=== mem_word_reader ===
Figure 1. Layout detail (mem_word_reader).
Bar = 20 um. Region (23, 55) to (73, 105) um. Cells in gray, sequential cells in the stronger gray; small squares are vias.
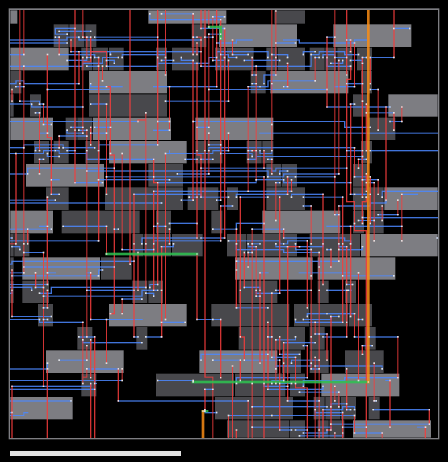
Figure 2. Ports around the boundary (mem_word_reader).
Bar = 20 um. Pins as bars across the die edge, other pins in gray.
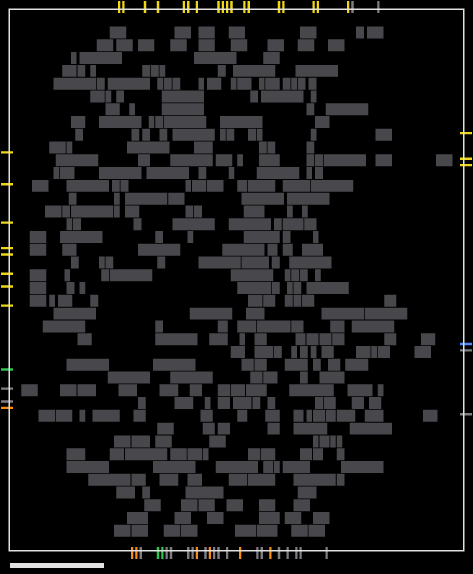
File: src/rtl/mem_word_reader.sv
// Host-side reader for the recirculating memory lines: waits for the addressed word,
// shifts its 29 bits in on the drum bit strobe and returns it over a valid/ready pair.
module mem_word_reader (
   input  logic        CLOCK,
   input  logic        rst,
   input  logic        BIT_EN,
   input  logic        T0,
   input  logic [6:0]  WORD_TIME,
   input  logic        M0,
   input  logic        M1,
   input  logic        M2,
   input  logic        M3,
   input  logic        M20,
   input  logic        req_valid,
   input  logic [2:0]  req_line,
   input  logic [6:0]  req_word,
   output logic        req_ready,
   input  logic        abort,
   output logic        rsp_valid,
   output logic [28:0] rsp_data,
   output logic        rsp_err,
   input  logic        rsp_ready,
   output logic        busy
);

   typedef enum logic [1:0] {
      S_IDLE,
      S_WAIT,
      S_SHIFT,
      S_RESP
   } state_t;

   state_t      state_reg, state_next;
   logic [2:0]  line_reg, line_next;
   logic [6:0]  word_reg, word_next;
   logic [28:0] shift_reg, shift_next;
   logic [4:0]  count_reg, count_next;
   logic        err_reg, err_next;

   logic        sel_bit;
   logic        word_match;
   logic        req_invalid;

   always_comb begin
      sel_bit = 1'b0;
      case (line_reg)
         3'd0:    sel_bit = M0;
         3'd1:    sel_bit = M1;
         3'd2:    sel_bit = M2;
         3'd3:    sel_bit = M3;
         3'd4:    sel_bit = M20;
         default: sel_bit = 1'b0;
      endcase
   end

   // M20 is only four words long, so only the low two address bits take part.
   assign word_match  = (line_reg == 3'd4) ? (word_reg[1:0] == WORD_TIME[1:0])
                                           : (word_reg == WORD_TIME);
   assign req_invalid = (req_line >= 3'd5) || ((req_line <= 3'd3) && (req_word >= 7'd108));

   always_ff @(posedge CLOCK or negedge rst) begin
      if (!rst) begin
         state_reg <= S_IDLE;
         line_reg  <= 3'd0;
         word_reg  <= 7'd0;
         shift_reg <= 29'd0;
         count_reg <= 5'd0;
         err_reg   <= 1'b0;
      end else begin
         state_reg <= state_next;
         line_reg  <= line_next;
         word_reg  <= word_next;
         shift_reg <= shift_next;
         count_reg <= count_next;
         err_reg   <= err_next;
      end
   end

   always_comb begin
      state_next = state_reg;
      line_next  = line_reg;
      word_next  = word_reg;
      shift_next = shift_reg;
      count_next = count_reg;
      err_next   = err_reg;
      case (state_reg)
         S_IDLE: begin
            if (req_valid) begin
               line_next  = req_line;
               word_next  = req_word;
               shift_next = 29'd0;
               count_next = 5'd0;
               err_next   = req_invalid;
               state_next = req_invalid ? S_RESP : S_WAIT;
            end
         end
         S_WAIT: begin
            if (abort) begin
               shift_next = 29'd0;
               count_next = 5'd0;
               state_next = S_IDLE;
            end else if (BIT_EN && T0 && word_match) begin
               shift_next = {sel_bit, shift_reg[28:1]};
               count_next = 5'd1;
               state_next = S_SHIFT;
            end
         end
         S_SHIFT: begin
            if (abort) begin
               shift_next = 29'd0;
               count_next = 5'd0;
               state_next = S_IDLE;
            end else if (BIT_EN) begin
               // First serial bit ends up in bit 0 after all 29 shifts.
               shift_next = {sel_bit, shift_reg[28:1]};
               count_next = count_reg + 5'd1;
               if (count_reg == 5'd28) begin
                  count_next = 5'd0;
                  state_next = S_RESP;
               end
            end
         end
         S_RESP: begin
            if (rsp_ready) begin
               shift_next = 29'd0;
               err_next   = 1'b0;
               state_next = S_IDLE;
            end
         end
         default: state_next = S_IDLE;
      endcase
   end

   assign req_ready = (state_reg == S_IDLE);
   assign rsp_valid = (state_reg == S_RESP);
   assign busy      = (state_reg == S_WAIT) || (state_reg == S_SHIFT);
   assign rsp_data  = shift_reg;
   assign rsp_err   = err_reg;

endmodule

File: config.mk
export PLATFORM = sky130hd
export DESIGN_NAME = mem_word_reader
export DESIGN_NICKNAME = d
export VERILOG_FILES = /design/src/rtl/mem_word_reader.sv
export SDC_FILE = /design/constraint.sdc
export NUM_CORES = 1
export LEC_CHECK = 0
export CORE_ASPECT_RATIO = 1.2
export CORE_MARGIN = 2
export CORE_UTILIZATION = 23
export CTS_BUF_LIST = sky130_fd_sc_hd__clkbuf_16
export CTS_CLUSTER_SIZE = 16
export DETAILED_ROUTE_END_ITERATION = 12
export HOLD_SLACK_MARGIN = 0.1
export PLACE_DENSITY = 0.47
export SYNTH_ARGS = -nofsm -noshare
export SYNTH_HDL_FRONTEND = slang
export SYNTH_SLANG_ARGS = --single-unit
File: constraint.sdc
create_clock -name CLOCK -period 1.9 [get_ports CLOCK]
set_input_delay 0.38 -clock CLOCK [delete_from_list [all_inputs] [get_ports CLOCK]]
set_output_delay 0.38 -clock CLOCK [all_outputs]
set_load 0.02 [all_outputs]
==> run summary <==
Physical implementation

The first detailed-routing pass ran for 4 iterations. The number of antenna diodes in the final layout is 0. The clock network contribution to total cell area is 3.786%.

The share of final layout cell area taken by non-clock buffers is 25.94%. The hold violation total from the final report is 0. The layout report gives the register share of total cell area as 31.22%. The post-synthesis cell type with the largest combined area is dfrtp_1. The pin count of the biggest net entering global routing is 29. Global routing consumed, on the met2 layer, 20.97% of the routing resources. The launch instance of the worst register-to-register path is state_reg[0]. The register with the most flip-flops in the layout has 29 of them. The report lists the cells along the critical path as buf_6 -> ha_2 -> nor2b_4 -> a211o_1 -> or2_4 -> o41ai_2. Of all power groups, the one with the highest power is combinational logic. STA shows the worst min-delay path finishing at line_reg[2].

The number of fillers in the final layout is 1045. Per the post-route antenna check, the number of violating nets is 0. The flow ran to the end, and the final reports show no timing, DRC or antenna violations.

STA lists the maximum fanout along the critical path as 5. Of the total power, combinational logic draws 53.1%. Net switching is 38.52% of the power.
Notes on Figure 1 above:
orange -> metal 4
green -> metal 3
red -> metal 2
blue -> metal 1
netlist names of flops here include = `rsp_data` (20), `count_reg` (5)
most frequent = dfrtp_1 (25), nand3_1 (22), nand2_1 (17)
sequential cells in the window = 25
cells with their middle in the window = 116

Notes on Figure 2 above:
yellow -> `rsp_data`  # pins 29, direction output, edge 18 north, 8 west, 3 east
blue -> `busy`  # pins 1, direction output, edge east
orange -> `WORD_TIME`  # pins 7, direction input, edge 6 south, 1 west
green -> `req_line`  # pins 3, direction input, edge 2 south, 1 west
all pins by edge = 24 south, 20 north, 12 west, 6 east
number of port buffers: 61
horizontal die dimension: 96.47 um
die span in y: 115.0 um


=== cache_tag_ctrl ===
Figure 3. M1 wires (cache_tag_ctrl).
Bar = 50 um.
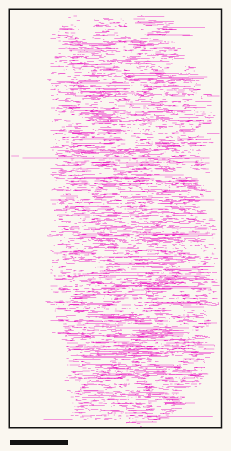
--- config.mk ---
export PLATFORM = sky130hd
export DESIGN_NAME = cache_tag_ctrl
export DESIGN_NICKNAME = d
export VERILOG_FILES = /design/src/rtl/cache_pkg.sv /design/src/rtl/cache_tag_array.sv /design/src/rtl/cache_tag_ctrl.sv
export SDC_FILE = /design/constraint.sdc
export NUM_CORES = 1
export LEC_CHECK = 0
export CAP_MARGIN = 20
export CORE_ASPECT_RATIO = 2
export CORE_MARGIN = 2
export CORE_UTILIZATION = 40
export DETAILED_ROUTE_END_ITERATION = 10
export PLACE_DENSITY = 0.65
export SLEW_MARGIN = 20
export SYNTH_ARGS = -nofsm -noshare
export SYNTH_HDL_FRONTEND = slang
export SYNTH_HIERARCHICAL = 1
export SYNTH_SLANG_ARGS = --single-unit
--- constraint.sdc ---
create_clock -name clk -period 10.12 [get_ports clk]
set_input_delay 2.024 -clock clk [delete_from_list [all_inputs] [get_ports clk]]
set_output_delay 2.024 -clock clk [all_outputs]
set_load 0.05 [all_outputs]
--- src/rtl/cache_pkg.sv ---
// cache_pkg: shared types and width helpers for the cache tag controller.
//   state_t  - controller FSM states
//   line_t   - per-line metadata {valid, dirty, tag}; tag is held zero-extended to TAG_MAX bits
//   idx_w / way_w / tag_w - derived widths from WAYS, TOTAL_SIZE, ADDR_W
package cache_pkg;
    localparam int TAG_MAX = 32;
    typedef enum logic [2:0] {IDLE, LOOKUP, WB, FILL, RESP} state_t;
    typedef struct packed {
        logic               valid;
        logic               dirty;
        logic [TAG_MAX-1:0] tag;
    } line_t;
    function automatic int idx_w(input int total, input int ways);
        return $clog2(total / ways);
    endfunction
    function automatic int way_w(input int ways);
        return $clog2(ways);
    endfunction
    function automatic int tag_w(input int addr_w, input int total, input int ways);
        return addr_w - idx_w(total, ways);
    endfunction
endpackage

--- src/rtl/cache_tag_array.sv ---
// cache_tag_array: tag/valid/dirty storage, all ways of one set read combinationally.
//   clk, rst (async, active-low clear)
//   idx          - set addressed by both the read and the write port
//   rd_lines     - metadata of every way in set idx
//   wr_en/wr_way/wr_line - single write port into set idx
module cache_tag_array
    import cache_pkg::*;
#(
    parameter int SETS  = 4,
    parameter int WAYS  = 4,
    parameter int IDX_W = 2,
    parameter int WAY_W = 2
)(
    input  logic             clk,
    input  logic             rst,
    input  logic [IDX_W-1:0] idx,
    output line_t            rd_lines [WAYS],
    input  logic             wr_en,
    input  logic [WAY_W-1:0] wr_way,
    input  line_t            wr_line
);
    line_t mem [SETS][WAYS];
    always_ff @(posedge clk or negedge rst)
        if (!rst)
            for (int s = 0; s < SETS; s++)
                for (int w = 0; w < WAYS; w++)
                    mem[s][w] <= '0;
        else if (wr_en)
            mem[idx][wr_way] <= wr_line;
    always_comb
        for (int w = 0; w < WAYS; w++)
            rd_lines[w] = mem[idx][w];
endmodule

--- src/rtl/cache_tag_ctrl.sv ---
// cache_tag_ctrl: set-associative lookup controller feeding the per-set LRU buffer.
//   requester: req_valid/req_ready/req_we/req_addr in, resp_valid/resp_hit/resp_way out
//   LRU touch: lru_re/lru_we/lru_way/lru_index out, lru_replace_way in
//   memory fill: mem_req_valid/mem_req_addr out, mem_req_ready in
//   writeback: wb_valid/wb_addr out, wb_ready in (active only with CACHE_WRITEBACK_EN)
//   rst is asynchronous, active-low.
module cache_tag_ctrl
    import cache_pkg::*;
#(
    parameter  int WAYS       = 4,
    parameter  int TOTAL_SIZE = 16,
    parameter  int ADDR_W     = 16,
    localparam int IDX_W      = idx_w(TOTAL_SIZE, WAYS),
    localparam int WAY_W      = way_w(WAYS),
    localparam int TAG_W      = tag_w(ADDR_W, TOTAL_SIZE, WAYS)
)(
    input  logic              clk,
    input  logic              rst,
    input  logic              req_valid,
    output logic              req_ready,
    input  logic              req_we,
    input  logic [ADDR_W-1:0] req_addr,
    output logic              resp_valid,
    output logic              resp_hit,
    output logic [WAY_W-1:0]  resp_way,
    output logic              lru_re,
    output logic              lru_we,
    output logic [WAY_W-1:0]  lru_way,
    output logic [IDX_W-1:0]  lru_index,
    input  logic [WAY_W-1:0]  lru_replace_way,
    output logic              mem_req_valid,
    input  logic              mem_req_ready,
    output logic [ADDR_W-1:0] mem_req_addr,
    output logic              wb_valid,
    input  logic              wb_ready,
    output logic [ADDR_W-1:0] wb_addr
);
    state_t             state;
    logic [ADDR_W-1:0]  addr_q;
    logic               we_q;
    logic [WAY_W-1:0]   victim_q, victim_c, hit_way, free_way, wr_way;
    logic               hit, has_free, touch, fill_done, wb_done, dirty_hit, fill_dirty, wb_need, wr_en;
    line_t              lines [WAYS];
    line_t              wr_line;
    logic [TAG_W-1:0]   tag_q;
    logic [IDX_W-1:0]   idx_q;
    logic [TAG_MAX-1:0] vtag;
    assign tag_q = addr_q[ADDR_W-1:IDX_W];
    assign idx_q = addr_q[IDX_W-1:0];
    assign vtag  = lines[victim_q].tag;
    cache_tag_array #(.SETS(TOTAL_SIZE / WAYS), .WAYS(WAYS), .IDX_W(IDX_W), .WAY_W(WAY_W)) u_tags (
        .clk(clk), .rst(rst), .idx(idx_q), .rd_lines(lines),
        .wr_en(wr_en), .wr_way(wr_way), .wr_line(wr_line)
    );
    // Descending scan so the lowest matching / lowest invalid way is the one left standing.
    always_comb begin
        hit      = 1'b0;
        hit_way  = '0;
        has_free = 1'b0;
        free_way = '0;
        for (int w = WAYS - 1; w >= 0; w--) begin
            if (lines[w].valid && lines[w].tag == TAG_MAX'(tag_q)) begin
                hit     = 1'b1;
                hit_way = WAY_W'(w);
            end
            if (!lines[w].valid) begin
                has_free = 1'b1;
                free_way = WAY_W'(w);
            end
        end
    end
    assign victim_c      = has_free ? free_way : lru_replace_way;
    assign fill_done     = (state == FILL) && mem_req_ready;
    assign touch         = ((state == LOOKUP) && hit) || fill_done;
    assign lru_re        = touch && !we_q;
    assign lru_we        = touch && we_q;
    assign lru_way       = (state == FILL) ? victim_q : hit_way;
    assign lru_index     = idx_q;
    assign req_ready     = (state == IDLE);
    assign resp_valid    = (state == RESP);
    assign mem_req_valid = (state == FILL);
    assign mem_req_addr  = addr_q;
`ifdef CACHE_WRITEBACK_EN
    assign dirty_hit  = (state == LOOKUP) && hit && we_q;
    assign wb_done    = (state == WB) && wb_ready;
    assign fill_dirty = we_q;
    assign wb_need    = lines[victim_c].valid && lines[victim_c].dirty;
    assign wb_valid   = (state == WB);
    assign wb_addr    = wb_valid ? {vtag[TAG_W-1:0], idx_q} : '0;
`else
    logic unused_ok;
    assign unused_ok  = ^{wb_ready, lines[victim_q].dirty};
    assign dirty_hit  = 1'b0;
    assign wb_done    = 1'b0;
    assign fill_dirty = 1'b0;
    assign wb_need    = 1'b0;
    assign wb_valid   = 1'b0;
    assign wb_addr    = '0;
`endif
    // One write port serves dirty-on-write-hit, dirty clear after writeback, and the fill itself.
    assign wr_en   = fill_done || wb_done || dirty_hit;
    assign wr_way  = dirty_hit ? hit_way : victim_q;
    assign wr_line = '{valid: 1'b1,
                       dirty: dirty_hit || (fill_done && fill_dirty),
                       tag:   wb_done ? vtag : TAG_MAX'(tag_q)};
    always_ff @(posedge clk or negedge rst)
        if (!rst) begin
            state    <= IDLE;
            addr_q   <= '0;
            we_q     <= 1'b0;
            victim_q <= '0;
            resp_hit <= 1'b0;
            resp_way <= '0;
        end else
            case (state)
                IDLE:
                    if (req_valid) begin
                        addr_q <= req_addr;
                        we_q   <= req_we;
                        state  <= LOOKUP;
                    end
                LOOKUP:
                    if (hit) begin
                        resp_hit <= 1'b1;
                        resp_way <= hit_way;
                        state    <= RESP;
                    end else begin
                        victim_q <= victim_c;
                        state    <= wb_need ? WB : FILL;
                    end
                WB:
                    if (wb_ready) state <= FILL;
                FILL:
                    if (mem_req_ready) begin
                        resp_hit <= 1'b0;
                        resp_way <= victim_q;
                        state    <= RESP;
                    end
                RESP:    state <= IDLE;
                default: state <= IDLE;
            endcase
endmodule

==> run summary <==
Physical implementation

The share of final layout cell area taken by non-clock buffers is 2.979%. Summing every instance area after synthesis gives 0.02499 mm^2. The register name with the most flops is u_tags/mem. The report puts the cell count of the worst reg-to-reg path at 10. Using the TritonRoute via totals, the vias-per-cell ratio works out to 5.314. The flow ran to the end, and the final reports show no timing, DRC or antenna violations.

The hold buffer count at CTS is 0. The element type at the critical path start is a flip-flop. According to the timing report, the critical path is captured at lru_we. TritonCTS created 47 clock buffers. The synthesized netlist cell count is 1556. The global routing usage on met3 is 1.716%. The final HPWL from detailed placement is 37610 um. The routed length on met1 is 20410 um.

Global routing consumed, on the met2 layer, 36.06% of the routing resources. The detailed placer reported the number of placed instances as 2426. STA lists the maximum fanout along the critical path as 38. Each instance of the synthesized netlist takes up on average 16.06 um^2. Counting the clock-network buffers in the layout gives 77. In this build the clock could be raised as far as 126.7 MHz.

The total overflow reported by the global router is 0. The switching power as a share of total power is 32.66%.
About Figure 3:
share of all routed wire = 35%
main direction = horizontal
nets with wire on the layer = 1584
wire length on this layer = 20.4 mm
longest straight run = 93.4 um


=== decode_stage ===
File: config.mk
export PLATFORM = sky130hd
export DESIGN_NAME = decode_stage
export DESIGN_NICKNAME = d
export VERILOG_FILES = /design/src/rtl/decode_stage.sv
export SDC_FILE = /design/constraint.sdc
export NUM_CORES = 1
export LEC_CHECK = 0
export ABC_AREA = 0
export ABC_CLOCK_PERIOD_IN_PS = 5200
export CORE_MARGIN = 2
export CORE_UTILIZATION = 30
export CTS_CLUSTER_SIZE = 20
export DETAILED_ROUTE_END_ITERATION = 6
export MAX_ROUTING_LAYER = met4
export PLACE_DENSITY = 0.64
export SLEW_MARGIN = 10
export SYNTH_ARGS = -nofsm -noshare
export SYNTH_HDL_FRONTEND = slang
export SYNTH_SLANG_ARGS = --single-unit
File: constraint.sdc
create_clock -name clk -period 5.2 [get_ports clk]
set_clock_uncertainty 0.2 [all_clocks]
set_input_delay 1.04 -clock clk [delete_from_list [all_inputs] [get_ports clk]]
set_output_delay 1.04 -clock clk [all_outputs]
set_load 0.05 [all_outputs]
File: src/rtl/decode_stage.sv
// RV32I decode stage: IF/ID register, field/immediate decode, illegal-opcode
// detection and a one-bubble load-use interlock toward the fetch stage.
`ifndef WORD_SIZE
`define WORD_SIZE 32
`endif

module decode_stage #(
  parameter int WORD_SIZE = `WORD_SIZE
) (
  input  logic                 clk,
  input  logic                 rst,
  input  logic                 valid_in,
  input  logic [WORD_SIZE-1:0] pc_in,
  input  logic [WORD_SIZE-1:0] instruction_in,
  input  logic                 exception_in,
  input  logic                 flush,
  input  logic                 stall_in,
  output logic                 stall_out,
  output logic                 valid_out,
  output logic [WORD_SIZE-1:0] pc_out,
  output logic                 exception_out,
  output logic [4:0]           rs1,
  output logic [4:0]           rs2,
  output logic [4:0]           rd,
  output logic [2:0]           funct3,
  output logic [6:0]           funct7,
  output logic [WORD_SIZE-1:0] imm,
  output logic                 is_load,
  output logic                 is_store,
  output logic                 is_branch,
  output logic                 is_jump,
  output logic                 uses_rs1,
  output logic                 uses_rs2
);
  localparam logic [6:0] OP_LUI    = 7'b0110111;
  localparam logic [6:0] OP_AUIPC  = 7'b0010111;
  localparam logic [6:0] OP_JAL    = 7'b1101111;
  localparam logic [6:0] OP_JALR   = 7'b1100111;
  localparam logic [6:0] OP_BRANCH = 7'b1100011;
  localparam logic [6:0] OP_LOAD   = 7'b0000011;
  localparam logic [6:0] OP_STORE  = 7'b0100011;
  localparam logic [6:0] OP_IMM    = 7'b0010011;
  localparam logic [6:0] OP_OP     = 7'b0110011;

  logic                 r_valid, r_exc, r_ld_valid;
  logic [WORD_SIZE-1:0] r_pc, r_instr;
  logic [4:0]           r_ld_rd;
  logic [31:0]          w_ins, w_imm32;
  logic                 w_legal, w_hazard, w_stall, w_issue;

  assign w_ins  = r_instr[31:0];
  assign rs1    = w_ins[19:15];
  assign rs2    = w_ins[24:20];
  assign rd     = w_ins[11:7];
  assign funct3 = w_ins[14:12];
  assign funct7 = w_ins[31:25];
  assign pc_out = r_pc;
  assign imm    = WORD_SIZE'($signed(w_imm32));

  always_comb begin
    w_legal   = 1'b1;
    is_load   = 1'b0;
    is_store  = 1'b0;
    is_branch = 1'b0;
    is_jump   = 1'b0;
    uses_rs1  = 1'b1;
    uses_rs2  = 1'b0;
    w_imm32   = {{20{w_ins[31]}}, w_ins[31:20]};
    case (w_ins[6:0])
      OP_LUI, OP_AUIPC: begin
        uses_rs1 = 1'b0;
        w_imm32  = {w_ins[31:12], 12'b0};
      end
      OP_JAL: begin
        uses_rs1 = 1'b0;
        is_jump  = 1'b1;
        w_imm32  = {{12{w_ins[31]}}, w_ins[19:12], w_ins[20], w_ins[30:21], 1'b0};
      end
      OP_JALR: is_jump = 1'b1;
      OP_BRANCH: begin
        is_branch = 1'b1;
        uses_rs2  = 1'b1;
        w_imm32   = {{20{w_ins[31]}}, w_ins[7], w_ins[30:25], w_ins[11:8], 1'b0};
      end
      OP_LOAD: is_load = 1'b1;
      OP_STORE: begin
        is_store = 1'b1;
        uses_rs2 = 1'b1;
        w_imm32  = {{20{w_ins[31]}}, w_ins[31:25], w_ins[11:7]};
      end
      OP_IMM: ;
      OP_OP: uses_rs2 = 1'b1;
      default: begin
        w_legal  = 1'b0;
        uses_rs1 = 1'b0;
      end
    endcase
  end

  // Only an issued load with a non-zero rd can block the instruction behind it.
  assign w_hazard = r_valid && !r_exc && r_ld_valid && (r_ld_rd != 5'd0) &&
                    ((uses_rs1 && rs1 == r_ld_rd) || (uses_rs2 && rs2 == r_ld_rd));
  assign w_stall       = stall_in || w_hazard;
  assign w_issue       = r_valid && !w_hazard;
  assign valid_out     = w_issue;
  assign stall_out     = rst && w_stall;
  assign exception_out = r_valid && (r_exc || !w_legal);

  always_ff @(posedge clk or negedge rst) begin
    if (!rst) begin
      r_valid    <= 1'b0;
      r_exc      <= 1'b0;
      r_pc       <= '0;
      r_instr    <= '0;
      r_ld_valid <= 1'b0;
      r_ld_rd    <= 5'd0;
    end else begin
      if (flush) begin
        r_valid <= 1'b0;
      end else if (!w_stall) begin
        r_valid <= valid_in;
        r_pc    <= pc_in;
        r_instr <= instruction_in;
        r_exc   <= exception_in;
      end
      // Tracker remembers only the instruction that actually left this stage.
      if (flush) begin
        r_ld_valid <= 1'b0;
      end else if (!stall_in) begin
        if (w_issue) begin
          r_ld_valid <= is_load;
          r_ld_rd    <= rd;
        end else begin
          r_ld_valid <= 1'b0;
        end
      end
    end
  end
endmodule

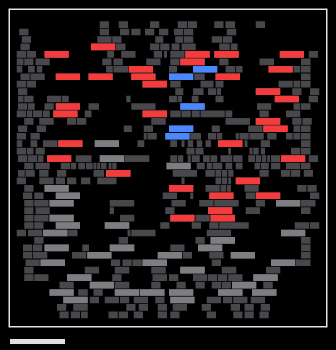
Figure 4: decode_stage, sequential cells grouped by signal name.
Bar = 20 um.
blue -> `r_ld_rd`  # sequential cells 5
red -> `r_instr`  # sequential cells 32
not colored = 35

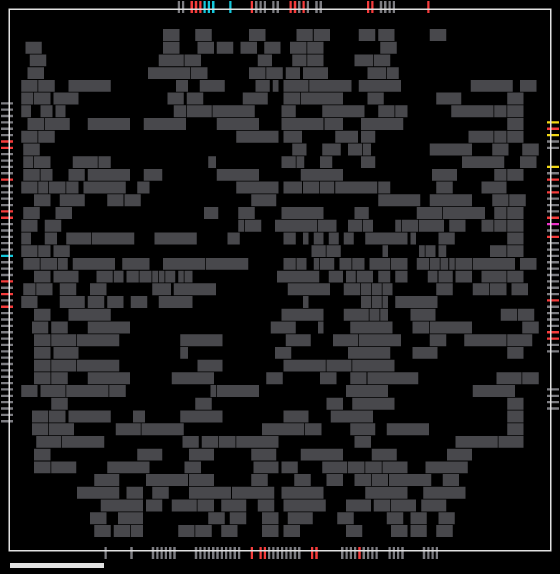
Figure 5: decode_stage, ports around the boundary.
Bar = 20 um. Pins as bars across the die edge, other pins in gray.
red -> `instruction_in`  # pins 32, direction input, edge 10 north, 8 east, 8 west, 6 south
cyan -> `rs2`  # pins 5, direction output, edge 4 north, 1 west
yellow -> `funct3`  # pins 3, direction output, edge east
magenta -> `uses_rs2`  # pins 1, direction output, edge east
all pins by edge = 51 west, 49 south, 39 east, 29 north

==> run summary <==
Physical implementation

The run finished with clean final reports. The net switching power is 0.8569 mW. Looking at the max-slew report, the worst-margin pin has a slew of 0.9050 ns. Sequential cells make up 31.85% of the cell area. STA lists the startpoint of the worst register-to-register path as r_instr[6].

The area of the core is 0.01206 mm^2. The critical path maximum fanout is 11. For this design, the sink count on the clock tree is 72. The detailed router used layers up to and including met4. The final layout contains a sequential cell count of 72.

The sequential cells in the finished layout cover a total of 0.001802 mm^2. The floorplan step set the die height to 115.5 um. The total of clock buffers placed in the layout is 11. The endpoint identified for the worst register-to-register timing path is pc_out[30].

After layout, the worst path uses 80.80% of the clock period. The clock reaches the later pin of the worst-skew pair after 0.32 ns. The cell count of the worst reg-to-reg path is 7. The CTS clock-pin slew for the worst setup and hold paths is 0.06 ns.

The TritonCTS clock tree is yes. The path with the worst hold slack has its endpoint at pc_out[5]. The total DRC errors in the routed layout is 0.

The average wire per cell in the routed design is 16.47 um. In the power breakdown, the internal column shows 1.414 mW. Once detailed placement completed, the half-perimeter wirelength came to 6905 um. The count of library flops with an enable pin is 0.

=== trace_stream_arbiter ===
==> src/rtl/trace_stream_arbiter.sv <==
// ============================================================================
// trace_stream_arbiter : round-robin sharing of one cpu_checker by NSRC sources
// Revision 1.0
// ============================================================================
`default_nettype none

module trace_stream_arbiter #(
    parameter int NSRC        = 2,
    parameter int SRC_W       = 1,
    parameter int MAX_LEN     = 64,
    parameter int VERDICT_LAT = 1
) (
    input  logic                clk,
    input  logic                reset,
    input  logic [NSRC-1:0]     src_valid,
    input  logic [NSRC*8-1:0]   src_char,
    output logic [NSRC-1:0]     src_ready,
    output logic [7:0]          chk_char,
    input  logic [1:0]          chk_format_type,
    output logic                res_valid,
    output logic [SRC_W-1:0]    res_src,
    output logic [1:0]          res_type,
    output logic                res_abort,
    output logic                busy
);

    localparam int         LEN_W    = $clog2(MAX_LEN + 1);
    localparam int         CNT_W    = $clog2(VERDICT_LAT + 2);
    localparam logic [7:0] CHAR_SOP = 8'h5E;
    localparam logic [7:0] CHAR_EOP = 8'h23;

    typedef enum logic [1:0] {
        IDLE   = 2'd0,
        STREAM = 2'd1,
        WAIT   = 2'd2,
        REPORT = 2'd3
    } state_e;

    state_e             state_q, state_d;
    logic [SRC_W-1:0]   grant_q, grant_d;
    logic [SRC_W-1:0]   rr_q, rr_d;
    logic [LEN_W-1:0]   len_q, len_d;
    logic [CNT_W-1:0]   cnt_q, cnt_d;
    logic [7:0]         chk_char_q, chk_char_d;
    logic               res_valid_q, res_valid_d;
    logic [SRC_W-1:0]   res_src_q, res_src_d;
    logic [1:0]         res_type_q, res_type_d;
    logic               res_abort_q, res_abort_d;

    logic               sel_valid;
    logic [7:0]         sel_char;
    logic [SRC_W:0]     scan;
    logic               abort;

    // First requester at or after ptr (wrapping); MSB flags that one was found.
    function automatic logic [SRC_W:0] rr_scan(input logic [NSRC-1:0] v,
                                               input logic [SRC_W-1:0] ptr);
        logic [SRC_W:0] r;
        int             idx;
        r = '0;
        for (int k = NSRC - 1; k >= 0; k--) begin
            idx = int'(ptr) + k;
            if (idx >= NSRC) idx = idx - NSRC;
            if (v[idx]) r = {1'b1, SRC_W'(idx)};
        end
        return r;
    endfunction

    always_comb begin
        sel_valid = 1'b0;
        sel_char  = 8'h00;
        src_ready = '0;
        for (int i = 0; i < NSRC; i++) begin
            if (grant_q == SRC_W'(i)) begin
                sel_valid    = src_valid[i];
                sel_char     = src_char[i*8 +: 8];
                src_ready[i] = (state_q == STREAM);
            end
        end
    end

    always_comb begin
        state_d     = state_q;
        grant_d     = grant_q;
        rr_d        = rr_q;
        len_d       = len_q;
        cnt_d       = cnt_q;
        chk_char_d  = 8'h00;
        res_src_d   = res_src_q;
        res_type_d  = res_type_q;
        res_abort_d = res_abort_q;
        abort       = 1'b0;
        scan        = rr_scan(src_valid, rr_q);

        case (state_q)
            IDLE: begin
                if (scan[SRC_W]) begin
                    grant_d = scan[SRC_W-1:0];
                    len_d   = '0;
                    state_d = STREAM;
                end
            end
            STREAM: begin
                // A stall would leave a bubble inside the checker's parse.
                if (!sel_valid || (len_q == '0 && sel_char != CHAR_SOP)) begin
                    abort = 1'b1;
                end else begin
                    len_d = len_q + LEN_W'(1);
                    if (sel_char == CHAR_EOP) begin
                        chk_char_d = sel_char;
                        cnt_d      = '0;
                        state_d    = WAIT;
                    end else if (len_q == LEN_W'(MAX_LEN - 1)) begin
                        abort = 1'b1;
                    end else begin
                        chk_char_d = sel_char;
                    end
                end
                if (abort) begin
                    state_d     = REPORT;
                    res_src_d   = grant_q;
                    res_type_d  = 2'b00;
                    res_abort_d = 1'b1;
                end
            end
            WAIT: begin
                if (cnt_q == CNT_W'(VERDICT_LAT)) begin
                    state_d     = REPORT;
                    res_src_d   = grant_q;
                    res_type_d  = chk_format_type;
                    res_abort_d = 1'b0;
                end else begin
                    cnt_d = cnt_q + CNT_W'(1);
                end
            end
            REPORT: begin
                rr_d    = (grant_q == SRC_W'(NSRC - 1)) ? '0 : grant_q + SRC_W'(1);
                state_d = IDLE;
            end
            default: state_d = IDLE;
        endcase

        res_valid_d = (state_d == REPORT);
    end

    always_ff @(posedge clk or negedge reset) begin
        if (!reset) begin
            state_q     <= IDLE;
            grant_q     <= '0;
            rr_q        <= '0;
            len_q       <= '0;
            cnt_q       <= '0;
            chk_char_q  <= 8'h00;
            res_valid_q <= 1'b0;
            res_src_q   <= '0;
            res_type_q  <= 2'b00;
            res_abort_q <= 1'b0;
        end else begin
            state_q     <= state_d;
            grant_q     <= grant_d;
            rr_q        <= rr_d;
            len_q       <= len_d;
            cnt_q       <= cnt_d;
            chk_char_q  <= chk_char_d;
            res_valid_q <= res_valid_d;
            res_src_q   <= res_src_d;
            res_type_q  <= res_type_d;
            res_abort_q <= res_abort_d;
        end
    end

    assign chk_char  = chk_char_q;
    assign res_valid = res_valid_q;
    assign res_src   = res_src_q;
    assign res_type  = res_type_q;
    assign res_abort = res_abort_q;
    assign busy      = (state_q != IDLE);

endmodule

`default_nettype wire

==> config.mk <==
export PLATFORM = sky130hd
export DESIGN_NAME = trace_stream_arbiter
export DESIGN_NICKNAME = d
export VERILOG_FILES = /design/src/rtl/trace_stream_arbiter.sv
export SDC_FILE = /design/constraint.sdc
export NUM_CORES = 1
export LEC_CHECK = 0
export CORE_AREA = 2 2 64 66
export DETAILED_ROUTE_END_ITERATION = 8
export DIE_AREA = 0 0 66 68
export HOLD_SLACK_MARGIN = 0.05
export PLACE_DENSITY = 0.78
export SYNTH_ARGS = -nofsm -noshare
export SYNTH_HDL_FRONTEND = slang
export SYNTH_SLANG_ARGS = --single-unit
==> constraint.sdc <==
create_clock -name clk -period 2.7 [get_ports clk]
set_input_delay 0.405 -clock clk [delete_from_list [all_inputs] [get_ports clk]]
set_output_delay 0.405 -clock clk [all_outputs]
set_load 0.05 [all_outputs]
==> run summary <==
Physical implementation

Looking at the reg2reg group, the worst path ends at res_valid. The flow ran to the end, and the final reports show no timing, DRC or antenna violations. In this run the VDD rail shows a maximum IR drop of 0.6215 mV. The worst setup path startpoint is state_q[1]. The top layer reached by signal wires is met4. Global routing used 28.54% of the available met2 tracks. Setup slack closes at 0.1452 ns. The report puts the hold buffer count at CTS at 0. TritonRoute output was used to compute an average wire per cell of 13.62 um.

Counting distinct cell types in the post-synthesis netlist gives 55. The number of antenna violations at the first check in global routing came to 0. The total DRC errors in the routed layout is 0. The arrival time at the worst endpoint is 2.15 ns. The number of cell rows is 23. The post-synthesis net count is 196. The chip occupies 0.004488 mm^2. The share of final-layout standard cells stronger than drive strength 1 is 12.02%. Measured along the y axis, the die boundary spans 68 um. The detailed router finished its first iteration with 84 violations. After detailed placement, the design holds a cell count of 254.

For reference, compound AND-OR and OR-AND cells occupy 23.71% of the area reported after synthesis. The dominant power group is combinational logic. On the reported timing paths, the clock transition at the registers reads 0.09 ns.

The script logs the ratio of routed vias to standard cells as 5.364.
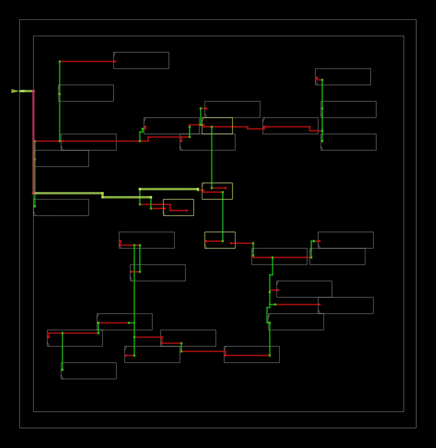
Figure 6: trace_stream_arbiter, clock routing.
CTS Sinks: 26
clock buffer instance count of the final layout: 4
clk pwr: 0.252 mW
Layout Skew: 0.002528 ns


=== conv1_line_buf_flat ===
Figure 7. Layout detail (conv1_line_buf_flat).
Bar = 20 um. Region (25, 51) to (75, 101) um. Cells in gray, sequential cells in the stronger gray; small squares are vias.
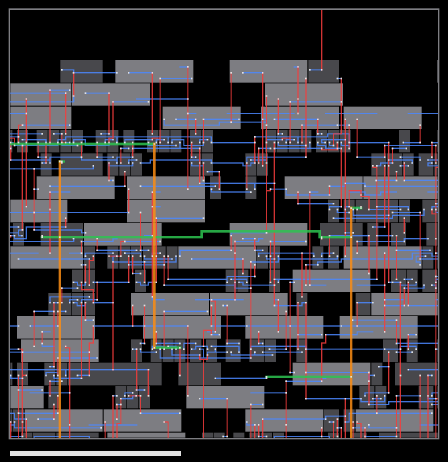
`src/rtl/conv1_line_buf_if.sv`:
```
// Pixel-stream in / 3x3 window out bundle for conv1_line_buf.
// frame_done exists only when CONV1_LINE_BUF_FRAME_DONE_EN is defined.
interface conv1_line_buf_if;
  logic valid_in;
  logic sof;
  logic pixel_in;
  logic pixel_0, pixel_1, pixel_2;
  logic pixel_3, pixel_4, pixel_5;
  logic pixel_6, pixel_7, pixel_8;
  logic valid_out_buf;
`ifdef CONV1_LINE_BUF_FRAME_DONE_EN
  logic frame_done;

  modport master (
    output valid_in, sof, pixel_in,
    input  pixel_0, pixel_1, pixel_2, pixel_3, pixel_4,
           pixel_5, pixel_6, pixel_7, pixel_8, valid_out_buf, frame_done
  );
  modport slave (
    input  valid_in, sof, pixel_in,
    output pixel_0, pixel_1, pixel_2, pixel_3, pixel_4,
           pixel_5, pixel_6, pixel_7, pixel_8, valid_out_buf, frame_done
  );
`else
  modport master (
    output valid_in, sof, pixel_in,
    input  pixel_0, pixel_1, pixel_2, pixel_3, pixel_4,
           pixel_5, pixel_6, pixel_7, pixel_8, valid_out_buf
  );
  modport slave (
    input  valid_in, sof, pixel_in,
    output pixel_0, pixel_1, pixel_2, pixel_3, pixel_4,
           pixel_5, pixel_6, pixel_7, pixel_8, valid_out_buf
  );
`endif
endinterface

```
`src/rtl/conv1_line_buf.sv`:
```
// 3x3 binary window generator: two shift-register line buffers feed a 3x3 window.
// Optional frame_done pulse under macro CONV1_LINE_BUF_FRAME_DONE_EN.
module conv1_line_buf #(
  parameter int IMG_W = 28,
  parameter int IMG_H = 28
) (
  input logic             clk,
  input logic             rst,
  conv1_line_buf_if.slave bus
);
  localparam int CW = $clog2(IMG_W);
  localparam int RW = $clog2(IMG_H);
  localparam logic [CW-1:0] COL_LAST = CW'(IMG_W - 1);
  localparam logic [RW-1:0] ROW_LAST = RW'(IMG_H - 1);
  localparam logic [CW-1:0] COL_WIN  = CW'(2);
  localparam logic [RW-1:0] ROW_WIN  = RW'(2);

  logic [CW-1:0]    col_q, col_d, cur_col;
  logic [RW-1:0]    row_q, row_d, cur_row;
  logic [IMG_W-1:0] lb1_q, lb1_d, lb2_q, lb2_d;
  // win_q[row][col]: row 0 is the oldest line, col 0 the oldest column
  logic [2:0][2:0]  win_q, win_d;
  logic [2:0]       new_col;
  logic [8:0]       pix_q, pix_d;
  logic             vld_q, vld_d;
  logic             beat, win_ok;
`ifdef CONV1_LINE_BUF_FRAME_DONE_EN
  logic             fd_q, fd_d;
`endif

  always_comb begin
    beat    = bus.valid_in;
    // sof pins the current beat to (0,0) regardless of the counters
    cur_col = bus.sof ? '0 : col_q;
    cur_row = bus.sof ? '0 : row_q;
    win_ok  = beat && (cur_row >= ROW_WIN) && (cur_col >= COL_WIN);
    new_col = {bus.pixel_in, lb1_q[IMG_W-1], lb2_q[IMG_W-1]};

    col_d = col_q;
    row_d = row_q;
    lb1_d = lb1_q;
    lb2_d = lb2_q;
    win_d = win_q;
    if (beat) begin
      lb1_d = {lb1_q[IMG_W-2:0], bus.pixel_in};
      lb2_d = {lb2_q[IMG_W-2:0], lb1_q[IMG_W-1]};
      for (int i = 0; i < 3; i++)
        win_d[i] = {new_col[i], win_q[i][2:1]};
      if (cur_col == COL_LAST) begin
        col_d = '0;
        row_d = (cur_row == ROW_LAST) ? '0 : cur_row + RW'(1);
      end else begin
        col_d = cur_col + CW'(1);
        row_d = cur_row;
      end
    end
  end

  // Output regs load only on a complete window so pixel_* hold otherwise
  always_comb begin
    vld_d = win_ok;
    pix_d = pix_q;
    if (win_ok)
      for (int i = 0; i < 3; i++)
        for (int j = 0; j < 3; j++)
          pix_d[3*i+j] = win_d[i][j];
  end

`ifdef CONV1_LINE_BUF_FRAME_DONE_EN
  always_comb fd_d = beat && (cur_row == ROW_LAST) && (cur_col == COL_LAST);
`endif

  always_ff @(posedge clk or posedge rst) begin
    if (rst) begin
      col_q <= '0;
      row_q <= '0;
      lb1_q <= '0;
      lb2_q <= '0;
      win_q <= '0;
      pix_q <= '0;
      vld_q <= 1'b0;
    end else begin
      col_q <= col_d;
      row_q <= row_d;
      lb1_q <= lb1_d;
      lb2_q <= lb2_d;
      win_q <= win_d;
      pix_q <= pix_d;
      vld_q <= vld_d;
    end
  end

`ifdef CONV1_LINE_BUF_FRAME_DONE_EN
  always_ff @(posedge clk or posedge rst) begin
    if (rst) fd_q <= 1'b0;
    else     fd_q <= fd_d;
  end
  assign bus.frame_done = fd_q;
`endif

  assign bus.valid_out_buf = vld_q;
  assign bus.pixel_0 = pix_q[0];
  assign bus.pixel_1 = pix_q[1];
  assign bus.pixel_2 = pix_q[2];
  assign bus.pixel_3 = pix_q[3];
  assign bus.pixel_4 = pix_q[4];
  assign bus.pixel_5 = pix_q[5];
  assign bus.pixel_6 = pix_q[6];
  assign bus.pixel_7 = pix_q[7];
  assign bus.pixel_8 = pix_q[8];
endmodule

```
`src/flat_wrapper.sv`:
```
// flat-port wrapper written by rule: the top's interface ports become plain ports
module conv1_line_buf_flat 
#(
  parameter int IMG_W = 28,
  parameter int IMG_H = 28
)
  (clk, rst, bus_valid_in, bus_sof, bus_pixel_in, bus_pixel_0, bus_pixel_1, bus_pixel_2, bus_pixel_3, bus_pixel_4, bus_pixel_5, bus_pixel_6, bus_pixel_7, bus_pixel_8, bus_valid_out_buf);
  conv1_line_buf_if bus_i ();
  input logic clk;
  input logic rst;
  input wire logic [$bits(bus_i.valid_in)-1:0] bus_valid_in;
  input wire logic [$bits(bus_i.sof)-1:0] bus_sof;
  input wire logic [$bits(bus_i.pixel_in)-1:0] bus_pixel_in;
  output wire logic [$bits(bus_i.pixel_0)-1:0] bus_pixel_0;
  output wire logic [$bits(bus_i.pixel_1)-1:0] bus_pixel_1;
  output wire logic [$bits(bus_i.pixel_2)-1:0] bus_pixel_2;
  output wire logic [$bits(bus_i.pixel_3)-1:0] bus_pixel_3;
  output wire logic [$bits(bus_i.pixel_4)-1:0] bus_pixel_4;
  output wire logic [$bits(bus_i.pixel_5)-1:0] bus_pixel_5;
  output wire logic [$bits(bus_i.pixel_6)-1:0] bus_pixel_6;
  output wire logic [$bits(bus_i.pixel_7)-1:0] bus_pixel_7;
  output wire logic [$bits(bus_i.pixel_8)-1:0] bus_pixel_8;
  output wire logic [$bits(bus_i.valid_out_buf)-1:0] bus_valid_out_buf;
  assign bus_i.valid_in = bus_valid_in;
  assign bus_i.sof = bus_sof;
  assign bus_i.pixel_in = bus_pixel_in;
  assign bus_pixel_0 = bus_i.pixel_0;
  assign bus_pixel_1 = bus_i.pixel_1;
  assign bus_pixel_2 = bus_i.pixel_2;
  assign bus_pixel_3 = bus_i.pixel_3;
  assign bus_pixel_4 = bus_i.pixel_4;
  assign bus_pixel_5 = bus_i.pixel_5;
  assign bus_pixel_6 = bus_i.pixel_6;
  assign bus_pixel_7 = bus_i.pixel_7;
  assign bus_pixel_8 = bus_i.pixel_8;
  assign bus_valid_out_buf = bus_i.valid_out_buf;
  conv1_line_buf #(.IMG_W(IMG_W), .IMG_H(IMG_H)) u_core (.clk(clk), .rst(rst), .bus(bus_i));
endmodule
```
`config.mk`:
```
export PLATFORM = sky130hd
export DESIGN_NAME = conv1_line_buf_flat
export DESIGN_NICKNAME = d
export VERILOG_FILES = /design/src/rtl/conv1_line_buf_if.sv /design/src/rtl/conv1_line_buf.sv /design/src/flat_wrapper.sv
export SDC_FILE = /design/constraint.sdc
export NUM_CORES = 1
export LEC_CHECK = 0
export ABC_AREA = 1
export CAP_MARGIN = 20
export CORE_ASPECT_RATIO = 1.1
export CORE_MARGIN = 8
export CORE_UTILIZATION = 45
export CTS_CLUSTER_DIAMETER = 30
export CTS_CLUSTER_SIZE = 24
export DETAILED_ROUTE_END_ITERATION = 10
export PLACE_DENSITY = 0.68
export SYNTH_ARGS = -nofsm -noshare
export SYNTH_HDL_FRONTEND = slang
export SYNTH_SLANG_ARGS = --single-unit
```
`constraint.sdc`:
```
create_clock -name clk -period 5.9 [get_ports clk]
set_input_delay 0.59 -clock clk [delete_from_list [all_inputs] [get_ports clk]]
set_output_delay 0.59 -clock clk [all_outputs]
set_load 0.05 [all_outputs]
```
==> run summary <==
Physical implementation

The overall power is 1.197 mW. Looking at the critical path, the single cell with the biggest stage delay is buf_4. The flow ran to the end, and the final reports show no timing, DRC or antenna violations. The smallest clock period supported by the final layout is computed as 2.246 ns. The average wire per cell in the routed design is 10.71 um. The maximum fanout count along the critical path is 72. The area taken by multi-input combinational cells is reported as 0.001209 mm^2.

In this run the deepest clock path goes through 2 buffers. The most common cell in the netlist is nand2_1. The total negative slack for setup checks is 0 ns. The deepest level of the CTS H-tree is 3. Internal power comes to 0.8857 mW. The number of buffers created by CTS is 9. Per STA, the worst path accumulates the most delay in the family buffers and inverters. The combined area of all synthesized cells is 0.003506 mm^2. Counting every net in the synthesized netlist gives 412. The biggest slice of the total power is consumed by registers. Combinational logic burns 10.7% of the power. The worst-case register-to-register setup slack is 4.33 ns.

Each instance of the synthesized netlist takes up on average 8.656 um^2. The weighted congestion reported at the end of routability-driven placement is 0.7896. The met1 global-route usage is 15.47%.
## Picture notes: Figure 7
orange -> metal 4
green -> metal 3
blue -> metal 1
red -> metal 2
netlist names of flops here include = `u_core.lb1_q` (16), `u_core.lb2_q` (10), `u_core.win_q` (9)
sequential cells in the window = 35
most frequent = nand2_1 (77), dfrtp_1 (35), o21ai_0 (9)
cells with their middle in the window = 140


=== timebase_ctrl ===
Figure 8. Ports around the boundary (timebase_ctrl).
Bar = 20 um. Pins as bars across the die edge, other pins in gray.
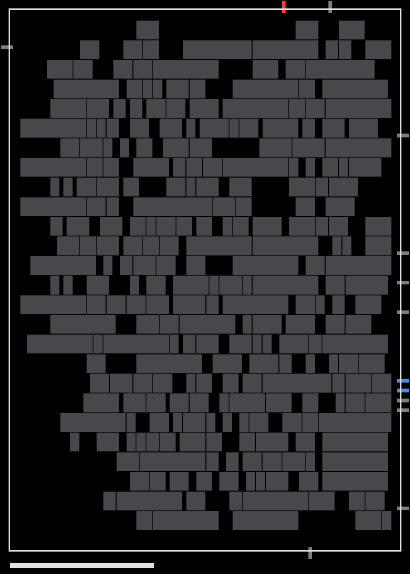
Figure 9. Clock routing (timebase_ctrl).
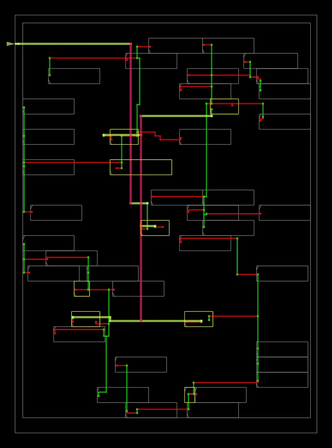
==> src/rtl/timebase_pkg.sv <==
// Shared definitions for the board timebase: FSM encodings and divider sizing helpers.
package timebase_pkg;

   typedef enum logic [1:0] {
      ST_IDLE  = 2'd0,
      ST_RUN   = 2'd1,
      ST_PAUSE = 2'd2,
      ST_STEP  = 2'd3
   } state_e;

   function automatic int calc_div(input int clk_hz, input int fast_hz);
      return clk_hz / fast_hz;
   endfunction

   // Smallest width whose range covers a modulo-n count (2^w >= n).
   function automatic int calc_width(input int n);
      int w;
      w = 1;
      while ((1 << w) < n) w++;
      return w;
   endfunction

endpackage

==> src/rtl/mod_counter.sv <==
// Modulo-N up counter with synchronous clear; tc flags the wrapping count.
module mod_counter #(
   parameter int N = 10,
   parameter int W = 4
) (
   input  logic         clk,
   input  logic         rst_n,
   input  logic         clr,
   input  logic         en,
   output logic [W-1:0] cnt,
   output logic         tc
);

   logic [W-1:0] cnt_q, cnt_d;

   assign tc  = en && (cnt_q == W'(N - 1));
   assign cnt = cnt_q;

   always_comb begin
      cnt_d = cnt_q;
      if (clr)      cnt_d = '0;
      else if (tc)  cnt_d = '0;
      else if (en)  cnt_d = cnt_q + 1'b1;
   end

   always_ff @(posedge clk or negedge rst_n) begin
      if (!rst_n) cnt_q <= '0;
      else        cnt_q <= cnt_d;
   end

endmodule

==> src/rtl/timebase_ctrl.sv <==
// Run/pause/single-step timebase: one prescaler plus slow counter producing
// clock-enable ticks and LED square waves, all outputs registered.
module timebase_ctrl
   import timebase_pkg::*;
#(
   parameter int CLK_HZ   = 50000000,
   parameter int FAST_HZ  = 10,
   parameter int SLOW_DIV = 10,
   parameter int PRE_W    = 23,
   parameter int SLW_W    = 4
) (
   input  logic       clk,
   input  logic       rst_n,
   input  logic       run,
   input  logic       clear,
   input  logic       step,
   input  logic       sel_slow,
   output logic       tick_fast,
   output logic       tick_slow,
   output logic       tick_sel,
   output logic       sq_fast,
   output logic       sq_slow,
   output logic [1:0] state
);

   localparam int DIV = calc_div(CLK_HZ, FAST_HZ);

   if (CLK_HZ % FAST_HZ != 0) begin : g_err_ratio
      $error("timebase_ctrl: CLK_HZ must be an integer multiple of FAST_HZ");
   end
   if (DIV < 2) begin : g_err_div
      $error("timebase_ctrl: CLK_HZ/FAST_HZ must be at least 2");
   end
   if (SLOW_DIV < 2) begin : g_err_slow
      $error("timebase_ctrl: SLOW_DIV must be at least 2");
   end
   if (PRE_W < calc_width(DIV)) begin : g_err_prew
      $error("timebase_ctrl: PRE_W too narrow for DIV");
   end
   if (SLW_W < calc_width(SLOW_DIV)) begin : g_err_slww
      $error("timebase_ctrl: SLW_W too narrow for SLOW_DIV");
   end

   state_e           state_q, state_d;
   logic             step_q, sel_q, sel_d;
   logic             tick_fast_q, tick_fast_d, tick_slow_q, tick_slow_d;
   logic             tick_sel_q, tick_sel_d, sq_fast_q, sq_fast_d, sq_slow_q, sq_slow_d;
   logic             pre_clr, pre_en, pre_tc, slw_clr, slw_en, slw_tc;
   logic             fast_evt, step_rise;
   logic [PRE_W-1:0] pre_cnt, pre_nxt;
   logic [SLW_W-1:0] slw_cnt, slw_nxt;

   assign step_rise = step & ~step_q;

   always_comb begin
      state_d = state_q;
      if (clear) begin
         state_d = ST_IDLE;
      end else begin
         case (state_q)
            ST_IDLE:  if (run) state_d = ST_RUN;
            ST_RUN:   if (!run) state_d = ST_PAUSE;
            ST_PAUSE: if (run) state_d = ST_RUN;
                      else if (step_rise) state_d = ST_STEP;
            ST_STEP:  state_d = ST_PAUSE;
            default:  state_d = ST_IDLE;
         endcase
      end
   end

   // A STEP cycle behaves like a prescaler wrap: it zeroes the count and feeds the slow chain.
   assign pre_en   = (state_q == ST_RUN) & ~clear;
   assign pre_clr  = clear | (state_q == ST_IDLE) | (state_q == ST_STEP);
   assign fast_evt = pre_tc | ((state_q == ST_STEP) & ~clear);
   assign slw_en   = fast_evt;
   assign slw_clr  = clear | (state_q == ST_IDLE);

   mod_counter #(.N(DIV), .W(PRE_W)) u_pre (
      .clk   (clk),
      .rst_n (rst_n),
      .clr   (pre_clr),
      .en    (pre_en),
      .cnt   (pre_cnt),
      .tc    (pre_tc)
   );

   mod_counter #(.N(SLOW_DIV), .W(SLW_W)) u_slw (
      .clk   (clk),
      .rst_n (rst_n),
      .clr   (slw_clr),
      .en    (slw_en),
      .cnt   (slw_cnt),
      .tc    (slw_tc)
   );

   // Squares are registered from the counts the counters will hold next cycle.
   always_comb begin
      pre_nxt = pre_cnt;
      if (pre_clr || pre_tc) pre_nxt = '0;
      else if (pre_en)       pre_nxt = pre_cnt + 1'b1;
      slw_nxt = slw_cnt;
      if (slw_clr || slw_tc) slw_nxt = '0;
      else if (slw_en)       slw_nxt = slw_cnt + 1'b1;

      tick_fast_d = fast_evt;
      tick_slow_d = slw_tc;
      tick_sel_d  = sel_q ? slw_tc : fast_evt;
      sq_fast_d   = (pre_nxt < PRE_W'(DIV / 2));
      sq_slow_d   = (slw_nxt < SLW_W'(SLOW_DIV / 2));
      sel_d       = ((state_q == ST_IDLE) || fast_evt) ? sel_slow : sel_q;
   end

   always_ff @(posedge clk or negedge rst_n) begin
      if (!rst_n) begin
         state_q     <= ST_IDLE;
         step_q      <= 1'b0;
         sel_q       <= 1'b0;
         tick_fast_q <= 1'b0;
         tick_slow_q <= 1'b0;
         tick_sel_q  <= 1'b0;
         sq_fast_q   <= 1'b1;
         sq_slow_q   <= 1'b1;
      end else begin
         state_q     <= state_d;
         step_q      <= step;
         sel_q       <= sel_d;
         tick_fast_q <= tick_fast_d;
         tick_slow_q <= tick_slow_d;
         tick_sel_q  <= tick_sel_d;
         sq_fast_q   <= sq_fast_d;
         sq_slow_q   <= sq_slow_d;
      end
   end

   assign tick_fast = tick_fast_q;
   assign tick_slow = tick_slow_q;
   assign tick_sel  = tick_sel_q;
   assign sq_fast   = sq_fast_q;
   assign sq_slow   = sq_slow_q;
   assign state     = state_q;

endmodule

==> config.mk <==
export PLATFORM = sky130hd
export DESIGN_NAME = timebase_ctrl
export DESIGN_NICKNAME = d
export VERILOG_FILES = /design/src/rtl/timebase_pkg.sv /design/src/rtl/mod_counter.sv /design/src/rtl/timebase_ctrl.sv
export SDC_FILE = /design/constraint.sdc
export NUM_CORES = 1
export LEC_CHECK = 0
export CAP_MARGIN = 20
export CORE_ASPECT_RATIO = 1.4
export CORE_UTILIZATION = 52
export CTS_CLUSTER_DIAMETER = 150
export DETAILED_ROUTE_END_ITERATION = 16
export HOLD_SLACK_MARGIN = 0.15
export PLACE_DENSITY = 0.74
export SLEW_MARGIN = 20
export SYNTH_ARGS = -nofsm -noshare
export SYNTH_HDL_FRONTEND = slang
export SYNTH_SLANG_ARGS = --single-unit
==> constraint.sdc <==
create_clock -name clk -period 2.1 [get_ports clk]
set_input_delay 0.315 -clock clk [delete_from_list [all_inputs] [get_ports clk]]
set_output_delay 0.315 -clock clk [all_outputs]
set_load 0.005 [all_outputs]
==> run summary <==
Physical implementation

The number of max-cap violations is 0. The run finished, with violations left. The xor and xnor area share after synthesis is 10.22%. The class of the tightest hold or removal check is in2async. met3 track demand over resource after global routing is 6.869%. The final HPWL from detailed placement is 3251 um. The count of final setup violators is 14. The number of buffers on the longest clock path is 2.

The synthesis report lists the Yosys warning total as 0. The count of library flops with an enable pin is 0. The cell family with the largest share of critical-path delay is simple AND/OR/NAND/NOR gates. The fraction of synthesized cell area taken by the top area cell type is 43.15%. The worst setup path is launched from a flip-flop. The sum of buffers and inverters on the critical path is 0. For this block, the initial DRC count from the detailed router was 82. The final reports fail on negative setup slack. The clock network contribution to total cell area is 4.163%. The final cell count without fillers is 307. The worst path setup slack after routing is -0.2142 ns.

The final layout report lists a non-clock inverter count of 6. STA classifies the critical path endpoint as a flip-flop. The total stage count of the critical path is 7.
## Picture notes: Figure 8
red -> `sq_fast`  # pins 1, direction output, edge north
blue -> `state`  # pins 2, direction output, edge east
die span in y: 74.86 um
horizontal die dimension: 54.05 um

## Picture notes: Figure 9
CTS Sinks: 36
flip-flops: 36
Layout Skew: 0.006611 ns
clock buffer instance count of the final layout: 5


=== tt_um_lfpm_serial ===
Figure 10. Ports around the boundary (tt_um_lfpm_serial).
Bar = 20 um. Pins as bars across the die edge, other pins in gray.
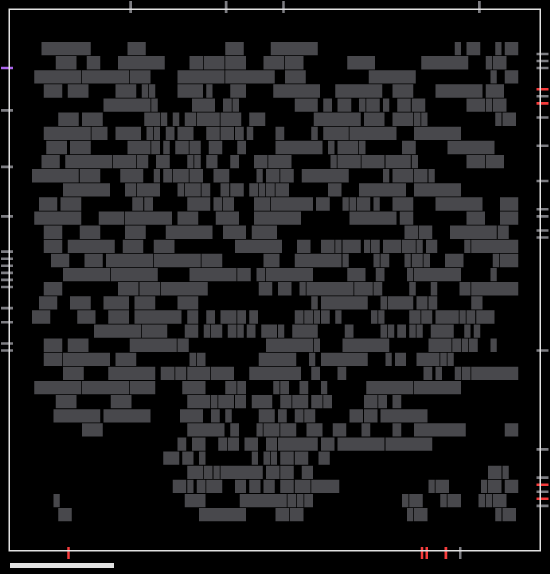
Figure 11. Sequential cells grouped by signal name (tt_um_lfpm_serial).
Bar = 20 um.
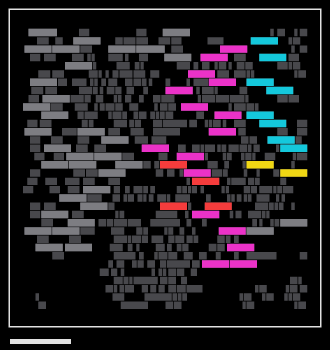
===== config.mk =====
export PLATFORM = sky130hd
export DESIGN_NAME = tt_um_lfpm_serial
export DESIGN_NICKNAME = d
export VERILOG_FILES = /design/src/rtl/lfpm_pkg.sv /design/src/rtl/lfpm_mitchell_core.sv /design/src/rtl/tt_um_lfpm_serial.sv
export SDC_FILE = /design/constraint.sdc
export NUM_CORES = 1
export LEC_CHECK = 0
export CORE_AREA = 4 4 98 100
export DETAILED_ROUTE_END_ITERATION = 16
export DIE_AREA = 0 0 102 104
export GPL_TIMING_DRIVEN = 0
export PLACE_DENSITY_LB_ADDON = 0.12
export SETUP_SLACK_MARGIN = 0.15
export SLEW_MARGIN = 25
export SYNTH_ARGS = -nofsm -noshare
export SYNTH_HDL_FRONTEND = slang
export SYNTH_SLANG_ARGS = --single-unit

===== constraint.sdc =====
create_clock -name clk -period 4.3 [get_ports clk]
set_input_delay 0.645 -clock clk [delete_from_list [all_inputs] [get_ports clk]]
set_output_delay 0.645 -clock clk [all_outputs]
set_load 0.02 [all_outputs]

===== src/rtl/lfpm_pkg.sv =====
// Shared types, status bit positions and width helpers for the byte-serial
// Mitchell log-domain multiplier.
package lfpm_pkg;

  typedef enum logic [1:0] {
    S_LOAD,
    S_CALC,
    S_OUT,
    S_STAT
  } lfpm_state_e;

  localparam int ST_INVALID = 0;
  localparam int ST_OVF     = 1;
  localparam int ST_UNF     = 2;
  localparam int ST_ZIN     = 3;

  function automatic int nbytes(input int w);
    return (w + 7) / 8;
  endfunction

  function automatic int bias(input int exp_w);
    return (1 << (exp_w - 1)) - 1;
  endfunction

endpackage


===== src/rtl/lfpm_mitchell_core.sv =====
// Combinational Mitchell multiplier: adds exponents and mantissas directly,
// which approximates the product in the log domain, plus IEEE-style specials.
module lfpm_mitchell_core #(
  parameter int EXP_W = 5,
  parameter int MAN_W = 10
) (
  input  logic [EXP_W+MAN_W:0] a,
  input  logic [EXP_W+MAN_W:0] b,
  output logic [EXP_W+MAN_W:0] p,
  output logic [3:0]           status
);
  import lfpm_pkg::*;

  localparam int BIAS = bias(EXP_W);
  localparam logic signed [EXP_W+1:0] BIAS_S = (EXP_W+2)'(BIAS);
  localparam logic signed [EXP_W+1:0] E_MAX  = (EXP_W+2)'((1 << EXP_W) - 1);

  logic               sa, sb, s;
  logic [EXP_W-1:0]   ea, eb;
  logic [MAN_W-1:0]   ma, mb;
  logic               nan_a, nan_b, inf_a, inf_b, zero_a, zero_b;
  logic [MAN_W:0]     msum;
  logic signed [EXP_W+1:0] e_res;

  always_comb begin
    {sa, ea, ma} = a;
    {sb, eb, mb} = b;
    s      = sa ^ sb;
    nan_a  = (&ea) && (|ma);
    nan_b  = (&eb) && (|mb);
    inf_a  = (&ea) && !(|ma);
    inf_b  = (&eb) && !(|mb);
    zero_a = !(|ea);
    zero_b = !(|eb);
    msum   = {1'b0, ma} + {1'b0, mb};
    // Mantissa carry bumps the exponent; evaluated wide and signed so the
    // overflow and underflow bounds are both visible.
    e_res  = signed'({2'b00, ea}) + signed'({2'b00, eb}) - BIAS_S
           + signed'({{(EXP_W+1){1'b0}}, msum[MAN_W]});

    status = 4'h0;
    p      = {s, e_res[EXP_W-1:0], msum[MAN_W-1:0]};
    if (nan_a || nan_b || (inf_a && zero_b) || (inf_b && zero_a)) begin
      p = {1'b0, {EXP_W{1'b1}}, 1'b1, {(MAN_W-1){1'b0}}};
      status[ST_INVALID] = 1'b1;
    end else if (inf_a || inf_b) begin
      p = {s, {EXP_W{1'b1}}, {MAN_W{1'b0}}};
    end else if (zero_a || zero_b) begin
      p = {s, {(EXP_W+MAN_W){1'b0}}};
      status[ST_ZIN] = 1'b1;
    end else if (e_res >= E_MAX) begin
      p = {s, {EXP_W{1'b1}}, {MAN_W{1'b0}}};
      status[ST_OVF] = 1'b1;
    end else if (e_res <= 0) begin
      p = {s, {(EXP_W+MAN_W){1'b0}}};
      status[ST_UNF] = 1'b1;
    end
  end

endmodule


===== src/rtl/tt_um_lfpm_serial.sv =====
// Byte-serial wrapper: loads A/B low byte first, computes one product, then
// streams the result bytes followed by a status byte on uo_out.
module tt_um_lfpm_serial #(
  parameter int EXP_W = 5,
  parameter int MAN_W = 10
) (
  input  logic       clk,
  input  logic       rst_n,
  input  logic       ena,
  input  logic [7:0] ui_in,
  input  logic [7:0] uio_in,
  output logic [7:0] uo_out,
  output logic [7:0] uio_out,
  output logic [7:0] uio_oe
);
  import lfpm_pkg::*;

  localparam int W      = 1 + EXP_W + MAN_W;
  localparam int NBYTES = nbytes(W);
  localparam int IDX_W  = $clog2(NBYTES + 1);
  localparam logic [W-1:0] BYTE_MASK = W'(8'hFF);

  lfpm_state_e      state_q, state_d;
  logic [IDX_W-1:0] idx_q, idx_d;
  logic [W-1:0]     a_q, b_q, res_q, prod, ld_mask;
  logic [3:0]       st_q, prod_st;
  logic [7:0]       uo_d;
  logic             load_en, calc_en;
  logic [IDX_W+2:0] sh;

  assign uio_out = 8'h00;
  assign uio_oe  = 8'h00;

  lfpm_mitchell_core #(
    .EXP_W(EXP_W),
    .MAN_W(MAN_W)
  ) u_core (
    .a     (a_q),
    .b     (b_q),
    .p     (prod),
    .status(prod_st)
  );

  always_ff @(posedge clk or negedge rst_n) begin
    if (!rst_n) begin
      state_q <= S_LOAD;
      idx_q   <= '0;
    end else begin
      state_q <= state_d;
      idx_q   <= idx_d;
    end
  end

  always_comb begin
    state_d = state_q;
    idx_d   = idx_q;
    load_en = 1'b0;
    calc_en = 1'b0;
    uo_d    = 8'h00;
    sh      = {idx_q, 3'b000};
    ld_mask = BYTE_MASK << sh;
    if (!ena) begin
      state_d = S_LOAD;
      idx_d   = '0;
    end else begin
      case (state_q)
        S_LOAD: begin
          load_en = 1'b1;
          if (idx_q == IDX_W'(NBYTES - 1)) begin
            state_d = S_CALC;
            idx_d   = '0;
          end else begin
            idx_d = idx_q + IDX_W'(1);
          end
        end
        S_CALC: begin
          calc_en = 1'b1;
          uo_d    = 8'(prod);
          state_d = S_OUT;
          idx_d   = IDX_W'(1);
        end
        S_OUT: begin
          // One slot past the last result byte carries the status byte.
          if (idx_q == IDX_W'(NBYTES)) begin
            uo_d    = {4'h0, st_q};
            state_d = S_STAT;
            idx_d   = '0;
          end else begin
            uo_d  = 8'(res_q >> sh);
            idx_d = idx_q + IDX_W'(1);
          end
        end
        S_STAT: begin
          state_d = S_LOAD;
          idx_d   = '0;
        end
        default: begin
          state_d = S_LOAD;
          idx_d   = '0;
        end
      endcase
    end
  end

  // Operand bytes beyond W fall off the top of the shift, so padding bits of
  // the last input byte are dropped and padding bits of the last output byte read 0.
  always_ff @(posedge clk or negedge rst_n) begin
    if (!rst_n) begin
      a_q    <= '0;
      b_q    <= '0;
      res_q  <= '0;
      st_q   <= '0;
      uo_out <= '0;
    end else begin
      uo_out <= uo_d;
      if (load_en) begin
        a_q <= (a_q & ~ld_mask) | ((W'(ui_in) << sh) & ld_mask);
        b_q <= (b_q & ~ld_mask) | ((W'(uio_in) << sh) & ld_mask);
      end
      if (calc_en) begin
        res_q <= prod;
        st_q  <= prod_st;
      end
    end
  end

endmodule


==> run summary <==
Physical implementation

After Yosys synthesis, XOR and XNOR cells account for 2.632% of the synthesized area. According to the Yosys statistics, the synthesized design has a chip area of 0.003851 mm^2.

The arrival time at the worst endpoint is 4.32 ns. The final HPWL from detailed placement is 6829 um. The final layout report lists a filler cell count of 807. The number of buffers on the longest clock path is 2.

Leaving out buffers and inverters, the combinational logic in the layout accounts for 0.002177 mm^2. The share of final layout cell area taken by non-clock buffers is 12.67%. The critical path goes through ha_4 -> fa_2 -> a211oi_2 -> nor2_2 -> o21ai_2 -> nor2b_1 -> o21a_1 -> nor2_4 -> ha_4 -> inv_2 -> ha_4 -> xnor3_1 -> or3_1 -> mux2_4 -> o311a_4 -> a32oi_4 -> buf_12 -> buf_8 -> o31ai_1. The CTS clock-pin slew for the worst setup and hold paths is 0.07 ns.

The clock network contribution to total cell area is 3.644%. The number of cell rows is 34. The run finished with clean final reports. The met2 wirelength from detailed routing is 4435 um. Detailed placement reports a standard cell area of 0.004325 mm^2. The number of register bits inferred by synthesis is 64.

The largest non-sequential cell family by area is AND-OR/OR-AND gates. Once detail routing completed, the nets flagged for antenna violations numbered 0. The post-synthesis cell count from yosys is 383.
Notes on Figure 10 above:
purple -> `clk`  # pins 1, direction input, edge west
red -> `uio_out`  # pins 8, direction output, edge 4 south, 4 east
all pins by edge = 20 east, 14 west, 5 south, 4 north
number of port buffers: 25
die span in y: 104 um
horizontal die dimension: 102 um

Notes on Figure 11 above:
magenta -> `res_q`  # sequential cells 16
yellow -> `idx_q`  # sequential cells 2
cyan -> `uo_out`  # sequential cells 8
red -> `st_q`  # sequential cells 4, where center
area occupied by registers: 0.001604 mm^2
share of the core filled with cells: 54.60%
share of the final layout cell area in sequential cells: 33.85%


=== axi_dma_read ===
`src/rtl/axi_dma_read.sv`:
```
// AXI4 read master: splits a transfer into INCR bursts (<= BURST_LEN, never crossing 4 KB) and streams R beats into the DMA FIFO.
// Latency: start -> arvalid 1 cycle; R beat -> FIFO write 0 cycles; last beat -> next arvalid or done 1 cycle.
// Backpressure: rready drops whenever fifo_full is high; arvalid/araddr/arlen hold until arready.
module axi_dma_read #(
    parameter int ADDR_WIDTH = 32,
    parameter int DATA_WIDTH = 32,
    parameter int BURST_LEN  = 8,
    parameter int LEN_WIDTH  = 16
) (
    input  logic                  clk,
    input  logic                  reset_n,
    input  logic                  start,
    input  logic [ADDR_WIDTH-1:0] src_addr,
    input  logic [LEN_WIDTH-1:0]  xfer_beats,
    output logic                  busy,
    output logic                  done,
    output logic                  error,
    output logic [ADDR_WIDTH-1:0] araddr,
    output logic [7:0]            arlen,
    output logic [2:0]            arsize,
    output logic [1:0]            arburst,
    output logic                  arvalid,
    input  logic                  arready,
    input  logic [DATA_WIDTH-1:0] rdata,
    input  logic [1:0]            rresp,
    input  logic                  rlast,
    input  logic                  rvalid,
    output logic                  rready,
    output logic [DATA_WIDTH-1:0] fifo_wdata,
    output logic                  fifo_wr_en,
    input  logic                  fifo_full
);

    localparam int BYTES = DATA_WIDTH / 8;
    localparam int SIZE  = $clog2(BYTES);
    // Wide enough for both the beat count and the 4 KB page distance (up to 4096 beats).
    localparam int CW    = (LEN_WIDTH > 13) ? LEN_WIDTH : 13;

    typedef enum logic [1:0] {
        S_IDLE = 2'd0,
        S_AR   = 2'd1,
        S_DATA = 2'd2,
        S_DONE = 2'd3
    } state_t;

    state_t                state_q, state_d;
    logic [ADDR_WIDTH-1:0] araddr_q, araddr_d;
    logic [7:0]            arlen_q, arlen_d;
    logic [LEN_WIDTH-1:0]  rem_q, rem_d;
    logic [7:0]            beat_cnt_q, beat_cnt_d;
    logic                  error_q, error_d;

    logic [ADDR_WIDTH-1:0] calc_addr;
    logic [ADDR_WIDTH-1:0] next_burst_addr;
    logic [LEN_WIDTH-1:0]  calc_rem;
    logic [CW-1:0]         page_beats;
    logic [CW-1:0]         calc_beats;
    logic                  beat_acc;
    logic                  last_beat;
    logic                  resp_err;
    logic                  burst_issue;

    assign beat_acc        = rvalid & rready;
    assign last_beat       = (beat_cnt_q == arlen_q);
    assign resp_err        = (rresp == 2'b10) || (rresp == 2'b11);
    // Start of the burst following the one in flight; wraps at 2^ADDR_WIDTH.
    assign next_burst_addr = araddr_q + ((ADDR_WIDTH'(arlen_q) + ADDR_WIDTH'(1)) << SIZE);

    // Size the next burst: min(remaining, BURST_LEN, beats left in this 4 KB page)
    always_comb begin
        calc_addr  = (state_q == S_IDLE) ? src_addr   : next_burst_addr;
        calc_rem   = (state_q == S_IDLE) ? xfer_beats : rem_q;
        page_beats = CW'(13'h1000 - {1'b0, calc_addr[11:0]}) >> SIZE;
        calc_beats = CW'(calc_rem);
        if (calc_beats > CW'(BURST_LEN)) begin
            calc_beats = CW'(BURST_LEN);
        end
        if (calc_beats > page_beats) begin
            calc_beats = page_beats;
        end
    end

    // Next-state, burst bookkeeping and error tracking
    always_comb begin
        state_d     = state_q;
        araddr_d    = araddr_q;
        arlen_d     = arlen_q;
        rem_d       = rem_q;
        beat_cnt_d  = beat_cnt_q;
        error_d     = error_q;
        burst_issue = 1'b0;
        case (state_q)
            S_IDLE: begin
                if (start) begin
                    error_d = 1'b0;
                    if (xfer_beats == '0) begin
                        state_d = S_DONE;
                    end else begin
                        state_d     = S_AR;
                        burst_issue = 1'b1;
                    end
                end
            end
            S_AR: begin
                if (arready) begin
                    state_d = S_DATA;
                end
            end
            S_DATA: begin
                if (beat_acc) begin
                    beat_cnt_d = beat_cnt_q + 8'd1;
                    // A bad response or an rlast that disagrees with the counter flags the transfer.
                    if (resp_err || (rlast != last_beat)) begin
                        error_d = 1'b1;
                    end
                    // The counter, not rlast, decides where the burst ends.
                    if (last_beat) begin
                        beat_cnt_d = '0;
                        if (error_d || (rem_q == '0)) begin
                            state_d = S_DONE;
                        end else begin
                            state_d     = S_AR;
                            burst_issue = 1'b1;
                        end
                    end
                end
            end
            S_DONE: begin
                state_d = S_IDLE;
            end
            default: begin
                state_d = S_IDLE;
            end
        endcase
        // Remaining count is debited as soon as a burst is committed to the AR channel.
        if (burst_issue) begin
            araddr_d = calc_addr;
            arlen_d  = 8'(calc_beats - CW'(1));
            rem_d    = calc_rem - LEN_WIDTH'(calc_beats);
        end
    end

    // State registers; reset drops any burst in flight
    always_ff @(posedge clk or negedge reset_n) begin
        if (!reset_n) begin
            state_q    <= S_IDLE;
            araddr_q   <= '0;
            arlen_q    <= '0;
            rem_q      <= '0;
            beat_cnt_q <= '0;
            error_q    <= 1'b0;
        end else begin
            state_q    <= state_d;
            araddr_q   <= araddr_d;
            arlen_q    <= arlen_d;
            rem_q      <= rem_d;
            beat_cnt_q <= beat_cnt_d;
            error_q    <= error_d;
        end
    end

    assign busy       = (state_q != S_IDLE);
    assign done       = (state_q == S_DONE);
    assign error      = error_q;
    assign arvalid    = (state_q == S_AR);
    assign araddr     = araddr_q;
    assign arlen      = arlen_q;
    assign arsize     = 3'(SIZE);
    assign arburst    = 2'b01;
    assign rready     = (state_q == S_DATA) && !fifo_full;
    assign fifo_wr_en = rvalid & rready;
    assign fifo_wdata = rdata;

endmodule

```
`config.mk`:
```
export PLATFORM = sky130hd
export DESIGN_NAME = axi_dma_read
export DESIGN_NICKNAME = d
export VERILOG_FILES = /design/src/rtl/axi_dma_read.sv
export SDC_FILE = /design/constraint.sdc
export NUM_CORES = 1
export LEC_CHECK = 0
export CELL_PAD_IN_SITES_DETAIL_PLACEMENT = 0
export CELL_PAD_IN_SITES_GLOBAL_PLACEMENT = 1
export CORE_MARGIN = 1
export CORE_UTILIZATION = 32
export CTS_CLUSTER_DIAMETER = 200
export DETAILED_ROUTE_END_ITERATION = 8
export GPL_ROUTABILITY_DRIVEN = 0
export GPL_TIMING_DRIVEN = 0
export PLACE_DENSITY = 0.83
export SYNTH_ARGS = -nofsm -noshare
export SYNTH_HDL_FRONTEND = slang
export SYNTH_SLANG_ARGS = --single-unit
```
`constraint.sdc`:
```
create_clock -name clk -period 6.3 [get_ports clk]
set_clock_uncertainty 0.2 [all_clocks]
set_input_delay 0.945 -clock clk [delete_from_list [all_inputs] [get_ports clk]]
set_output_delay 0.945 -clock clk [all_outputs]
set_load 0.01 [all_outputs]
```
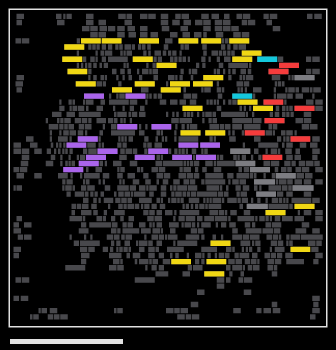
Figure 12: axi_dma_read, sequential cells grouped by signal name.
Bar = 50 um.
red -> `beat_cnt_q`  # sequential cells 8
yellow -> `araddr`  # sequential cells 32
purple -> `rem_q`  # sequential cells 16
cyan -> `state_q`  # sequential cells 2
share of the final layout cell area in sequential cells: 18.81%
share of the core filled with cells: 47.75%

==> run summary <==
Physical implementation

The script parses the final routing iteration and logs DRC violations as 1. The met1 global-route usage is 28.56%. The total of clock buffers placed in the layout is 9. The worst setup path is captured at a flip-flop.

The most used flip-flop cell after synthesis is dfrtp_1. Summing all flip-flop and latch instances after layout gives 0.001680 mm^2. The fraction of synthesized cell area taken by the top area cell type is 27.44%. The number of antenna violations at the first check in global routing is 0. The library cell contributing the largest single delay on the critical path is clkbuf_1. CTS added clock buffers totalling 9. The maximum fanout count along the critical path is 10. The critical path in the final layout is reported with a setup slack of -0.1209 ns. The final report lists the setup-violating endpoint count as 4. Per Yosys stat, the portion of area used by sequential elements is 27.44%.

After synthesis the netlist holds a flip-flop and latch count of 67. The worst setup path startpoint is arlen[0]. The most common logic cells in the final layout are clkdlybuf4s50_1 (132), nand2_1 (100), buf_4 (88). The post-synthesis cell type with the largest combined area is dfrtp_1. The share of final-layout standard cells stronger than drive strength 1 is 20.10%.

The run finished, with violations left. The first-pass GRT wire length is 32500 um. The synthesis run shows the most used standard cells to be nand2_1 (104), a21oi_1 (77), nor2_1 (73).

The checks that failed: design-rule violations, negative setup slack. The area of the core is 0.01871 mm^2. The multi-input combinational cell area is 0.004349 mm^2.

=== regfile_sb ===
Figure 13. Ports around the boundary (regfile_sb).
Bar = 100 um. Pins as bars across the die edge, other pins in gray.
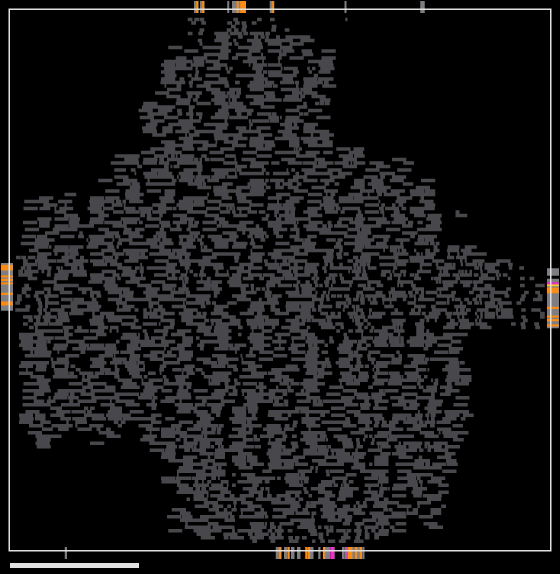
Figure 14. Layout detail (regfile_sb).
Bar = 20 um. Region (185, 269) to (235, 319) um. Cells in gray, sequential cells in the stronger gray; small squares are vias.
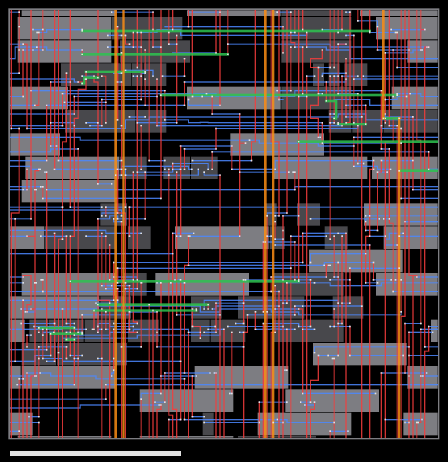
Figure 15. M1 wires (regfile_sb).
Bar = 100 um.
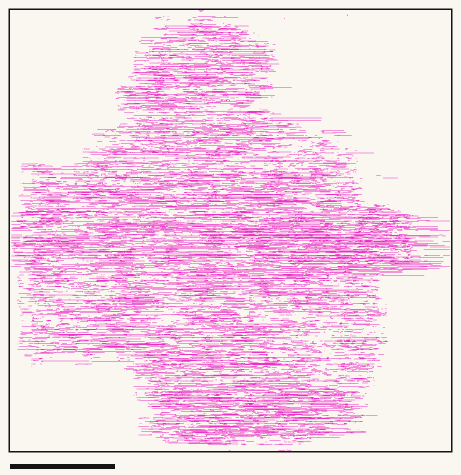
===== src/rtl/regfile_sb.sv =====
// MIPS GPR file: self-initialising after reset, hardwired r0, write-to-read
// bypass, and a per-register pending-write scoreboard for decode hazard checks.
module regfile_sb #(
  parameter int                DATA_W   = 32,
  parameter int                ADDR_W   = 5,
  parameter int                SP_IDX   = 29,
  parameter logic [DATA_W-1:0] SP_INIT  = 'h00008000,
  parameter bit                ZERO_REG = 1'b1
) (
  input  logic              clock,
  input  logic              reset_n,
  input  logic [ADDR_W-1:0] rd_addr_a,
  input  logic [ADDR_W-1:0] rd_addr_b,
  output logic [DATA_W-1:0] rd_data_a,
  output logic [DATA_W-1:0] rd_data_b,
  output logic              rd_busy_a,
  output logic              rd_busy_b,
  input  logic              wr_en,
  input  logic [ADDR_W-1:0] wr_addr,
  input  logic [DATA_W-1:0] wr_data,
  input  logic              rsv_en,
  input  logic [ADDR_W-1:0] rsv_addr,
  input  logic              flush,
  output logic              ready
);

  localparam int                DEPTH = 1 << ADDR_W;
  localparam logic [ADDR_W-1:0] SP_A  = ADDR_W'(SP_IDX);

  typedef enum logic {S_INIT, S_RUN} state_t;

  state_t              state_q;
  logic [ADDR_W-1:0]   init_cnt_q;
  logic                ready_q;
  logic [DEPTH-1:0]    busy_q, busy_d;
  logic [DATA_W-1:0]   mem_q [DEPTH];
  logic [DATA_W-1:0]   init_val;
  logic                wr_ok, rsv_ok;

  assign wr_ok    = wr_en  && !(ZERO_REG && wr_addr  == '0);
  assign rsv_ok   = rsv_en && !(ZERO_REG && rsv_addr == '0);
  assign init_val = (init_cnt_q == SP_A) ? SP_INIT : DATA_W'(init_cnt_q);

  // Set beats same-edge clear (new producer pending); flush beats everything.
  always_comb begin
    busy_d = busy_q;
    if (wr_en)  busy_d[wr_addr]  = 1'b0;
    if (rsv_ok) busy_d[rsv_addr] = 1'b1;
    if (flush)  busy_d = '0;
  end

  always_ff @(posedge clock or negedge reset_n) begin
    if (!reset_n) begin
      state_q    <= S_INIT;
      init_cnt_q <= '0;
      ready_q    <= 1'b0;
      busy_q     <= '0;
    end else begin
      case (state_q)
        S_INIT: begin
          init_cnt_q <= init_cnt_q + 1'b1;
          if (init_cnt_q == '1) begin
            state_q <= S_RUN;
            ready_q <= 1'b1;
          end
        end
        S_RUN:   busy_q <= busy_d;
        default: state_q <= S_INIT;
      endcase
    end
  end

  // Storage has no reset; the INIT sweep overwrites every entry.
  always_ff @(posedge clock) begin
    if (state_q == S_INIT)
      mem_q[init_cnt_q] <= init_val;
    else if (wr_ok)
      mem_q[wr_addr] <= wr_data;
  end

  logic [1:0][ADDR_W-1:0] ra;
  logic [1:0][DATA_W-1:0] rdat;
  logic [1:0]             rbsy;

  assign ra = {rd_addr_b, rd_addr_a};

  for (genvar p = 0; p < 2; p++) begin : g_rd
    logic hit, zero;
    assign hit     = wr_en && (wr_addr == ra[p]);
    assign zero    = ZERO_REG && (ra[p] == '0);
    assign rdat[p] = (!ready_q || zero) ? '0 : (hit ? wr_data : mem_q[ra[p]]);
    assign rbsy[p] = ready_q & busy_q[ra[p]] & ~hit;
  end

  assign rd_data_a = rdat[0];
  assign rd_data_b = rdat[1];
  assign rd_busy_a = rbsy[0];
  assign rd_busy_b = rbsy[1];
  assign ready     = ready_q;

endmodule


===== config.mk =====
export PLATFORM = sky130hd
export DESIGN_NAME = regfile_sb
export DESIGN_NICKNAME = d
export VERILOG_FILES = /design/src/rtl/regfile_sb.sv
export SDC_FILE = /design/constraint.sdc
export NUM_CORES = 1
export LEC_CHECK = 0
export ABC_CLOCK_PERIOD_IN_PS = 6100
export CAP_MARGIN = 10
export CORE_MARGIN = 4
export CORE_UTILIZATION = 30
export DETAILED_ROUTE_END_ITERATION = 10
export MAX_ROUTING_LAYER = met4
export PLACE_DENSITY = 0.53
export SYNTH_ARGS = -nofsm -noshare
export SYNTH_HDL_FRONTEND = slang
export SYNTH_SLANG_ARGS = --single-unit
export TNS_END_PERCENT = 50

===== constraint.sdc =====
create_clock -name clock -period 6.1 [get_ports clock]
set_input_delay 1.22 -clock clock [delete_from_list [all_inputs] [get_ports clock]]
set_output_delay 1.22 -clock clock [all_outputs]
set_load 0.005 [all_outputs]

==> run summary <==
Physical implementation

The flow ran to the end, and the final reports show no timing, DRC or antenna violations. The layout inverter count without the clock tree is 5. The number of ordinary and repair buffers in the finished layout is 297.

The fraction of cell area in multi-input combinational cells is reported as 30.56%. The total overflow reported by the global router is 0. The number of buffers created by CTS is 118. The worst-case register-to-register setup slack is 2.31 ns. In this run, placement finished with an instance count of 5136. The top layer reached by signal wires is met4. The final power report lists total power as 16.49 mW. In the final layout, the multi-input gates occupy 0.01819 mm^2. The clock insertion delay at the later pin of the skew report is 0.76 ns. The mean number of vias per cell is 5.825. Synthesis produced 2877 cells. The post-layout minimum cycle time is 5.502 ns.
About Figure 13:
yellow -> `ready`  # pins 1, direction output, edge east
magenta -> `wr_addr`  # pins 5, direction input, edge 4 south, 1 east
orange -> `rd_data_b`  # pins 32, direction output, edge 9 south, 9 west, 7 north, 7 east
horizontal die dimension: 419.4 um
number of port buffers: 123
die span in y: 419.4 um

About Figure 14:
red -> metal 2
green -> metal 3
blue -> metal 1
orange -> metal 4
cells with their middle in the window = 68
sequential cells in the window = 25
most frequent = edfxtp_1 (25), mux4_2 (11), mux2i_1 (6)
netlist names of flops here include = `mem_q` (25)

About Figure 15:
nets with wire on the layer = 2982
share of all routed wire = 41%
main direction = horizontal
Total Routed Length: 173700 um
total vias in the final route: 31230


=== asteroid_field ===
<file path="src/rtl/asteroid_pkg.sv">
// asteroid_pkg: direction field encodings and start-position helpers shared
// by the asteroid motion engine (asteroid_field / asteroid_slot).
package asteroid_pkg;

    // x field (dir[3:2]) and y field (dir[1:0]) encodings
    localparam logic [1:0] DIR_X_POS = 2'b01;
    localparam logic [1:0] DIR_X_NEG = 2'b10;
    localparam logic [1:0] DIR_Y_NEG = 2'b01;
    localparam logic [1:0] DIR_Y_POS = 2'b10;

    // Screen midpoints derive from the edge coordinates by integer halving
    function automatic int mid_of(input int max_v);
        return max_v / 2;
    endfunction

    // Only the eight compass directions have a start position
    function automatic logic dir_valid(input logic [3:0] dir);
        case (dir)
            4'b0010, 4'b1010, 4'b1000, 4'b1001,
            4'b0001, 4'b0101, 4'b0100, 4'b0110: return 1'b1;
            default:                            return 1'b0;
        endcase
    endfunction

    // Entry column: asteroids enter from the edge opposite their x motion
    function automatic int start_x_of(input logic [3:0] dir, input int x_max);
        case (dir)
            4'b0010, 4'b0001:          return mid_of(x_max);
            4'b1010, 4'b1000, 4'b1001: return x_max;
            default:                   return 0;
        endcase
    endfunction

    // Entry row: asteroids enter from the edge opposite their y motion
    function automatic int start_y_of(input logic [3:0] dir, input int y_max);
        case (dir)
            4'b1000, 4'b0100:          return mid_of(y_max);
            4'b1001, 4'b0001, 4'b0101: return y_max;
            default:                   return 0;
        endcase
    endfunction

endpackage

</file>
<file path="src/rtl/asteroid_slot.sv">
// asteroid_slot: one asteroid's position/direction/occupancy state and its
// per-tick step. Off-screen results despawn the slot, or wrap around the
// playfield when ASTEROID_WRAP_EN is defined.
module asteroid_slot import asteroid_pkg::*; #(
    parameter int X_W   = 8,
    parameter int Y_W   = 7,
    parameter int X_MAX = 159,
    parameter int Y_MAX = 119,
    parameter int STEP  = 3
) (
    input  logic           clk,
    input  logic           reset,
    input  logic           load,
    input  logic [3:0]     load_dir,
    input  logic [X_W-1:0] load_x,
    input  logic [Y_W-1:0] load_y,
    input  logic           tick,
    input  logic           kill,
    output logic           active,
    output logic           despawn,
    output logic [X_W-1:0] pos_x,
    output logic [Y_W-1:0] pos_y
);

    // Two guard bits: one for the carry past the edge, one for the sign
    localparam int XC_W = X_W + 2;
    localparam int YC_W = Y_W + 2;
    localparam logic signed [XC_W-1:0] X_MAX_S  = XC_W'(X_MAX);
    localparam logic signed [YC_W-1:0] Y_MAX_S  = YC_W'(Y_MAX);
    localparam logic signed [XC_W-1:0] X_STEP_S = XC_W'(STEP);
    localparam logic signed [YC_W-1:0] Y_STEP_S = YC_W'(STEP);
`ifdef ASTEROID_WRAP_EN
    localparam logic signed [XC_W-1:0] X_SPAN_S = XC_W'(X_MAX + 1);
    localparam logic signed [YC_W-1:0] Y_SPAN_S = YC_W'(Y_MAX + 1);
`endif

    logic [3:0]              dir;
    logic signed [XC_W-1:0]  nxt_x;
    logic signed [YC_W-1:0]  nxt_y;
    logic                    off_screen;

    function automatic logic signed [XC_W-1:0] step_x(input logic signed [XC_W-1:0] v,
                                                      input logic [1:0] f);
        case (f)
            DIR_X_POS: return v + X_STEP_S;
            DIR_X_NEG: return v - X_STEP_S;
            default:   return v;
        endcase
    endfunction

    function automatic logic signed [YC_W-1:0] step_y(input logic signed [YC_W-1:0] v,
                                                      input logic [1:0] f);
        case (f)
            DIR_Y_POS: return v + Y_STEP_S;
            DIR_Y_NEG: return v - Y_STEP_S;
            default:   return v;
        endcase
    endfunction

`ifdef ASTEROID_WRAP_EN
    // STEP never exceeds the span, so a single correction suffices
    function automatic logic [X_W-1:0] wrap_x(input logic signed [XC_W-1:0] v);
        logic signed [XC_W-1:0] w;
        if (v[XC_W-1])        w = v + X_SPAN_S;
        else if (v > X_MAX_S) w = v - X_SPAN_S;
        else                  w = v;
        return w[X_W-1:0];
    endfunction

    function automatic logic [Y_W-1:0] wrap_y(input logic signed [YC_W-1:0] v);
        logic signed [YC_W-1:0] w;
        if (v[YC_W-1])        w = v + Y_SPAN_S;
        else if (v > Y_MAX_S) w = v - Y_SPAN_S;
        else                  w = v;
        return w[Y_W-1:0];
    endfunction
`endif

    // Candidate position for this tick and whether it leaves the playfield
    always_comb begin
        nxt_x      = step_x($signed({2'b00, pos_x}), dir[3:2]);
        nxt_y      = step_y($signed({2'b00, pos_y}), dir[1:0]);
        off_screen = nxt_x[XC_W-1] || (nxt_x > X_MAX_S) ||
                     nxt_y[YC_W-1] || (nxt_y > Y_MAX_S);
    end

    // Slot state: load beats kill beats move; kill suppresses move and despawn
    always_ff @(posedge clk) begin
        if (reset) begin
            active  <= 1'b0;
            despawn <= 1'b0;
            pos_x   <= '0;
            pos_y   <= '0;
        end else begin
            despawn <= 1'b0;
            if (load) begin
                active <= 1'b1;
                pos_x  <= load_x;
                pos_y  <= load_y;
                dir    <= load_dir;
            end else if (kill) begin
                active <= 1'b0;
            end else if (tick && active) begin
                if (off_screen) begin
`ifdef ASTEROID_WRAP_EN
                    pos_x <= wrap_x(nxt_x);
                    pos_y <= wrap_y(nxt_y);
`else
                    active  <= 1'b0;
                    despawn <= 1'b1;
`endif
                end else begin
                    pos_x <= nxt_x[X_W-1:0];
                    pos_y <= nxt_y[Y_W-1:0];
                end
            end
        end
    end

endmodule

</file>
<file path="src/rtl/asteroid_field.sv">
// asteroid_field: NUM_AST-slot asteroid motion engine for the playfield.
// Holds the motion tick divider, the lowest-free-slot spawn encoder and the
// kill decode; per-slot motion lives in asteroid_slot.
// Optional feature macro: ASTEROID_WRAP_EN (wrap at screen edges, no despawn).
module asteroid_field import asteroid_pkg::*; #(
    parameter int NUM_AST  = 4,
    parameter int X_W      = 8,
    parameter int Y_W      = 7,
    parameter int X_MAX    = 159,
    parameter int Y_MAX    = 119,
    parameter int STEP     = 3,
    parameter int TICK_DIV = 1250000
) (
    input  logic                   clk,
    input  logic                   reset,
    input  logic                   spawn_valid,
    input  logic [3:0]             spawn_dir,
    output logic                   spawn_ready,
    output logic                   spawn_err,
    input  logic                   kill_valid,
    input  logic [3:0]             kill_idx,
    output logic [NUM_AST-1:0]     active,
    output logic [NUM_AST-1:0]     despawn,
    output logic [NUM_AST*X_W-1:0] pos_x,
    output logic [NUM_AST*Y_W-1:0] pos_y,
    output logic                   tick
);

    localparam int CNT_W = (TICK_DIV > 1) ? $clog2(TICK_DIV) : 1;
    localparam logic [CNT_W-1:0] CNT_LOAD = CNT_W'(TICK_DIV - 1);

    logic [CNT_W-1:0]   div_cnt;
    logic [NUM_AST-1:0] free_oh;
    logic               free_any;
    logic               accept;
    logic               dir_ok;
    logic [X_W-1:0]     start_x;
    logic [Y_W-1:0]     start_y;
    logic [NUM_AST-1:0] load_vec;
    logic [NUM_AST-1:0] kill_vec;

    // Motion divider: counts down, strobes tick while at zero, then reloads
    always_ff @(posedge clk) begin
        if (reset)                div_cnt <= CNT_LOAD;
        else if (div_cnt == '0)   div_cnt <= CNT_LOAD;
        else                      div_cnt <= div_cnt - CNT_W'(1);
    end

    assign tick = ~reset & (div_cnt == '0);

    // Lowest-index inactive slot; a slot being killed this cycle is still busy
    always_comb begin
        free_oh  = '0;
        free_any = 1'b0;
        for (int i = 0; i < NUM_AST; i++) begin
            if (!active[i] && !free_any) begin
                free_oh[i] = 1'b1;
                free_any   = 1'b1;
            end
        end
    end

    assign spawn_ready = ~reset & free_any;
    assign accept      = spawn_valid & spawn_ready;
    assign dir_ok      = dir_valid(spawn_dir);
    assign start_x     = X_W'(start_x_of(spawn_dir, X_MAX));
    assign start_y     = Y_W'(start_y_of(spawn_dir, Y_MAX));

    // Invalid directions still consume the handshake and flag the error
    always_ff @(posedge clk) begin
        if (reset) spawn_err <= 1'b0;
        else       spawn_err <= accept & ~dir_ok;
    end

    for (genvar g = 0; g < NUM_AST; g++) begin : g_slot
        assign load_vec[g] = accept & dir_ok & free_oh[g];
        assign kill_vec[g] = kill_valid & (kill_idx == 4'(g));

        asteroid_slot #(
            .X_W   (X_W),
            .Y_W   (Y_W),
            .X_MAX (X_MAX),
            .Y_MAX (Y_MAX),
            .STEP  (STEP)
        ) u_slot (
            .clk      (clk),
            .reset    (reset),
            .load     (load_vec[g]),
            .load_dir (spawn_dir),
            .load_x   (start_x),
            .load_y   (start_y),
            .tick     (tick),
            .kill     (kill_vec[g]),
            .active   (active[g]),
            .despawn  (despawn[g]),
            .pos_x    (pos_x[g*X_W +: X_W]),
            .pos_y    (pos_y[g*Y_W +: Y_W])
        );
    end

endmodule

</file>
<file path="config.mk">
export PLATFORM = sky130hd
export DESIGN_NAME = asteroid_field
export DESIGN_NICKNAME = d
export VERILOG_FILES = /design/src/rtl/asteroid_pkg.sv /design/src/rtl/asteroid_slot.sv /design/src/rtl/asteroid_field.sv
export SDC_FILE = /design/constraint.sdc
export NUM_CORES = 1
export LEC_CHECK = 0
export ABC_AREA = 1
export CELL_PAD_IN_SITES_DETAIL_PLACEMENT = 0
export CELL_PAD_IN_SITES_GLOBAL_PLACEMENT = 1
export CORE_UTILIZATION = 35
export CTS_BUF_LIST = sky130_fd_sc_hd__clkbuf_4 sky130_fd_sc_hd__clkbuf_8
export CTS_CLUSTER_SIZE = 40
export DETAILED_ROUTE_END_ITERATION = 8
export MAX_ROUTING_LAYER = met4
export PLACE_DENSITY = 0.72
export RECOVER_POWER = 25
export SETUP_SLACK_MARGIN = 0.5
export SLEW_MARGIN = 10
export SYNTH_ARGS = -nofsm -noshare
export SYNTH_HDL_FRONTEND = slang
export SYNTH_SLANG_ARGS = --single-unit
</file>
<file path="constraint.sdc">
create_clock -name clk -period 4.45 [get_ports clk]
set_input_delay 1.1125 -clock clk [delete_from_list [all_inputs] [get_ports clk]]
set_output_delay 1.1125 -clock clk [all_outputs]
set_load 0.1 [all_outputs]
</file>
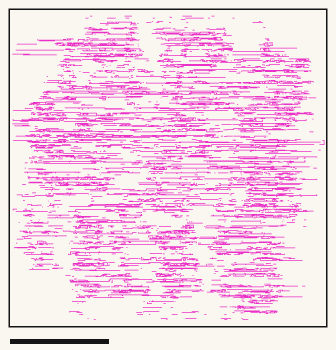
Figure 16: asteroid_field, M1 wires.
Bar = 50 um.
wire length on this layer = 12200 um
longest straight run = 37.3 um
share of all routed wire = 49%
nets with wire on the layer = 1354
main direction = horizontal
total vias in the final route: 8860
met1 track demand over resource in global routing: 26.61%

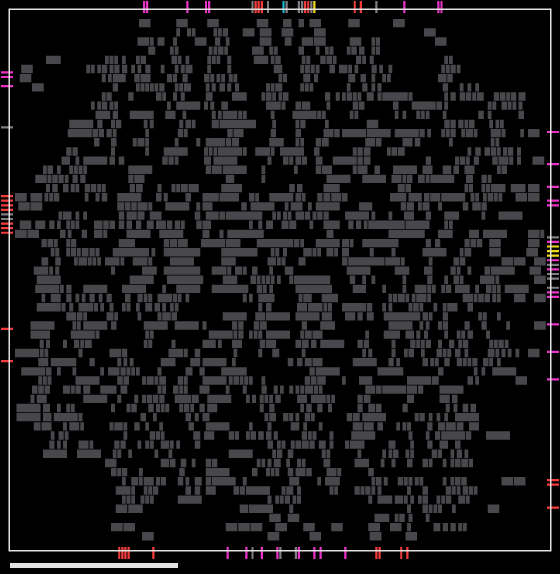
Figure 17: asteroid_field, ports around the boundary.
Bar = 50 um. Pins as bars across the die edge, other pins in gray.
cyan -> `spawn_ready`  # pins 1, direction output, edge north
magenta -> `pos_x`  # pins 32, direction output, edge 13 east, 8 south, 8 north, 3 west
red -> `pos_y`  # pins 28, direction output, edge 9 south, 9 west, 7 north, 3 east
yellow -> `kill_idx`  # pins 4, direction input, edge 3 east, 1 north
all pins by edge = 24 north, 24 east, 20 south, 15 west

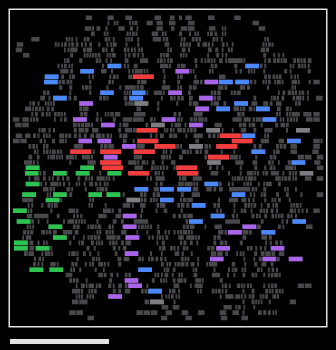
Figure 18: asteroid_field, sequential cells grouped by signal name.
Bar = 50 um.
red -> `g_slot.u_slot.dir`  # sequential cells 16
green -> `div_cnt`  # sequential cells 21, where west
purple -> `g_slot.u_slot.pos_y`  # sequential cells 28
blue -> `g_slot.u_slot.pos_x`  # sequential cells 32
not colored = 9

==> run summary <==
Physical implementation

In this run the clock root is driven by a clkbuf_8. The cell family with the largest share of critical-path delay is buffers and inverters. For hold timing, the worst endpoint is div_cnt[0]. The top layer reached by signal wires is met4. The simple-gate share of the synthesized area is 38.98%. The ratio of total power to cell area is 186.6 mW/mm^2. Per the CTS log, the buffer count on the longest clock path is 2. Per the post-synthesis report, the nets total 1430. The register with the most flip-flops in the layout has 32 of them. In the final layout, multi-input gates take up 55.42% of the cell area. The worst setup path startpoint is spawn_dir[0]. The pin slew with the least headroom to its limit is 1.037 ns.

In the layout the commonest cells are nand2_1 (336), nand3_1 (160), inv_1 (158). The first-pass GRT wire length is 41320 um. The netlist uses 53 different library cells. STA lists the startpoint of the worst register-to-register path as g_slot[0].u_slot.active. The post-route clock skew is 0.02576 ns.

Leaving out fill and tap cells, the most frequent cell in the layout is nand2_1. Of the total power, the share spent switching nets is 28.35%. The deepest level of the CTS H-tree is 3. Routing resource usage on met3 recorded by global route was 3.048%. The run finished with clean final reports.

=== maxnet_input_loader_flat ===
File: config.mk
export PLATFORM = sky130hd
export DESIGN_NAME = maxnet_input_loader_flat
export DESIGN_NICKNAME = d
export VERILOG_FILES = /design/src/rtl/maxnet_input_loader_if.sv /design/src/rtl/maxnet_input_loader.sv /design/src/flat_wrapper.sv
export SDC_FILE = /design/constraint.sdc
export NUM_CORES = 1
export LEC_CHECK = 0
export CELL_PAD_IN_SITES_DETAIL_PLACEMENT = 0
export CELL_PAD_IN_SITES_GLOBAL_PLACEMENT = 1
export CORE_ASPECT_RATIO = 0.8
export CORE_MARGIN = 2
export CORE_UTILIZATION = 36
export CTS_CLUSTER_SIZE = 30
export DETAILED_ROUTE_END_ITERATION = 8
export MAX_ROUTING_LAYER = met4
export PLACE_DENSITY_LB_ADDON = 0.1
export REMOVE_ABC_BUFFERS = 1
export SLEW_MARGIN = 30
export SYNTH_ARGS = -nofsm -noshare
export SYNTH_HDL_FRONTEND = slang
export SYNTH_SLANG_ARGS = --single-unit
File: constraint.sdc
create_clock -name clk -period 4.93 [get_ports clk]
set_input_delay 0.493 -clock clk [delete_from_list [all_inputs] [get_ports clk]]
set_output_delay 0.493 -clock clk [all_outputs]
set_load 0.02 [all_outputs]
File: src/rtl/maxnet_input_loader_if.sv
// Candidate-value stream into the Maxnet input loader.
// Valid/ready: a word moves on a rising edge where in_valid && in_ready; the master holds in_data stable while in_valid is high and unaccepted.
interface maxnet_input_loader_if #(
    parameter int DATA_W = 32
);
    logic [DATA_W-1:0] in_data;
    logic              in_valid;
    logic              in_ready;

    modport master (output in_data, output in_valid, input in_ready);
    modport slave  (input in_data, input in_valid, output in_ready);
endinterface

File: src/rtl/maxnet_input_loader.sv
// Buffers N candidate values into a parallel bank, launches the Maxnet core,
// and holds the operands until the core reports done.
module maxnet_input_loader #(
    parameter int DATA_W    = 32,
    parameter int N         = 4,
    parameter int START_LEN = 1,
    parameter int CNT_W     = 16
) (
    input  logic                  clk,
    input  logic                  rst,
    maxnet_input_loader_if.slave  stream,
    output logic [N*DATA_W-1:0]   x_bank,
    output logic                  core_start,
    input  logic                  core_done,
    output logic                  neg_seen,
    output logic                  busy,
    output logic [CNT_W-1:0]      batch_count,
    output logic [1:0]            fsm_state
);
    localparam logic [1:0] FILL   = 2'd0;
    localparam logic [1:0] LAUNCH = 2'd1;
    localparam logic [1:0] BUSY   = 2'd2;

    localparam int IDX_W = (N > 1) ? $clog2(N) : 1;
    localparam int SC_W  = (START_LEN > 1) ? $clog2(START_LEN) : 1;
    localparam logic [IDX_W-1:0] IDX_LAST   = IDX_W'(N - 1);
    localparam logic [SC_W-1:0]  START_LAST = SC_W'(START_LEN - 1);

    logic [1:0]                  state;
    logic [IDX_W-1:0]            idx;
    logic [SC_W-1:0]             start_cnt;
    logic [N-1:0][DATA_W-1:0]    bank;
    logic                        take;
    logic                        is_neg;

    // Ready is held low while reset is asserted, not just once state settles.
    assign stream.in_ready = (state == FILL) && !rst;
    assign take            = stream.in_valid && (state == FILL);
    assign is_neg          = stream.in_data[DATA_W-1];
    assign x_bank          = bank;
    assign fsm_state       = state;

    always_ff @(posedge clk or posedge rst) begin
        if (rst) begin
            state       <= FILL;
            idx         <= '0;
            start_cnt   <= '0;
            bank        <= '0;
            core_start  <= 1'b0;
            busy        <= 1'b0;
            neg_seen    <= 1'b0;
            batch_count <= '0;
        end else begin
            case (state)
                FILL: begin
                    if (take) begin
                        // Any set sign bit, including -0.0, clamps to +0.0.
                        bank[idx] <= is_neg ? '0 : stream.in_data;
                        if (is_neg) neg_seen <= 1'b1;
                        if (idx == IDX_LAST) begin
                            idx        <= '0;
                            state      <= LAUNCH;
                            core_start <= 1'b1;
                            busy       <= 1'b1;
                            start_cnt  <= '0;
                        end else begin
                            idx <= idx + 1'b1;
                        end
                    end
                end
                LAUNCH: begin
                    if (start_cnt == START_LAST) begin
                        core_start <= 1'b0;
                        state      <= BUSY;
                    end else begin
                        start_cnt <= start_cnt + 1'b1;
                    end
                end
                BUSY: begin
                    if (core_done) begin
                        batch_count <= batch_count + 1'b1;
                        busy        <= 1'b0;
                        neg_seen    <= 1'b0;
                        state       <= FILL;
                    end
                end
                default: begin
                    state      <= FILL;
                    core_start <= 1'b0;
                    busy       <= 1'b0;
                end
            endcase
        end
    end
endmodule

File: src/flat_wrapper.sv
// flat-port wrapper written by rule: the top's interface ports become plain ports
module maxnet_input_loader_flat 
#(
    parameter int DATA_W    = 32,
    parameter int N         = 4,
    parameter int START_LEN = 1,
    parameter int CNT_W     = 16
)
  (clk, rst, x_bank, core_start, core_done, neg_seen, busy, batch_count, fsm_state, stream_in_data, stream_in_valid, stream_in_ready);
  maxnet_input_loader_if #(.DATA_W(DATA_W)) stream_i ();
  input  logic clk;
  input  logic rst;
  output logic [N*DATA_W-1:0] x_bank;
  output logic core_start;
  input  logic core_done;
  output logic neg_seen;
  output logic busy;
  output logic [CNT_W-1:0] batch_count;
  output logic [1:0] fsm_state;
  input wire logic [$bits(stream_i.in_data)-1:0] stream_in_data;
  input wire logic [$bits(stream_i.in_valid)-1:0] stream_in_valid;
  output wire logic [$bits(stream_i.in_ready)-1:0] stream_in_ready;
  assign stream_i.in_data = stream_in_data;
  assign stream_i.in_valid = stream_in_valid;
  assign stream_in_ready = stream_i.in_ready;
  maxnet_input_loader #(.DATA_W(DATA_W), .N(N), .START_LEN(START_LEN), .CNT_W(CNT_W)) u_core (.clk(clk), .rst(rst), .stream(stream_i), .x_bank(x_bank), .core_start(core_start), .core_done(core_done), .neg_seen(neg_seen), .busy(busy), .batch_count(batch_count), .fsm_state(fsm_state));
endmodule
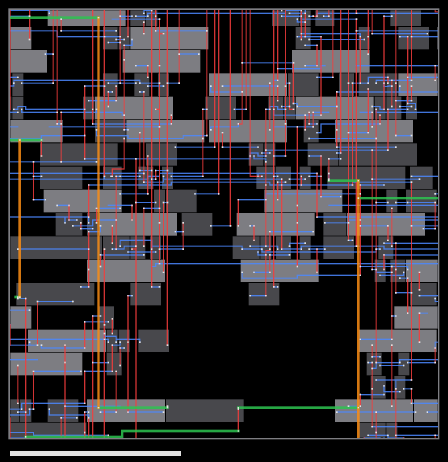
Figure 19: maxnet_input_loader_flat, layout detail.
Bar = 20 um. Region (49, 58) to (99, 108) um. Cells in gray, sequential cells in the stronger gray; small squares are vias.
orange -> metal 4
blue -> metal 1
red -> metal 2
green -> metal 3
most frequent = nand2_1 (28), dfrtp_1 (25), clkdlybuf4s50_1 (15)
netlist names of flops here include = `u_core.x_bank` (25)
sequential cells in the window = 25
cells with their middle in the window = 109

==> run summary <==
Physical implementation

The worst vdd rail ir drop is 0.2965 mV. The max-slew violation total from the final report is 0. The multiplexer share of the synthesized area is 0.1682%. STA classifies the critical path startpoint as a flip-flop.

The top cell type by area accounts for 61.83% of the synthesized area. Per the post-synthesis report, the number of cells in the design is 537. The cell count of the worst reg-to-reg path is 5. In the floorplan report the effective utilization is 36.40%.

For reference, the most critical setup path is categorized as reg2out. The final design was reported to hold multi-input combinational gates totalling 352. Across all hold checks on the routed design, the worst slack comes to 0.4750 ns. For the worst reg-to-reg path, the startpoint reported by OpenROAD is u_core.fsm_state[0].

The total DRC errors in the routed layout is 0. The run finished with clean final reports. The critical path goes through nor3_1 -> clkdlybuf4s50_1.

=== tree_node_writer ===
[config.mk]
export PLATFORM = sky130hd
export DESIGN_NAME = tree_node_writer
export DESIGN_NICKNAME = d
export VERILOG_FILES = /design/src/rtl/bster_pkg.sv /design/src/rtl/tree_node_writer.sv
export SDC_FILE = /design/constraint.sdc
export NUM_CORES = 1
export LEC_CHECK = 0
export CAP_MARGIN = 20
export CORE_ASPECT_RATIO = 0.6
export CORE_UTILIZATION = 44
export DETAILED_ROUTE_END_ITERATION = 6
export PLACE_DENSITY = 0.81
export SLEW_MARGIN = 0
export SYNTH_ARGS = -nofsm -noshare
export SYNTH_HDL_FRONTEND = slang
export SYNTH_SLANG_ARGS = --single-unit
[constraint.sdc]
create_clock -name aclk -period 2.5 [get_ports aclk]
set_clock_uncertainty 0.05 [all_clocks]
set_input_delay 0.25 -clock aclk [delete_from_list [all_inputs] [get_ports aclk]]
set_output_delay 0.25 -clock aclk [all_outputs]
set_load 0.01 [all_outputs]
[src/rtl/bster_pkg.sv]
// bster_pkg: shared definitions for the tree node writer.
//   Status codes, FSM state encoding, the null-pointer value, node field
//   offsets and the node-pack helper. Node layout, MSB to LSB:
//   {valid, key, data, left, right}, with both pointers RAM_ADDR_WIDTH wide.
package bster_pkg;
  typedef enum logic [1:0] {S_IDLE, S_REQ, S_WRITE, S_RESP} state_e;
  localparam logic [1:0] ST_OK = 2'b00;
  localparam logic [1:0] ST_FULL = 2'b01;
  localparam logic [1:0] ST_TIMEOUT = 2'b10;
  // Widest node the helper can build; callers truncate to their own width.
  localparam int NODE_MAX = 256;
  // Null pointer is all ones; callers take the low RAM_ADDR_WIDTH bits.
  localparam logic [NODE_MAX-1:0] NULL_ADDR = '1;
  function automatic int right_off(input int aw); return 0; endfunction
  function automatic int left_off(input int aw); return aw; endfunction
  function automatic int data_off(input int aw); return 2 * aw; endfunction
  function automatic int key_off(input int aw, input int dw); return 2 * aw + dw; endfunction
  function automatic int valid_off(input int aw, input int kw, input int dw);
    return 2 * aw + dw + kw;
  endfunction
  // key/data must arrive zero-extended to NODE_MAX bits.
  function automatic logic [NODE_MAX-1:0] pack_node(input logic [NODE_MAX-1:0] key,
                                                    input logic [NODE_MAX-1:0] data,
                                                    input int aw, input int kw, input int dw);
    logic [NODE_MAX-1:0] null_ptr;
    null_ptr = NULL_ADDR >> (NODE_MAX - aw);
    return (NODE_MAX'(1) << valid_off(aw, kw, dw)) | (key << key_off(aw, dw)) |
           (data << data_off(aw)) | (null_ptr << left_off(aw)) | (null_ptr << right_off(aw));
  endfunction
endpackage

[src/rtl/tree_node_writer.sv]
// tree_node_writer: allocates a tree RAM slot from the space manager and writes a fresh node.
//   Ports: aclk/aresetn (async active-low); cmd_* insert command in; tree_mgt_req_* slot
//   request/grant and tree_mgt_full from the space manager; ram_* single-cycle node write;
//   done_* result (address, status) back to the tree engine; node_count saturating count
//   of successful writes. All outputs registered.
//   Optional: define TREE_WRITER_TIMEOUT_EN to abort REQ after REQ_TIMEOUT cycles.
module tree_node_writer
  import bster_pkg::*;
#(
  parameter int RAM_ADDR_WIDTH = 16,
  parameter int KEY_WIDTH = 8,
  parameter int DATA_WIDTH = 8,
  parameter int REQ_TIMEOUT = 64,
  localparam int NODE_WIDTH = 1 + KEY_WIDTH + DATA_WIDTH + 2 * RAM_ADDR_WIDTH
) (
  input  logic                      aclk,
  input  logic                      aresetn,
  input  logic                      cmd_valid,
  output logic                      cmd_ready,
  input  logic [KEY_WIDTH-1:0]      cmd_key,
  input  logic [DATA_WIDTH-1:0]     cmd_data,
  output logic                      tree_mgt_req_valid,
  input  logic                      tree_mgt_req_ready,
  input  logic [RAM_ADDR_WIDTH-1:0] tree_mgt_req_addr,
  input  logic                      tree_mgt_full,
  output logic                      ram_wr_en,
  output logic [RAM_ADDR_WIDTH-1:0] ram_addr,
  output logic [NODE_WIDTH-1:0]     ram_wr_data,
  output logic                      done_valid,
  input  logic                      done_ready,
  output logic [RAM_ADDR_WIDTH-1:0] done_addr,
  output logic [1:0]                done_status,
  output logic [RAM_ADDR_WIDTH:0]   node_count
);
  state_e state_q, state_d;
  logic [KEY_WIDTH-1:0] key_q, key_d;
  logic [DATA_WIDTH-1:0] data_q, data_d;
  logic cmd_ready_q, cmd_ready_d;
  logic req_valid_q, req_valid_d;
  logic ram_wr_en_q, ram_wr_en_d;
  logic [RAM_ADDR_WIDTH-1:0] ram_addr_q, ram_addr_d;
  logic [NODE_WIDTH-1:0] ram_wr_data_q, ram_wr_data_d;
  logic done_valid_q, done_valid_d;
  logic [RAM_ADDR_WIDTH-1:0] done_addr_q, done_addr_d;
  logic [1:0] done_status_q, done_status_d;
  logic [RAM_ADDR_WIDTH:0] node_count_q, node_count_d;
  logic cmd_hs, req_hs, done_hs, tmo_hit;
  assign cmd_hs = cmd_valid && cmd_ready_q;
  assign req_hs = req_valid_q && tree_mgt_req_ready;
  assign done_hs = done_valid_q && done_ready;
`ifdef TREE_WRITER_TIMEOUT_EN
  localparam int TMO_W = $clog2(REQ_TIMEOUT + 1);
  logic [TMO_W-1:0] tmo_q, tmo_d;
  // Zero outside REQ, so it starts from 0 on every entry into REQ.
  assign tmo_d = (state_q == S_REQ) ? tmo_q + TMO_W'(1) : '0;
  assign tmo_hit = tmo_q == TMO_W'(REQ_TIMEOUT - 1);
  always_ff @(posedge aclk or negedge aresetn) begin
    if (!aresetn) tmo_q <= '0;
    else tmo_q <= tmo_d;
  end
`else
  localparam int unused_req_timeout = REQ_TIMEOUT;
  assign tmo_hit = 1'b0;
`endif
  always_comb begin
    state_d = state_q;
    key_d = cmd_hs ? cmd_key : key_q;
    data_d = cmd_hs ? cmd_data : data_q;
    ram_addr_d = ram_addr_q;
    ram_wr_data_d = ram_wr_data_q;
    done_addr_d = done_addr_q;
    done_status_d = done_status_q;
    node_count_d = node_count_q;
    case (state_q)
      S_IDLE: state_d = cmd_hs ? S_REQ : S_IDLE;
      S_REQ: begin
        // A grant wins over a simultaneous full indication.
        if (req_hs) begin
          state_d = S_WRITE;
          ram_addr_d = tree_mgt_req_addr;
          ram_wr_data_d = NODE_WIDTH'(pack_node(NODE_MAX'(key_q), NODE_MAX'(data_q),
                                                RAM_ADDR_WIDTH, KEY_WIDTH, DATA_WIDTH));
        end else if (tree_mgt_full || tmo_hit) begin
          state_d = S_RESP;
          done_addr_d = '0;
          done_status_d = tree_mgt_full ? ST_FULL : ST_TIMEOUT;
        end
      end
      S_WRITE: begin
        state_d = S_RESP;
        done_addr_d = ram_addr_q;
        done_status_d = ST_OK;
        node_count_d = &node_count_q ? node_count_q : node_count_q + 1'b1;
      end
      S_RESP: state_d = done_hs ? S_IDLE : S_RESP;
      default: state_d = S_IDLE;
    endcase
    // Strobes are registered copies of the next state.
    cmd_ready_d = state_d == S_IDLE;
    req_valid_d = state_d == S_REQ;
    ram_wr_en_d = state_d == S_WRITE;
    done_valid_d = state_d == S_RESP;
  end
  always_ff @(posedge aclk or negedge aresetn) begin
    if (!aresetn) begin
      state_q <= S_IDLE;
      key_q <= '0;
      data_q <= '0;
      cmd_ready_q <= 1'b0;
      req_valid_q <= 1'b0;
      ram_wr_en_q <= 1'b0;
      ram_addr_q <= '0;
      ram_wr_data_q <= '0;
      done_valid_q <= 1'b0;
      done_addr_q <= '0;
      done_status_q <= ST_OK;
      node_count_q <= '0;
    end else begin
      state_q <= state_d;
      key_q <= key_d;
      data_q <= data_d;
      cmd_ready_q <= cmd_ready_d;
      req_valid_q <= req_valid_d;
      ram_wr_en_q <= ram_wr_en_d;
      ram_addr_q <= ram_addr_d;
      ram_wr_data_q <= ram_wr_data_d;
      done_valid_q <= done_valid_d;
      done_addr_q <= done_addr_d;
      done_status_q <= done_status_d;
      node_count_q <= node_count_d;
    end
  end
  assign cmd_ready = cmd_ready_q;
  assign tree_mgt_req_valid = req_valid_q;
  assign ram_wr_en = ram_wr_en_q;
  assign ram_addr = ram_addr_q;
  assign ram_wr_data = ram_wr_data_q;
  assign done_valid = done_valid_q;
  assign done_addr = done_addr_q;
  assign done_status = done_status_q;
  assign node_count = node_count_q;
endmodule

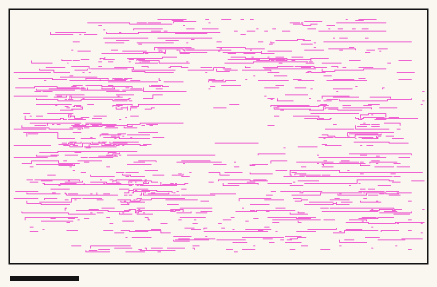
Figure 20: tree_node_writer, M1 wires.
Bar = 20 um.
longest straight run = 25.8 um
nets with wire on the layer = 364
main direction = horizontal

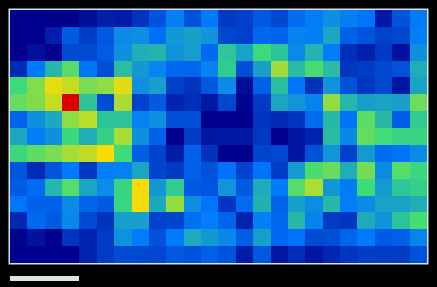
Figure 21: tree_node_writer, wiring heat map.
Bar = 20 um. The die is cut into 24 by 15 equal tiles; dark blue is low, red is high, scaled to the fullest tile. Values are wire area over tile area, all layers added.
fullest tile = 0.56
nearly empty tiles = 6.1%
emptiest ninth of the die = center
tiles over half the peak = 11%

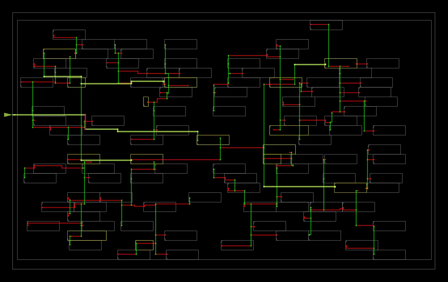
Figure 22: tree_node_writer, clock routing.
flip-flops: 89
clock insertion delay at the later pin of the skew report: 0.33 ns
TritonCTS Buffers: 9

==> run summary <==
Physical implementation

The share of synthesized area in the top cell type comes to 60.40%. The critical path runs through a total of 8 cells. For met1 alone, demand over resource in global routing was 27.09%. According to the floorplan report, the die width is 120.2 um. The global routing report lists met3 layer usage as 8.047%. The storage element area is 0.002227 mm^2.

The run finished with clean final reports. The total negative slack for setup checks is 0 ns. The internal power is 4.660 mW. The post-synthesis cell type with the largest combined area is dfrtp_1. The multiplexer share of the synthesized area is 15.58%. The number of global-route vias before repair is 2460. The number of max-cap violations is 0. The power share of the sequential group is 36.1%. Before CTS, the worst setup slack after placement is 0.4323 ns. The length of the first detailed-routing pass in iterations is 4. For reference, the final report shows the max-slew violation count at 0. Data on the critical path is required at its endpoint by 2.66 ns. In the synthesized netlist, the dominant kind of combinational cell is multiplexers.

Per the synthesis report, the AND-OR/OR-AND share of the synthesized area is 5.192%. The top layer reached by signal wires is met4. The average size of a mapped cell is 13.76 um^2.

The number of ordinary and repair buffers in the finished layout is 148. The post-layout minimum cycle time is 2.089 ns. Once the clock tree was built, the setup fixing pass inserted 0 buffers. The floorplan step defined a die boundary enclosing 0.008762 mm^2. In this run, the combinational gates consume 41.8% of the power.

Of all power groups, the one with the highest power is combinational logic. The number of warnings issued by yosys is 0. The post-route utilization of the core is recorded as 66.75%.

=== uart_rx_buffer ===
Figure 23. Layout detail (uart_rx_buffer).
Bar = 20 um. Region (19, 37) to (69, 87) um. Cells in gray, sequential cells in the stronger gray; small squares are vias.
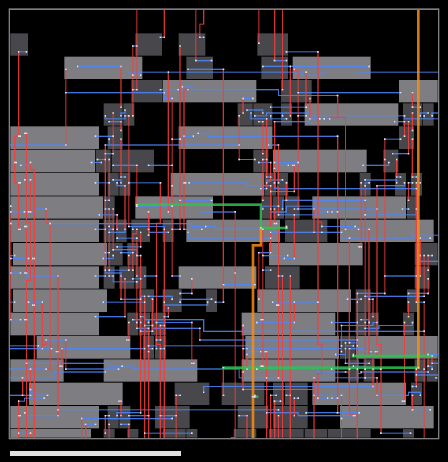
Figure 24. Sequential cells grouped by signal name (uart_rx_buffer).
Bar = 20 um.
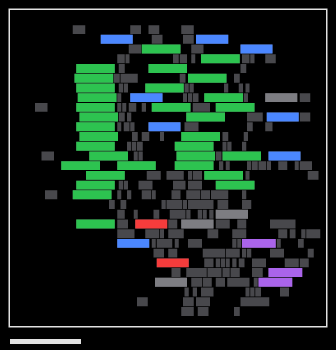
Figure 25. Clock routing (uart_rx_buffer).
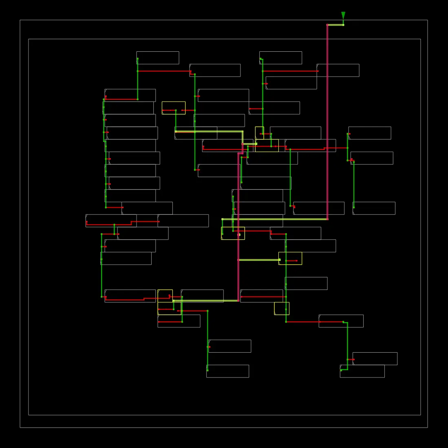
==> src/rtl/uart_rx_buffer.sv <==
// Receive-side byte FIFO between the UART receiver shift logic and the host bus.
// Define RX_FRAMING_ERR_EN to carry a per-byte framing-error flag alongside the data.
module uart_rx_buffer #(
  parameter int unsigned DEPTH = 4,
  parameter int unsigned AW    = 2
) (
  input  logic          rClk,
  input  logic          rRst,
  input  logic [7:0]    rdataIn,
`ifdef RX_FRAMING_ERR_EN
  input  logic          rferrIn,
  output logic          rferrOut,
`endif
  input  logic          rWR,
  input  logic          rRD,
  input  logic          rovfClr,
  output logic [7:0]    rdataOut,
  output logic          rvalid,
  output logic          rEMPTY,
  output logic          rFULL,
  output logic          rxrdy,
  output logic          roverflow,
  output logic [AW:0]   rcount
);

`ifdef RX_FRAMING_ERR_EN
  localparam int unsigned EW = 9;
`else
  localparam int unsigned EW = 8;
`endif

  localparam logic [AW:0] FULL_CNT = (AW+1)'(DEPTH);

  logic [EW-1:0] mem_q [DEPTH];

  logic [AW-1:0] wptr_q,   wptr_d;
  logic [AW-1:0] rptr_q,   rptr_d;
  logic [AW:0]   count_q,  count_d;
  logic [EW-1:0] rdata_q,  rdata_d;
  logic          rvalid_q, rvalid_d;
  logic          ovf_q,    ovf_d;

  logic          empty;
  logic          full;
  logic          do_pop;
  logic          do_push;
  logic          ovf_set;
  logic [EW-1:0] wr_entry;

`ifdef RX_FRAMING_ERR_EN
  assign wr_entry = {rferrIn, rdataIn};
`else
  assign wr_entry = rdataIn;
`endif

  assign empty   = (count_q == '0);
  assign full    = (count_q == FULL_CNT);
  assign do_pop  = rRD & ~empty;
  // A full FIFO still accepts a byte when a pop frees the oldest slot in the same cycle.
  assign do_push = rWR & (~full | do_pop);
  assign ovf_set = rWR & full & ~rRD;

  always_comb begin
    wptr_d   = wptr_q;
    rptr_d   = rptr_q;
    count_d  = count_q;
    rdata_d  = rdata_q;
    rvalid_d = 1'b0;
    ovf_d    = ovf_q;

    if (do_push) begin
      wptr_d = wptr_q + AW'(1);
    end

    if (do_pop) begin
      rdata_d  = mem_q[rptr_q];
      rptr_d   = rptr_q + AW'(1);
      rvalid_d = 1'b1;
    end

    case ({do_push, do_pop})
      2'b10:   count_d = count_q + (AW+1)'(1);
      2'b01:   count_d = count_q - (AW+1)'(1);
      default: count_d = count_q;
    endcase

    // Set has priority over clear so a drop in the clearing cycle is not lost.
    if (rovfClr) begin
      ovf_d = 1'b0;
    end
    if (ovf_set) begin
      ovf_d = 1'b1;
    end
  end

  always_ff @(posedge rClk or posedge rRst) begin
    if (rRst) begin
      wptr_q   <= '0;
      rptr_q   <= '0;
      count_q  <= '0;
      rdata_q  <= '0;
      rvalid_q <= 1'b0;
      ovf_q    <= 1'b0;
    end else begin
      wptr_q   <= wptr_d;
      rptr_q   <= rptr_d;
      count_q  <= count_d;
      rdata_q  <= rdata_d;
      rvalid_q <= rvalid_d;
      ovf_q    <= ovf_d;
    end
  end

  // Storage is deliberately left out of reset.
  always_ff @(posedge rClk) begin
    if (do_push) begin
      mem_q[wptr_q] <= wr_entry;
    end
  end

  assign rdataOut  = rdata_q[7:0];
`ifdef RX_FRAMING_ERR_EN
  assign rferrOut  = rdata_q[EW-1];
`endif
  assign rvalid    = rvalid_q;
  assign rEMPTY    = empty;
  assign rFULL     = full;
  assign rxrdy     = ~empty;
  assign roverflow = ovf_q;
  assign rcount    = count_q;

endmodule

==> config.mk <==
export PLATFORM = sky130hd
export DESIGN_NAME = uart_rx_buffer
export DESIGN_NICKNAME = d
export VERILOG_FILES = /design/src/rtl/uart_rx_buffer.sv
export SDC_FILE = /design/constraint.sdc
export NUM_CORES = 1
export LEC_CHECK = 0
export ABC_AREA = 1
export CORE_MARGIN = 1.5
export CORE_UTILIZATION = 28
export DETAILED_ROUTE_END_ITERATION = 12
export GPL_TIMING_DRIVEN = 1
export PLACE_DENSITY_LB_ADDON = 0.3
export SETUP_SLACK_MARGIN = 0.05
export SLEW_MARGIN = 15
export SYNTH_ARGS = -nofsm -noshare
export SYNTH_HDL_FRONTEND = slang
export SYNTH_SLANG_ARGS = --single-unit
==> constraint.sdc <==
create_clock -name rClk -period 1.5 [get_ports rClk]
set_input_delay 0.225 -clock rClk [delete_from_list [all_inputs] [get_ports rClk]]
set_output_delay 0.225 -clock rClk [all_outputs]
set_load 0.03 [all_outputs]
==> run summary <==
Physical implementation

The run finished with clean final reports. The hold buffer count at CTS is 0. The internal power is 3.080 mW. The post-place instance area is 0.002555 mm^2. The commonest cells after synthesis are nor2_1 (49), edfxtp_1 (32), dfrtp_1 (17).

The number of buffers added for setup after CTS is 3. The commonest register cell is edfxtp_1. Per report_power, the clock group accounts for 15.0% of the total. The number of clock sinks is 49. In this run, synthesis inferred 32 flip-flops with an integrated enable. Registers represent a cell area share of 50.55%. After detailed routing, the total wire length is 3791 um.

Per the Yosys statistics, synthesis produced 172 cells. The power report lists the clock group at 0.762 mW. Of all nets on the critical path, the largest fanout is 3. Dividing the detail-routed wire length by the instance count gives 11.77 um.

The distinct cell type count after synthesis is 26. The number of nets in the final layout is 243. The total DRC errors in the routed layout is 0. The number of warnings issued by yosys is 0. The final layout report lists a filler cell count of 682. The number of logic gates is 99. The total instance count after detailed placement is 308. The flow reports that sequential cells draw 39.8% of the design power. The length of routed met3 wiring is 109 um. After layout, the inverter instance count without clock inverters stands at 19.
Notes on Figure 23 above:
green -> metal 3
blue -> metal 1
red -> metal 2
orange -> metal 4
netlist names of flops here include = `mem_q` (30), `rdataOut` (4)
cells with their middle in the window = 108
sequential cells in the window = 34
most frequent = nor2_1 (35), edfxtp_1 (30), o21ai_0 (14)

Notes on Figure 24 above:
green -> `mem_q`  # sequential cells 32
purple -> `rcount`  # sequential cells 3
blue -> `rdataOut`  # sequential cells 8
red -> `wptr_q`  # sequential cells 2
not colored = 4
share of the core filled with cells: 39.60%
sequential cell power: 2.02 mW
area occupied by registers: 0.001390 mm^2

Notes on Figure 25 above:
Layout Skew: 0.006614 ns
flip-flops: 49



==> screenshots <==
Ports around the boundary.
image #1
Bar = 20 um. Pins as bars across the die edge, other pins in gray.
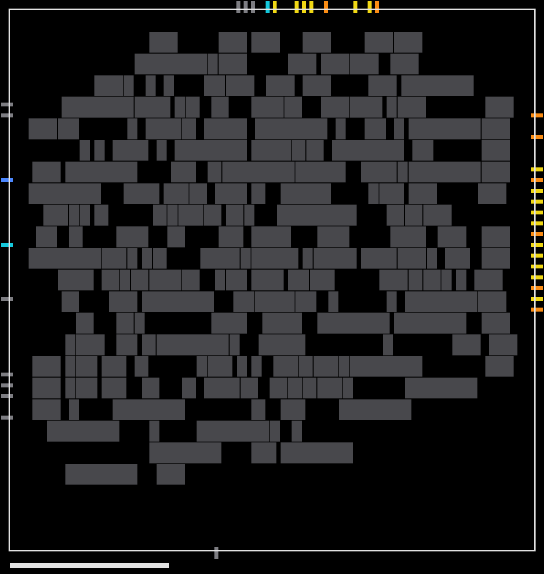
image #2
Bar = 20 um. Pins as bars across the die edge, other pins in gray.
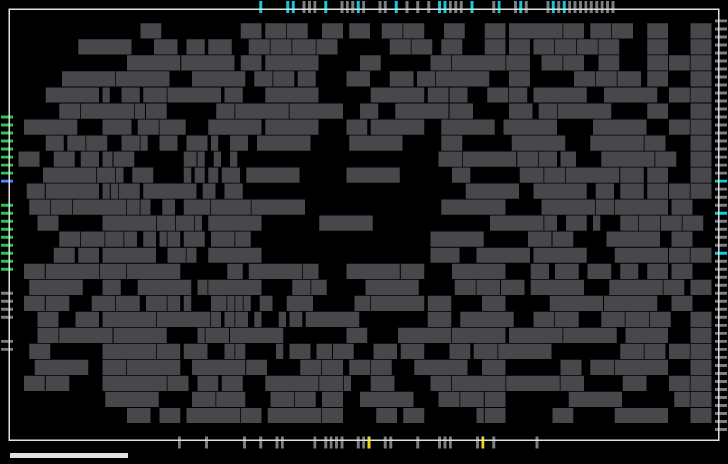
image #3
Bar = 50 um. Pins as bars across the die edge, other pins in gray.
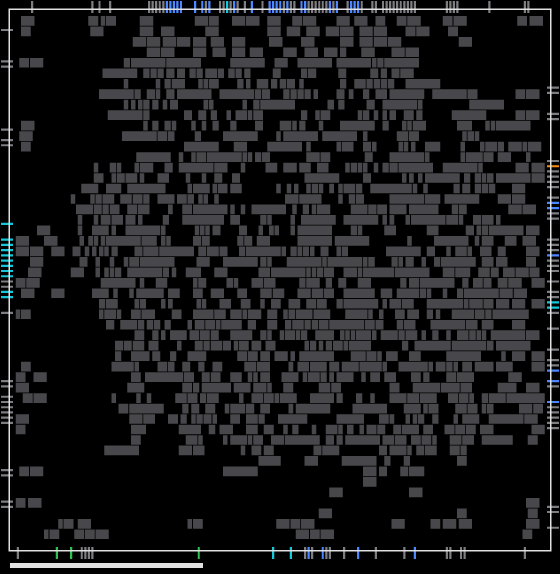
image #4
Bar = 50 um. Pins as bars across the die edge, other pins in gray.
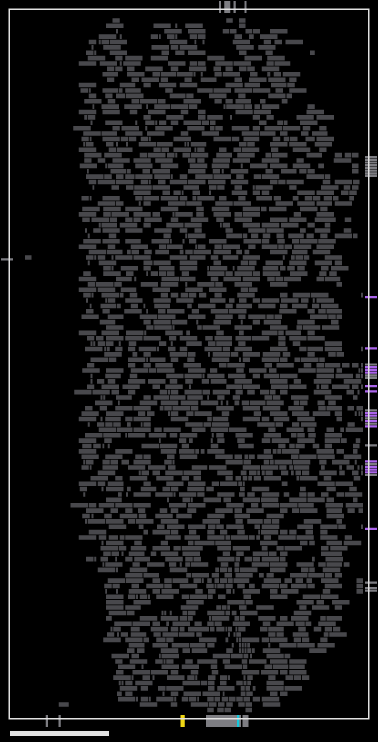
image #5
Bar = 50 um. Pins as bars across the die edge, other pins in gray.
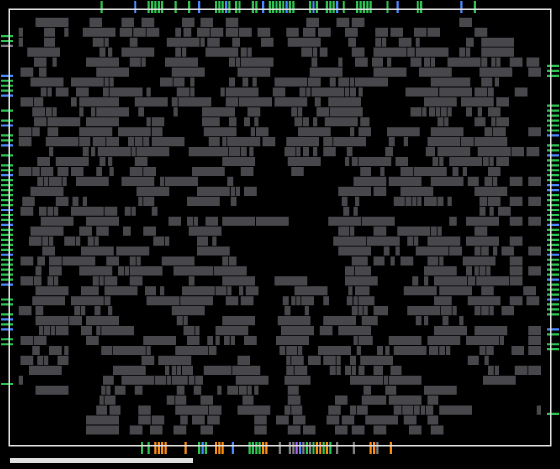
image #6
Bar = 20 um. Pins as bars across the die edge, other pins in gray.
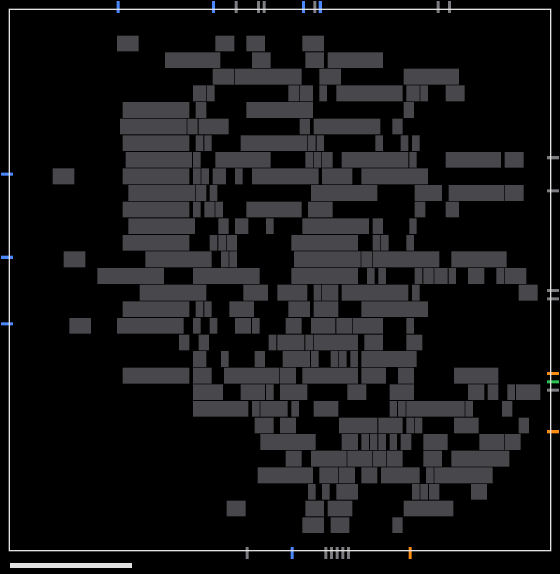
Of these, largest die: image #4
Of these, fewest pins: image #6
tree_node_writer: image #2
uart_rx_buffer: image #6
maxnet_input_loader_flat: image #5
cache_tag_ctrl: image #4
trace_stream_arbiter: image #1
axi_dma_read: image #3

Key to image #4:
yellow -> `lru_replace_way`  # pins 2, direction input, edge south
cyan -> `resp_hit`  # pins 1, direction output, edge south
purple -> `wb_addr`  # pins 16, direction output, edge east


==> gallery <==
Layout detail.
panel A
Bar = 20 um. Region (33, 56) to (83, 106) um. Cells in gray, sequential cells in the stronger gray; small squares are vias.
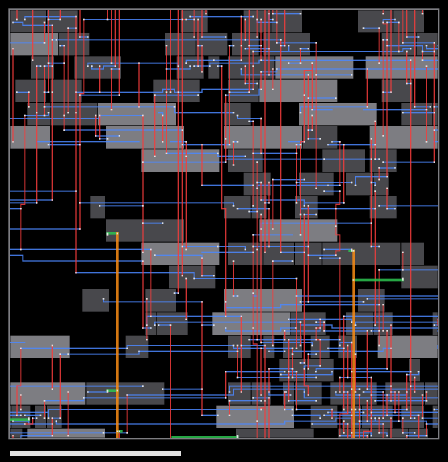
panel B
Bar = 20 um. Region (26, 48) to (76, 98) um. Cells in gray, sequential cells in the stronger gray; small squares are vias.
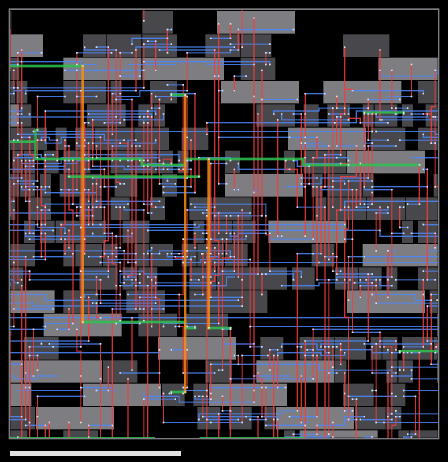
panel C
Bar = 20 um. Region (45, 73) to (95, 123) um. Cells in gray, sequential cells in the stronger gray; small squares are vias.
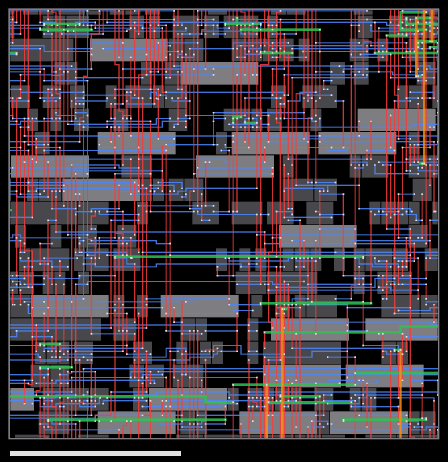
panel D
Bar = 20 um. Region (65, 225) to (115, 275) um. Cells in gray, sequential cells in the stronger gray; small squares are vias.
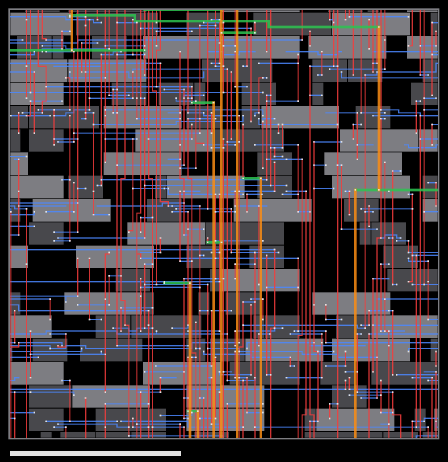
panel E
Bar = 20 um. Region (55, 87) to (105, 137) um. Cells in gray, sequential cells in the stronger gray; small squares are vias.
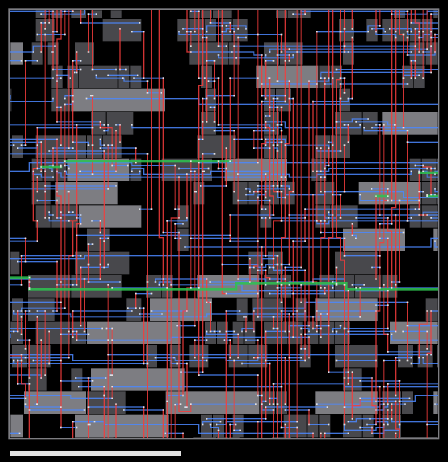
- largest die: panel D
- smallest die: panel B
cache_tag_ctrl: panel D
tt_um_lfpm_serial: panel B
asteroid_field: panel E
decode_stage: panel A
axi_dma_read: panel C

Key to panel A:
green -> metal 3
red -> metal 2
blue -> metal 1
orange -> metal 4
most frequent = dfrtp_1 (19), clkdlybuf4s50_1 (14)
sequential cells in the window = 19
netlist names of flops here include = `r_instr` (11), `r_ld_rd` (5)
cells with their middle in the window = 99

Power and IR drop assume default switching activity.
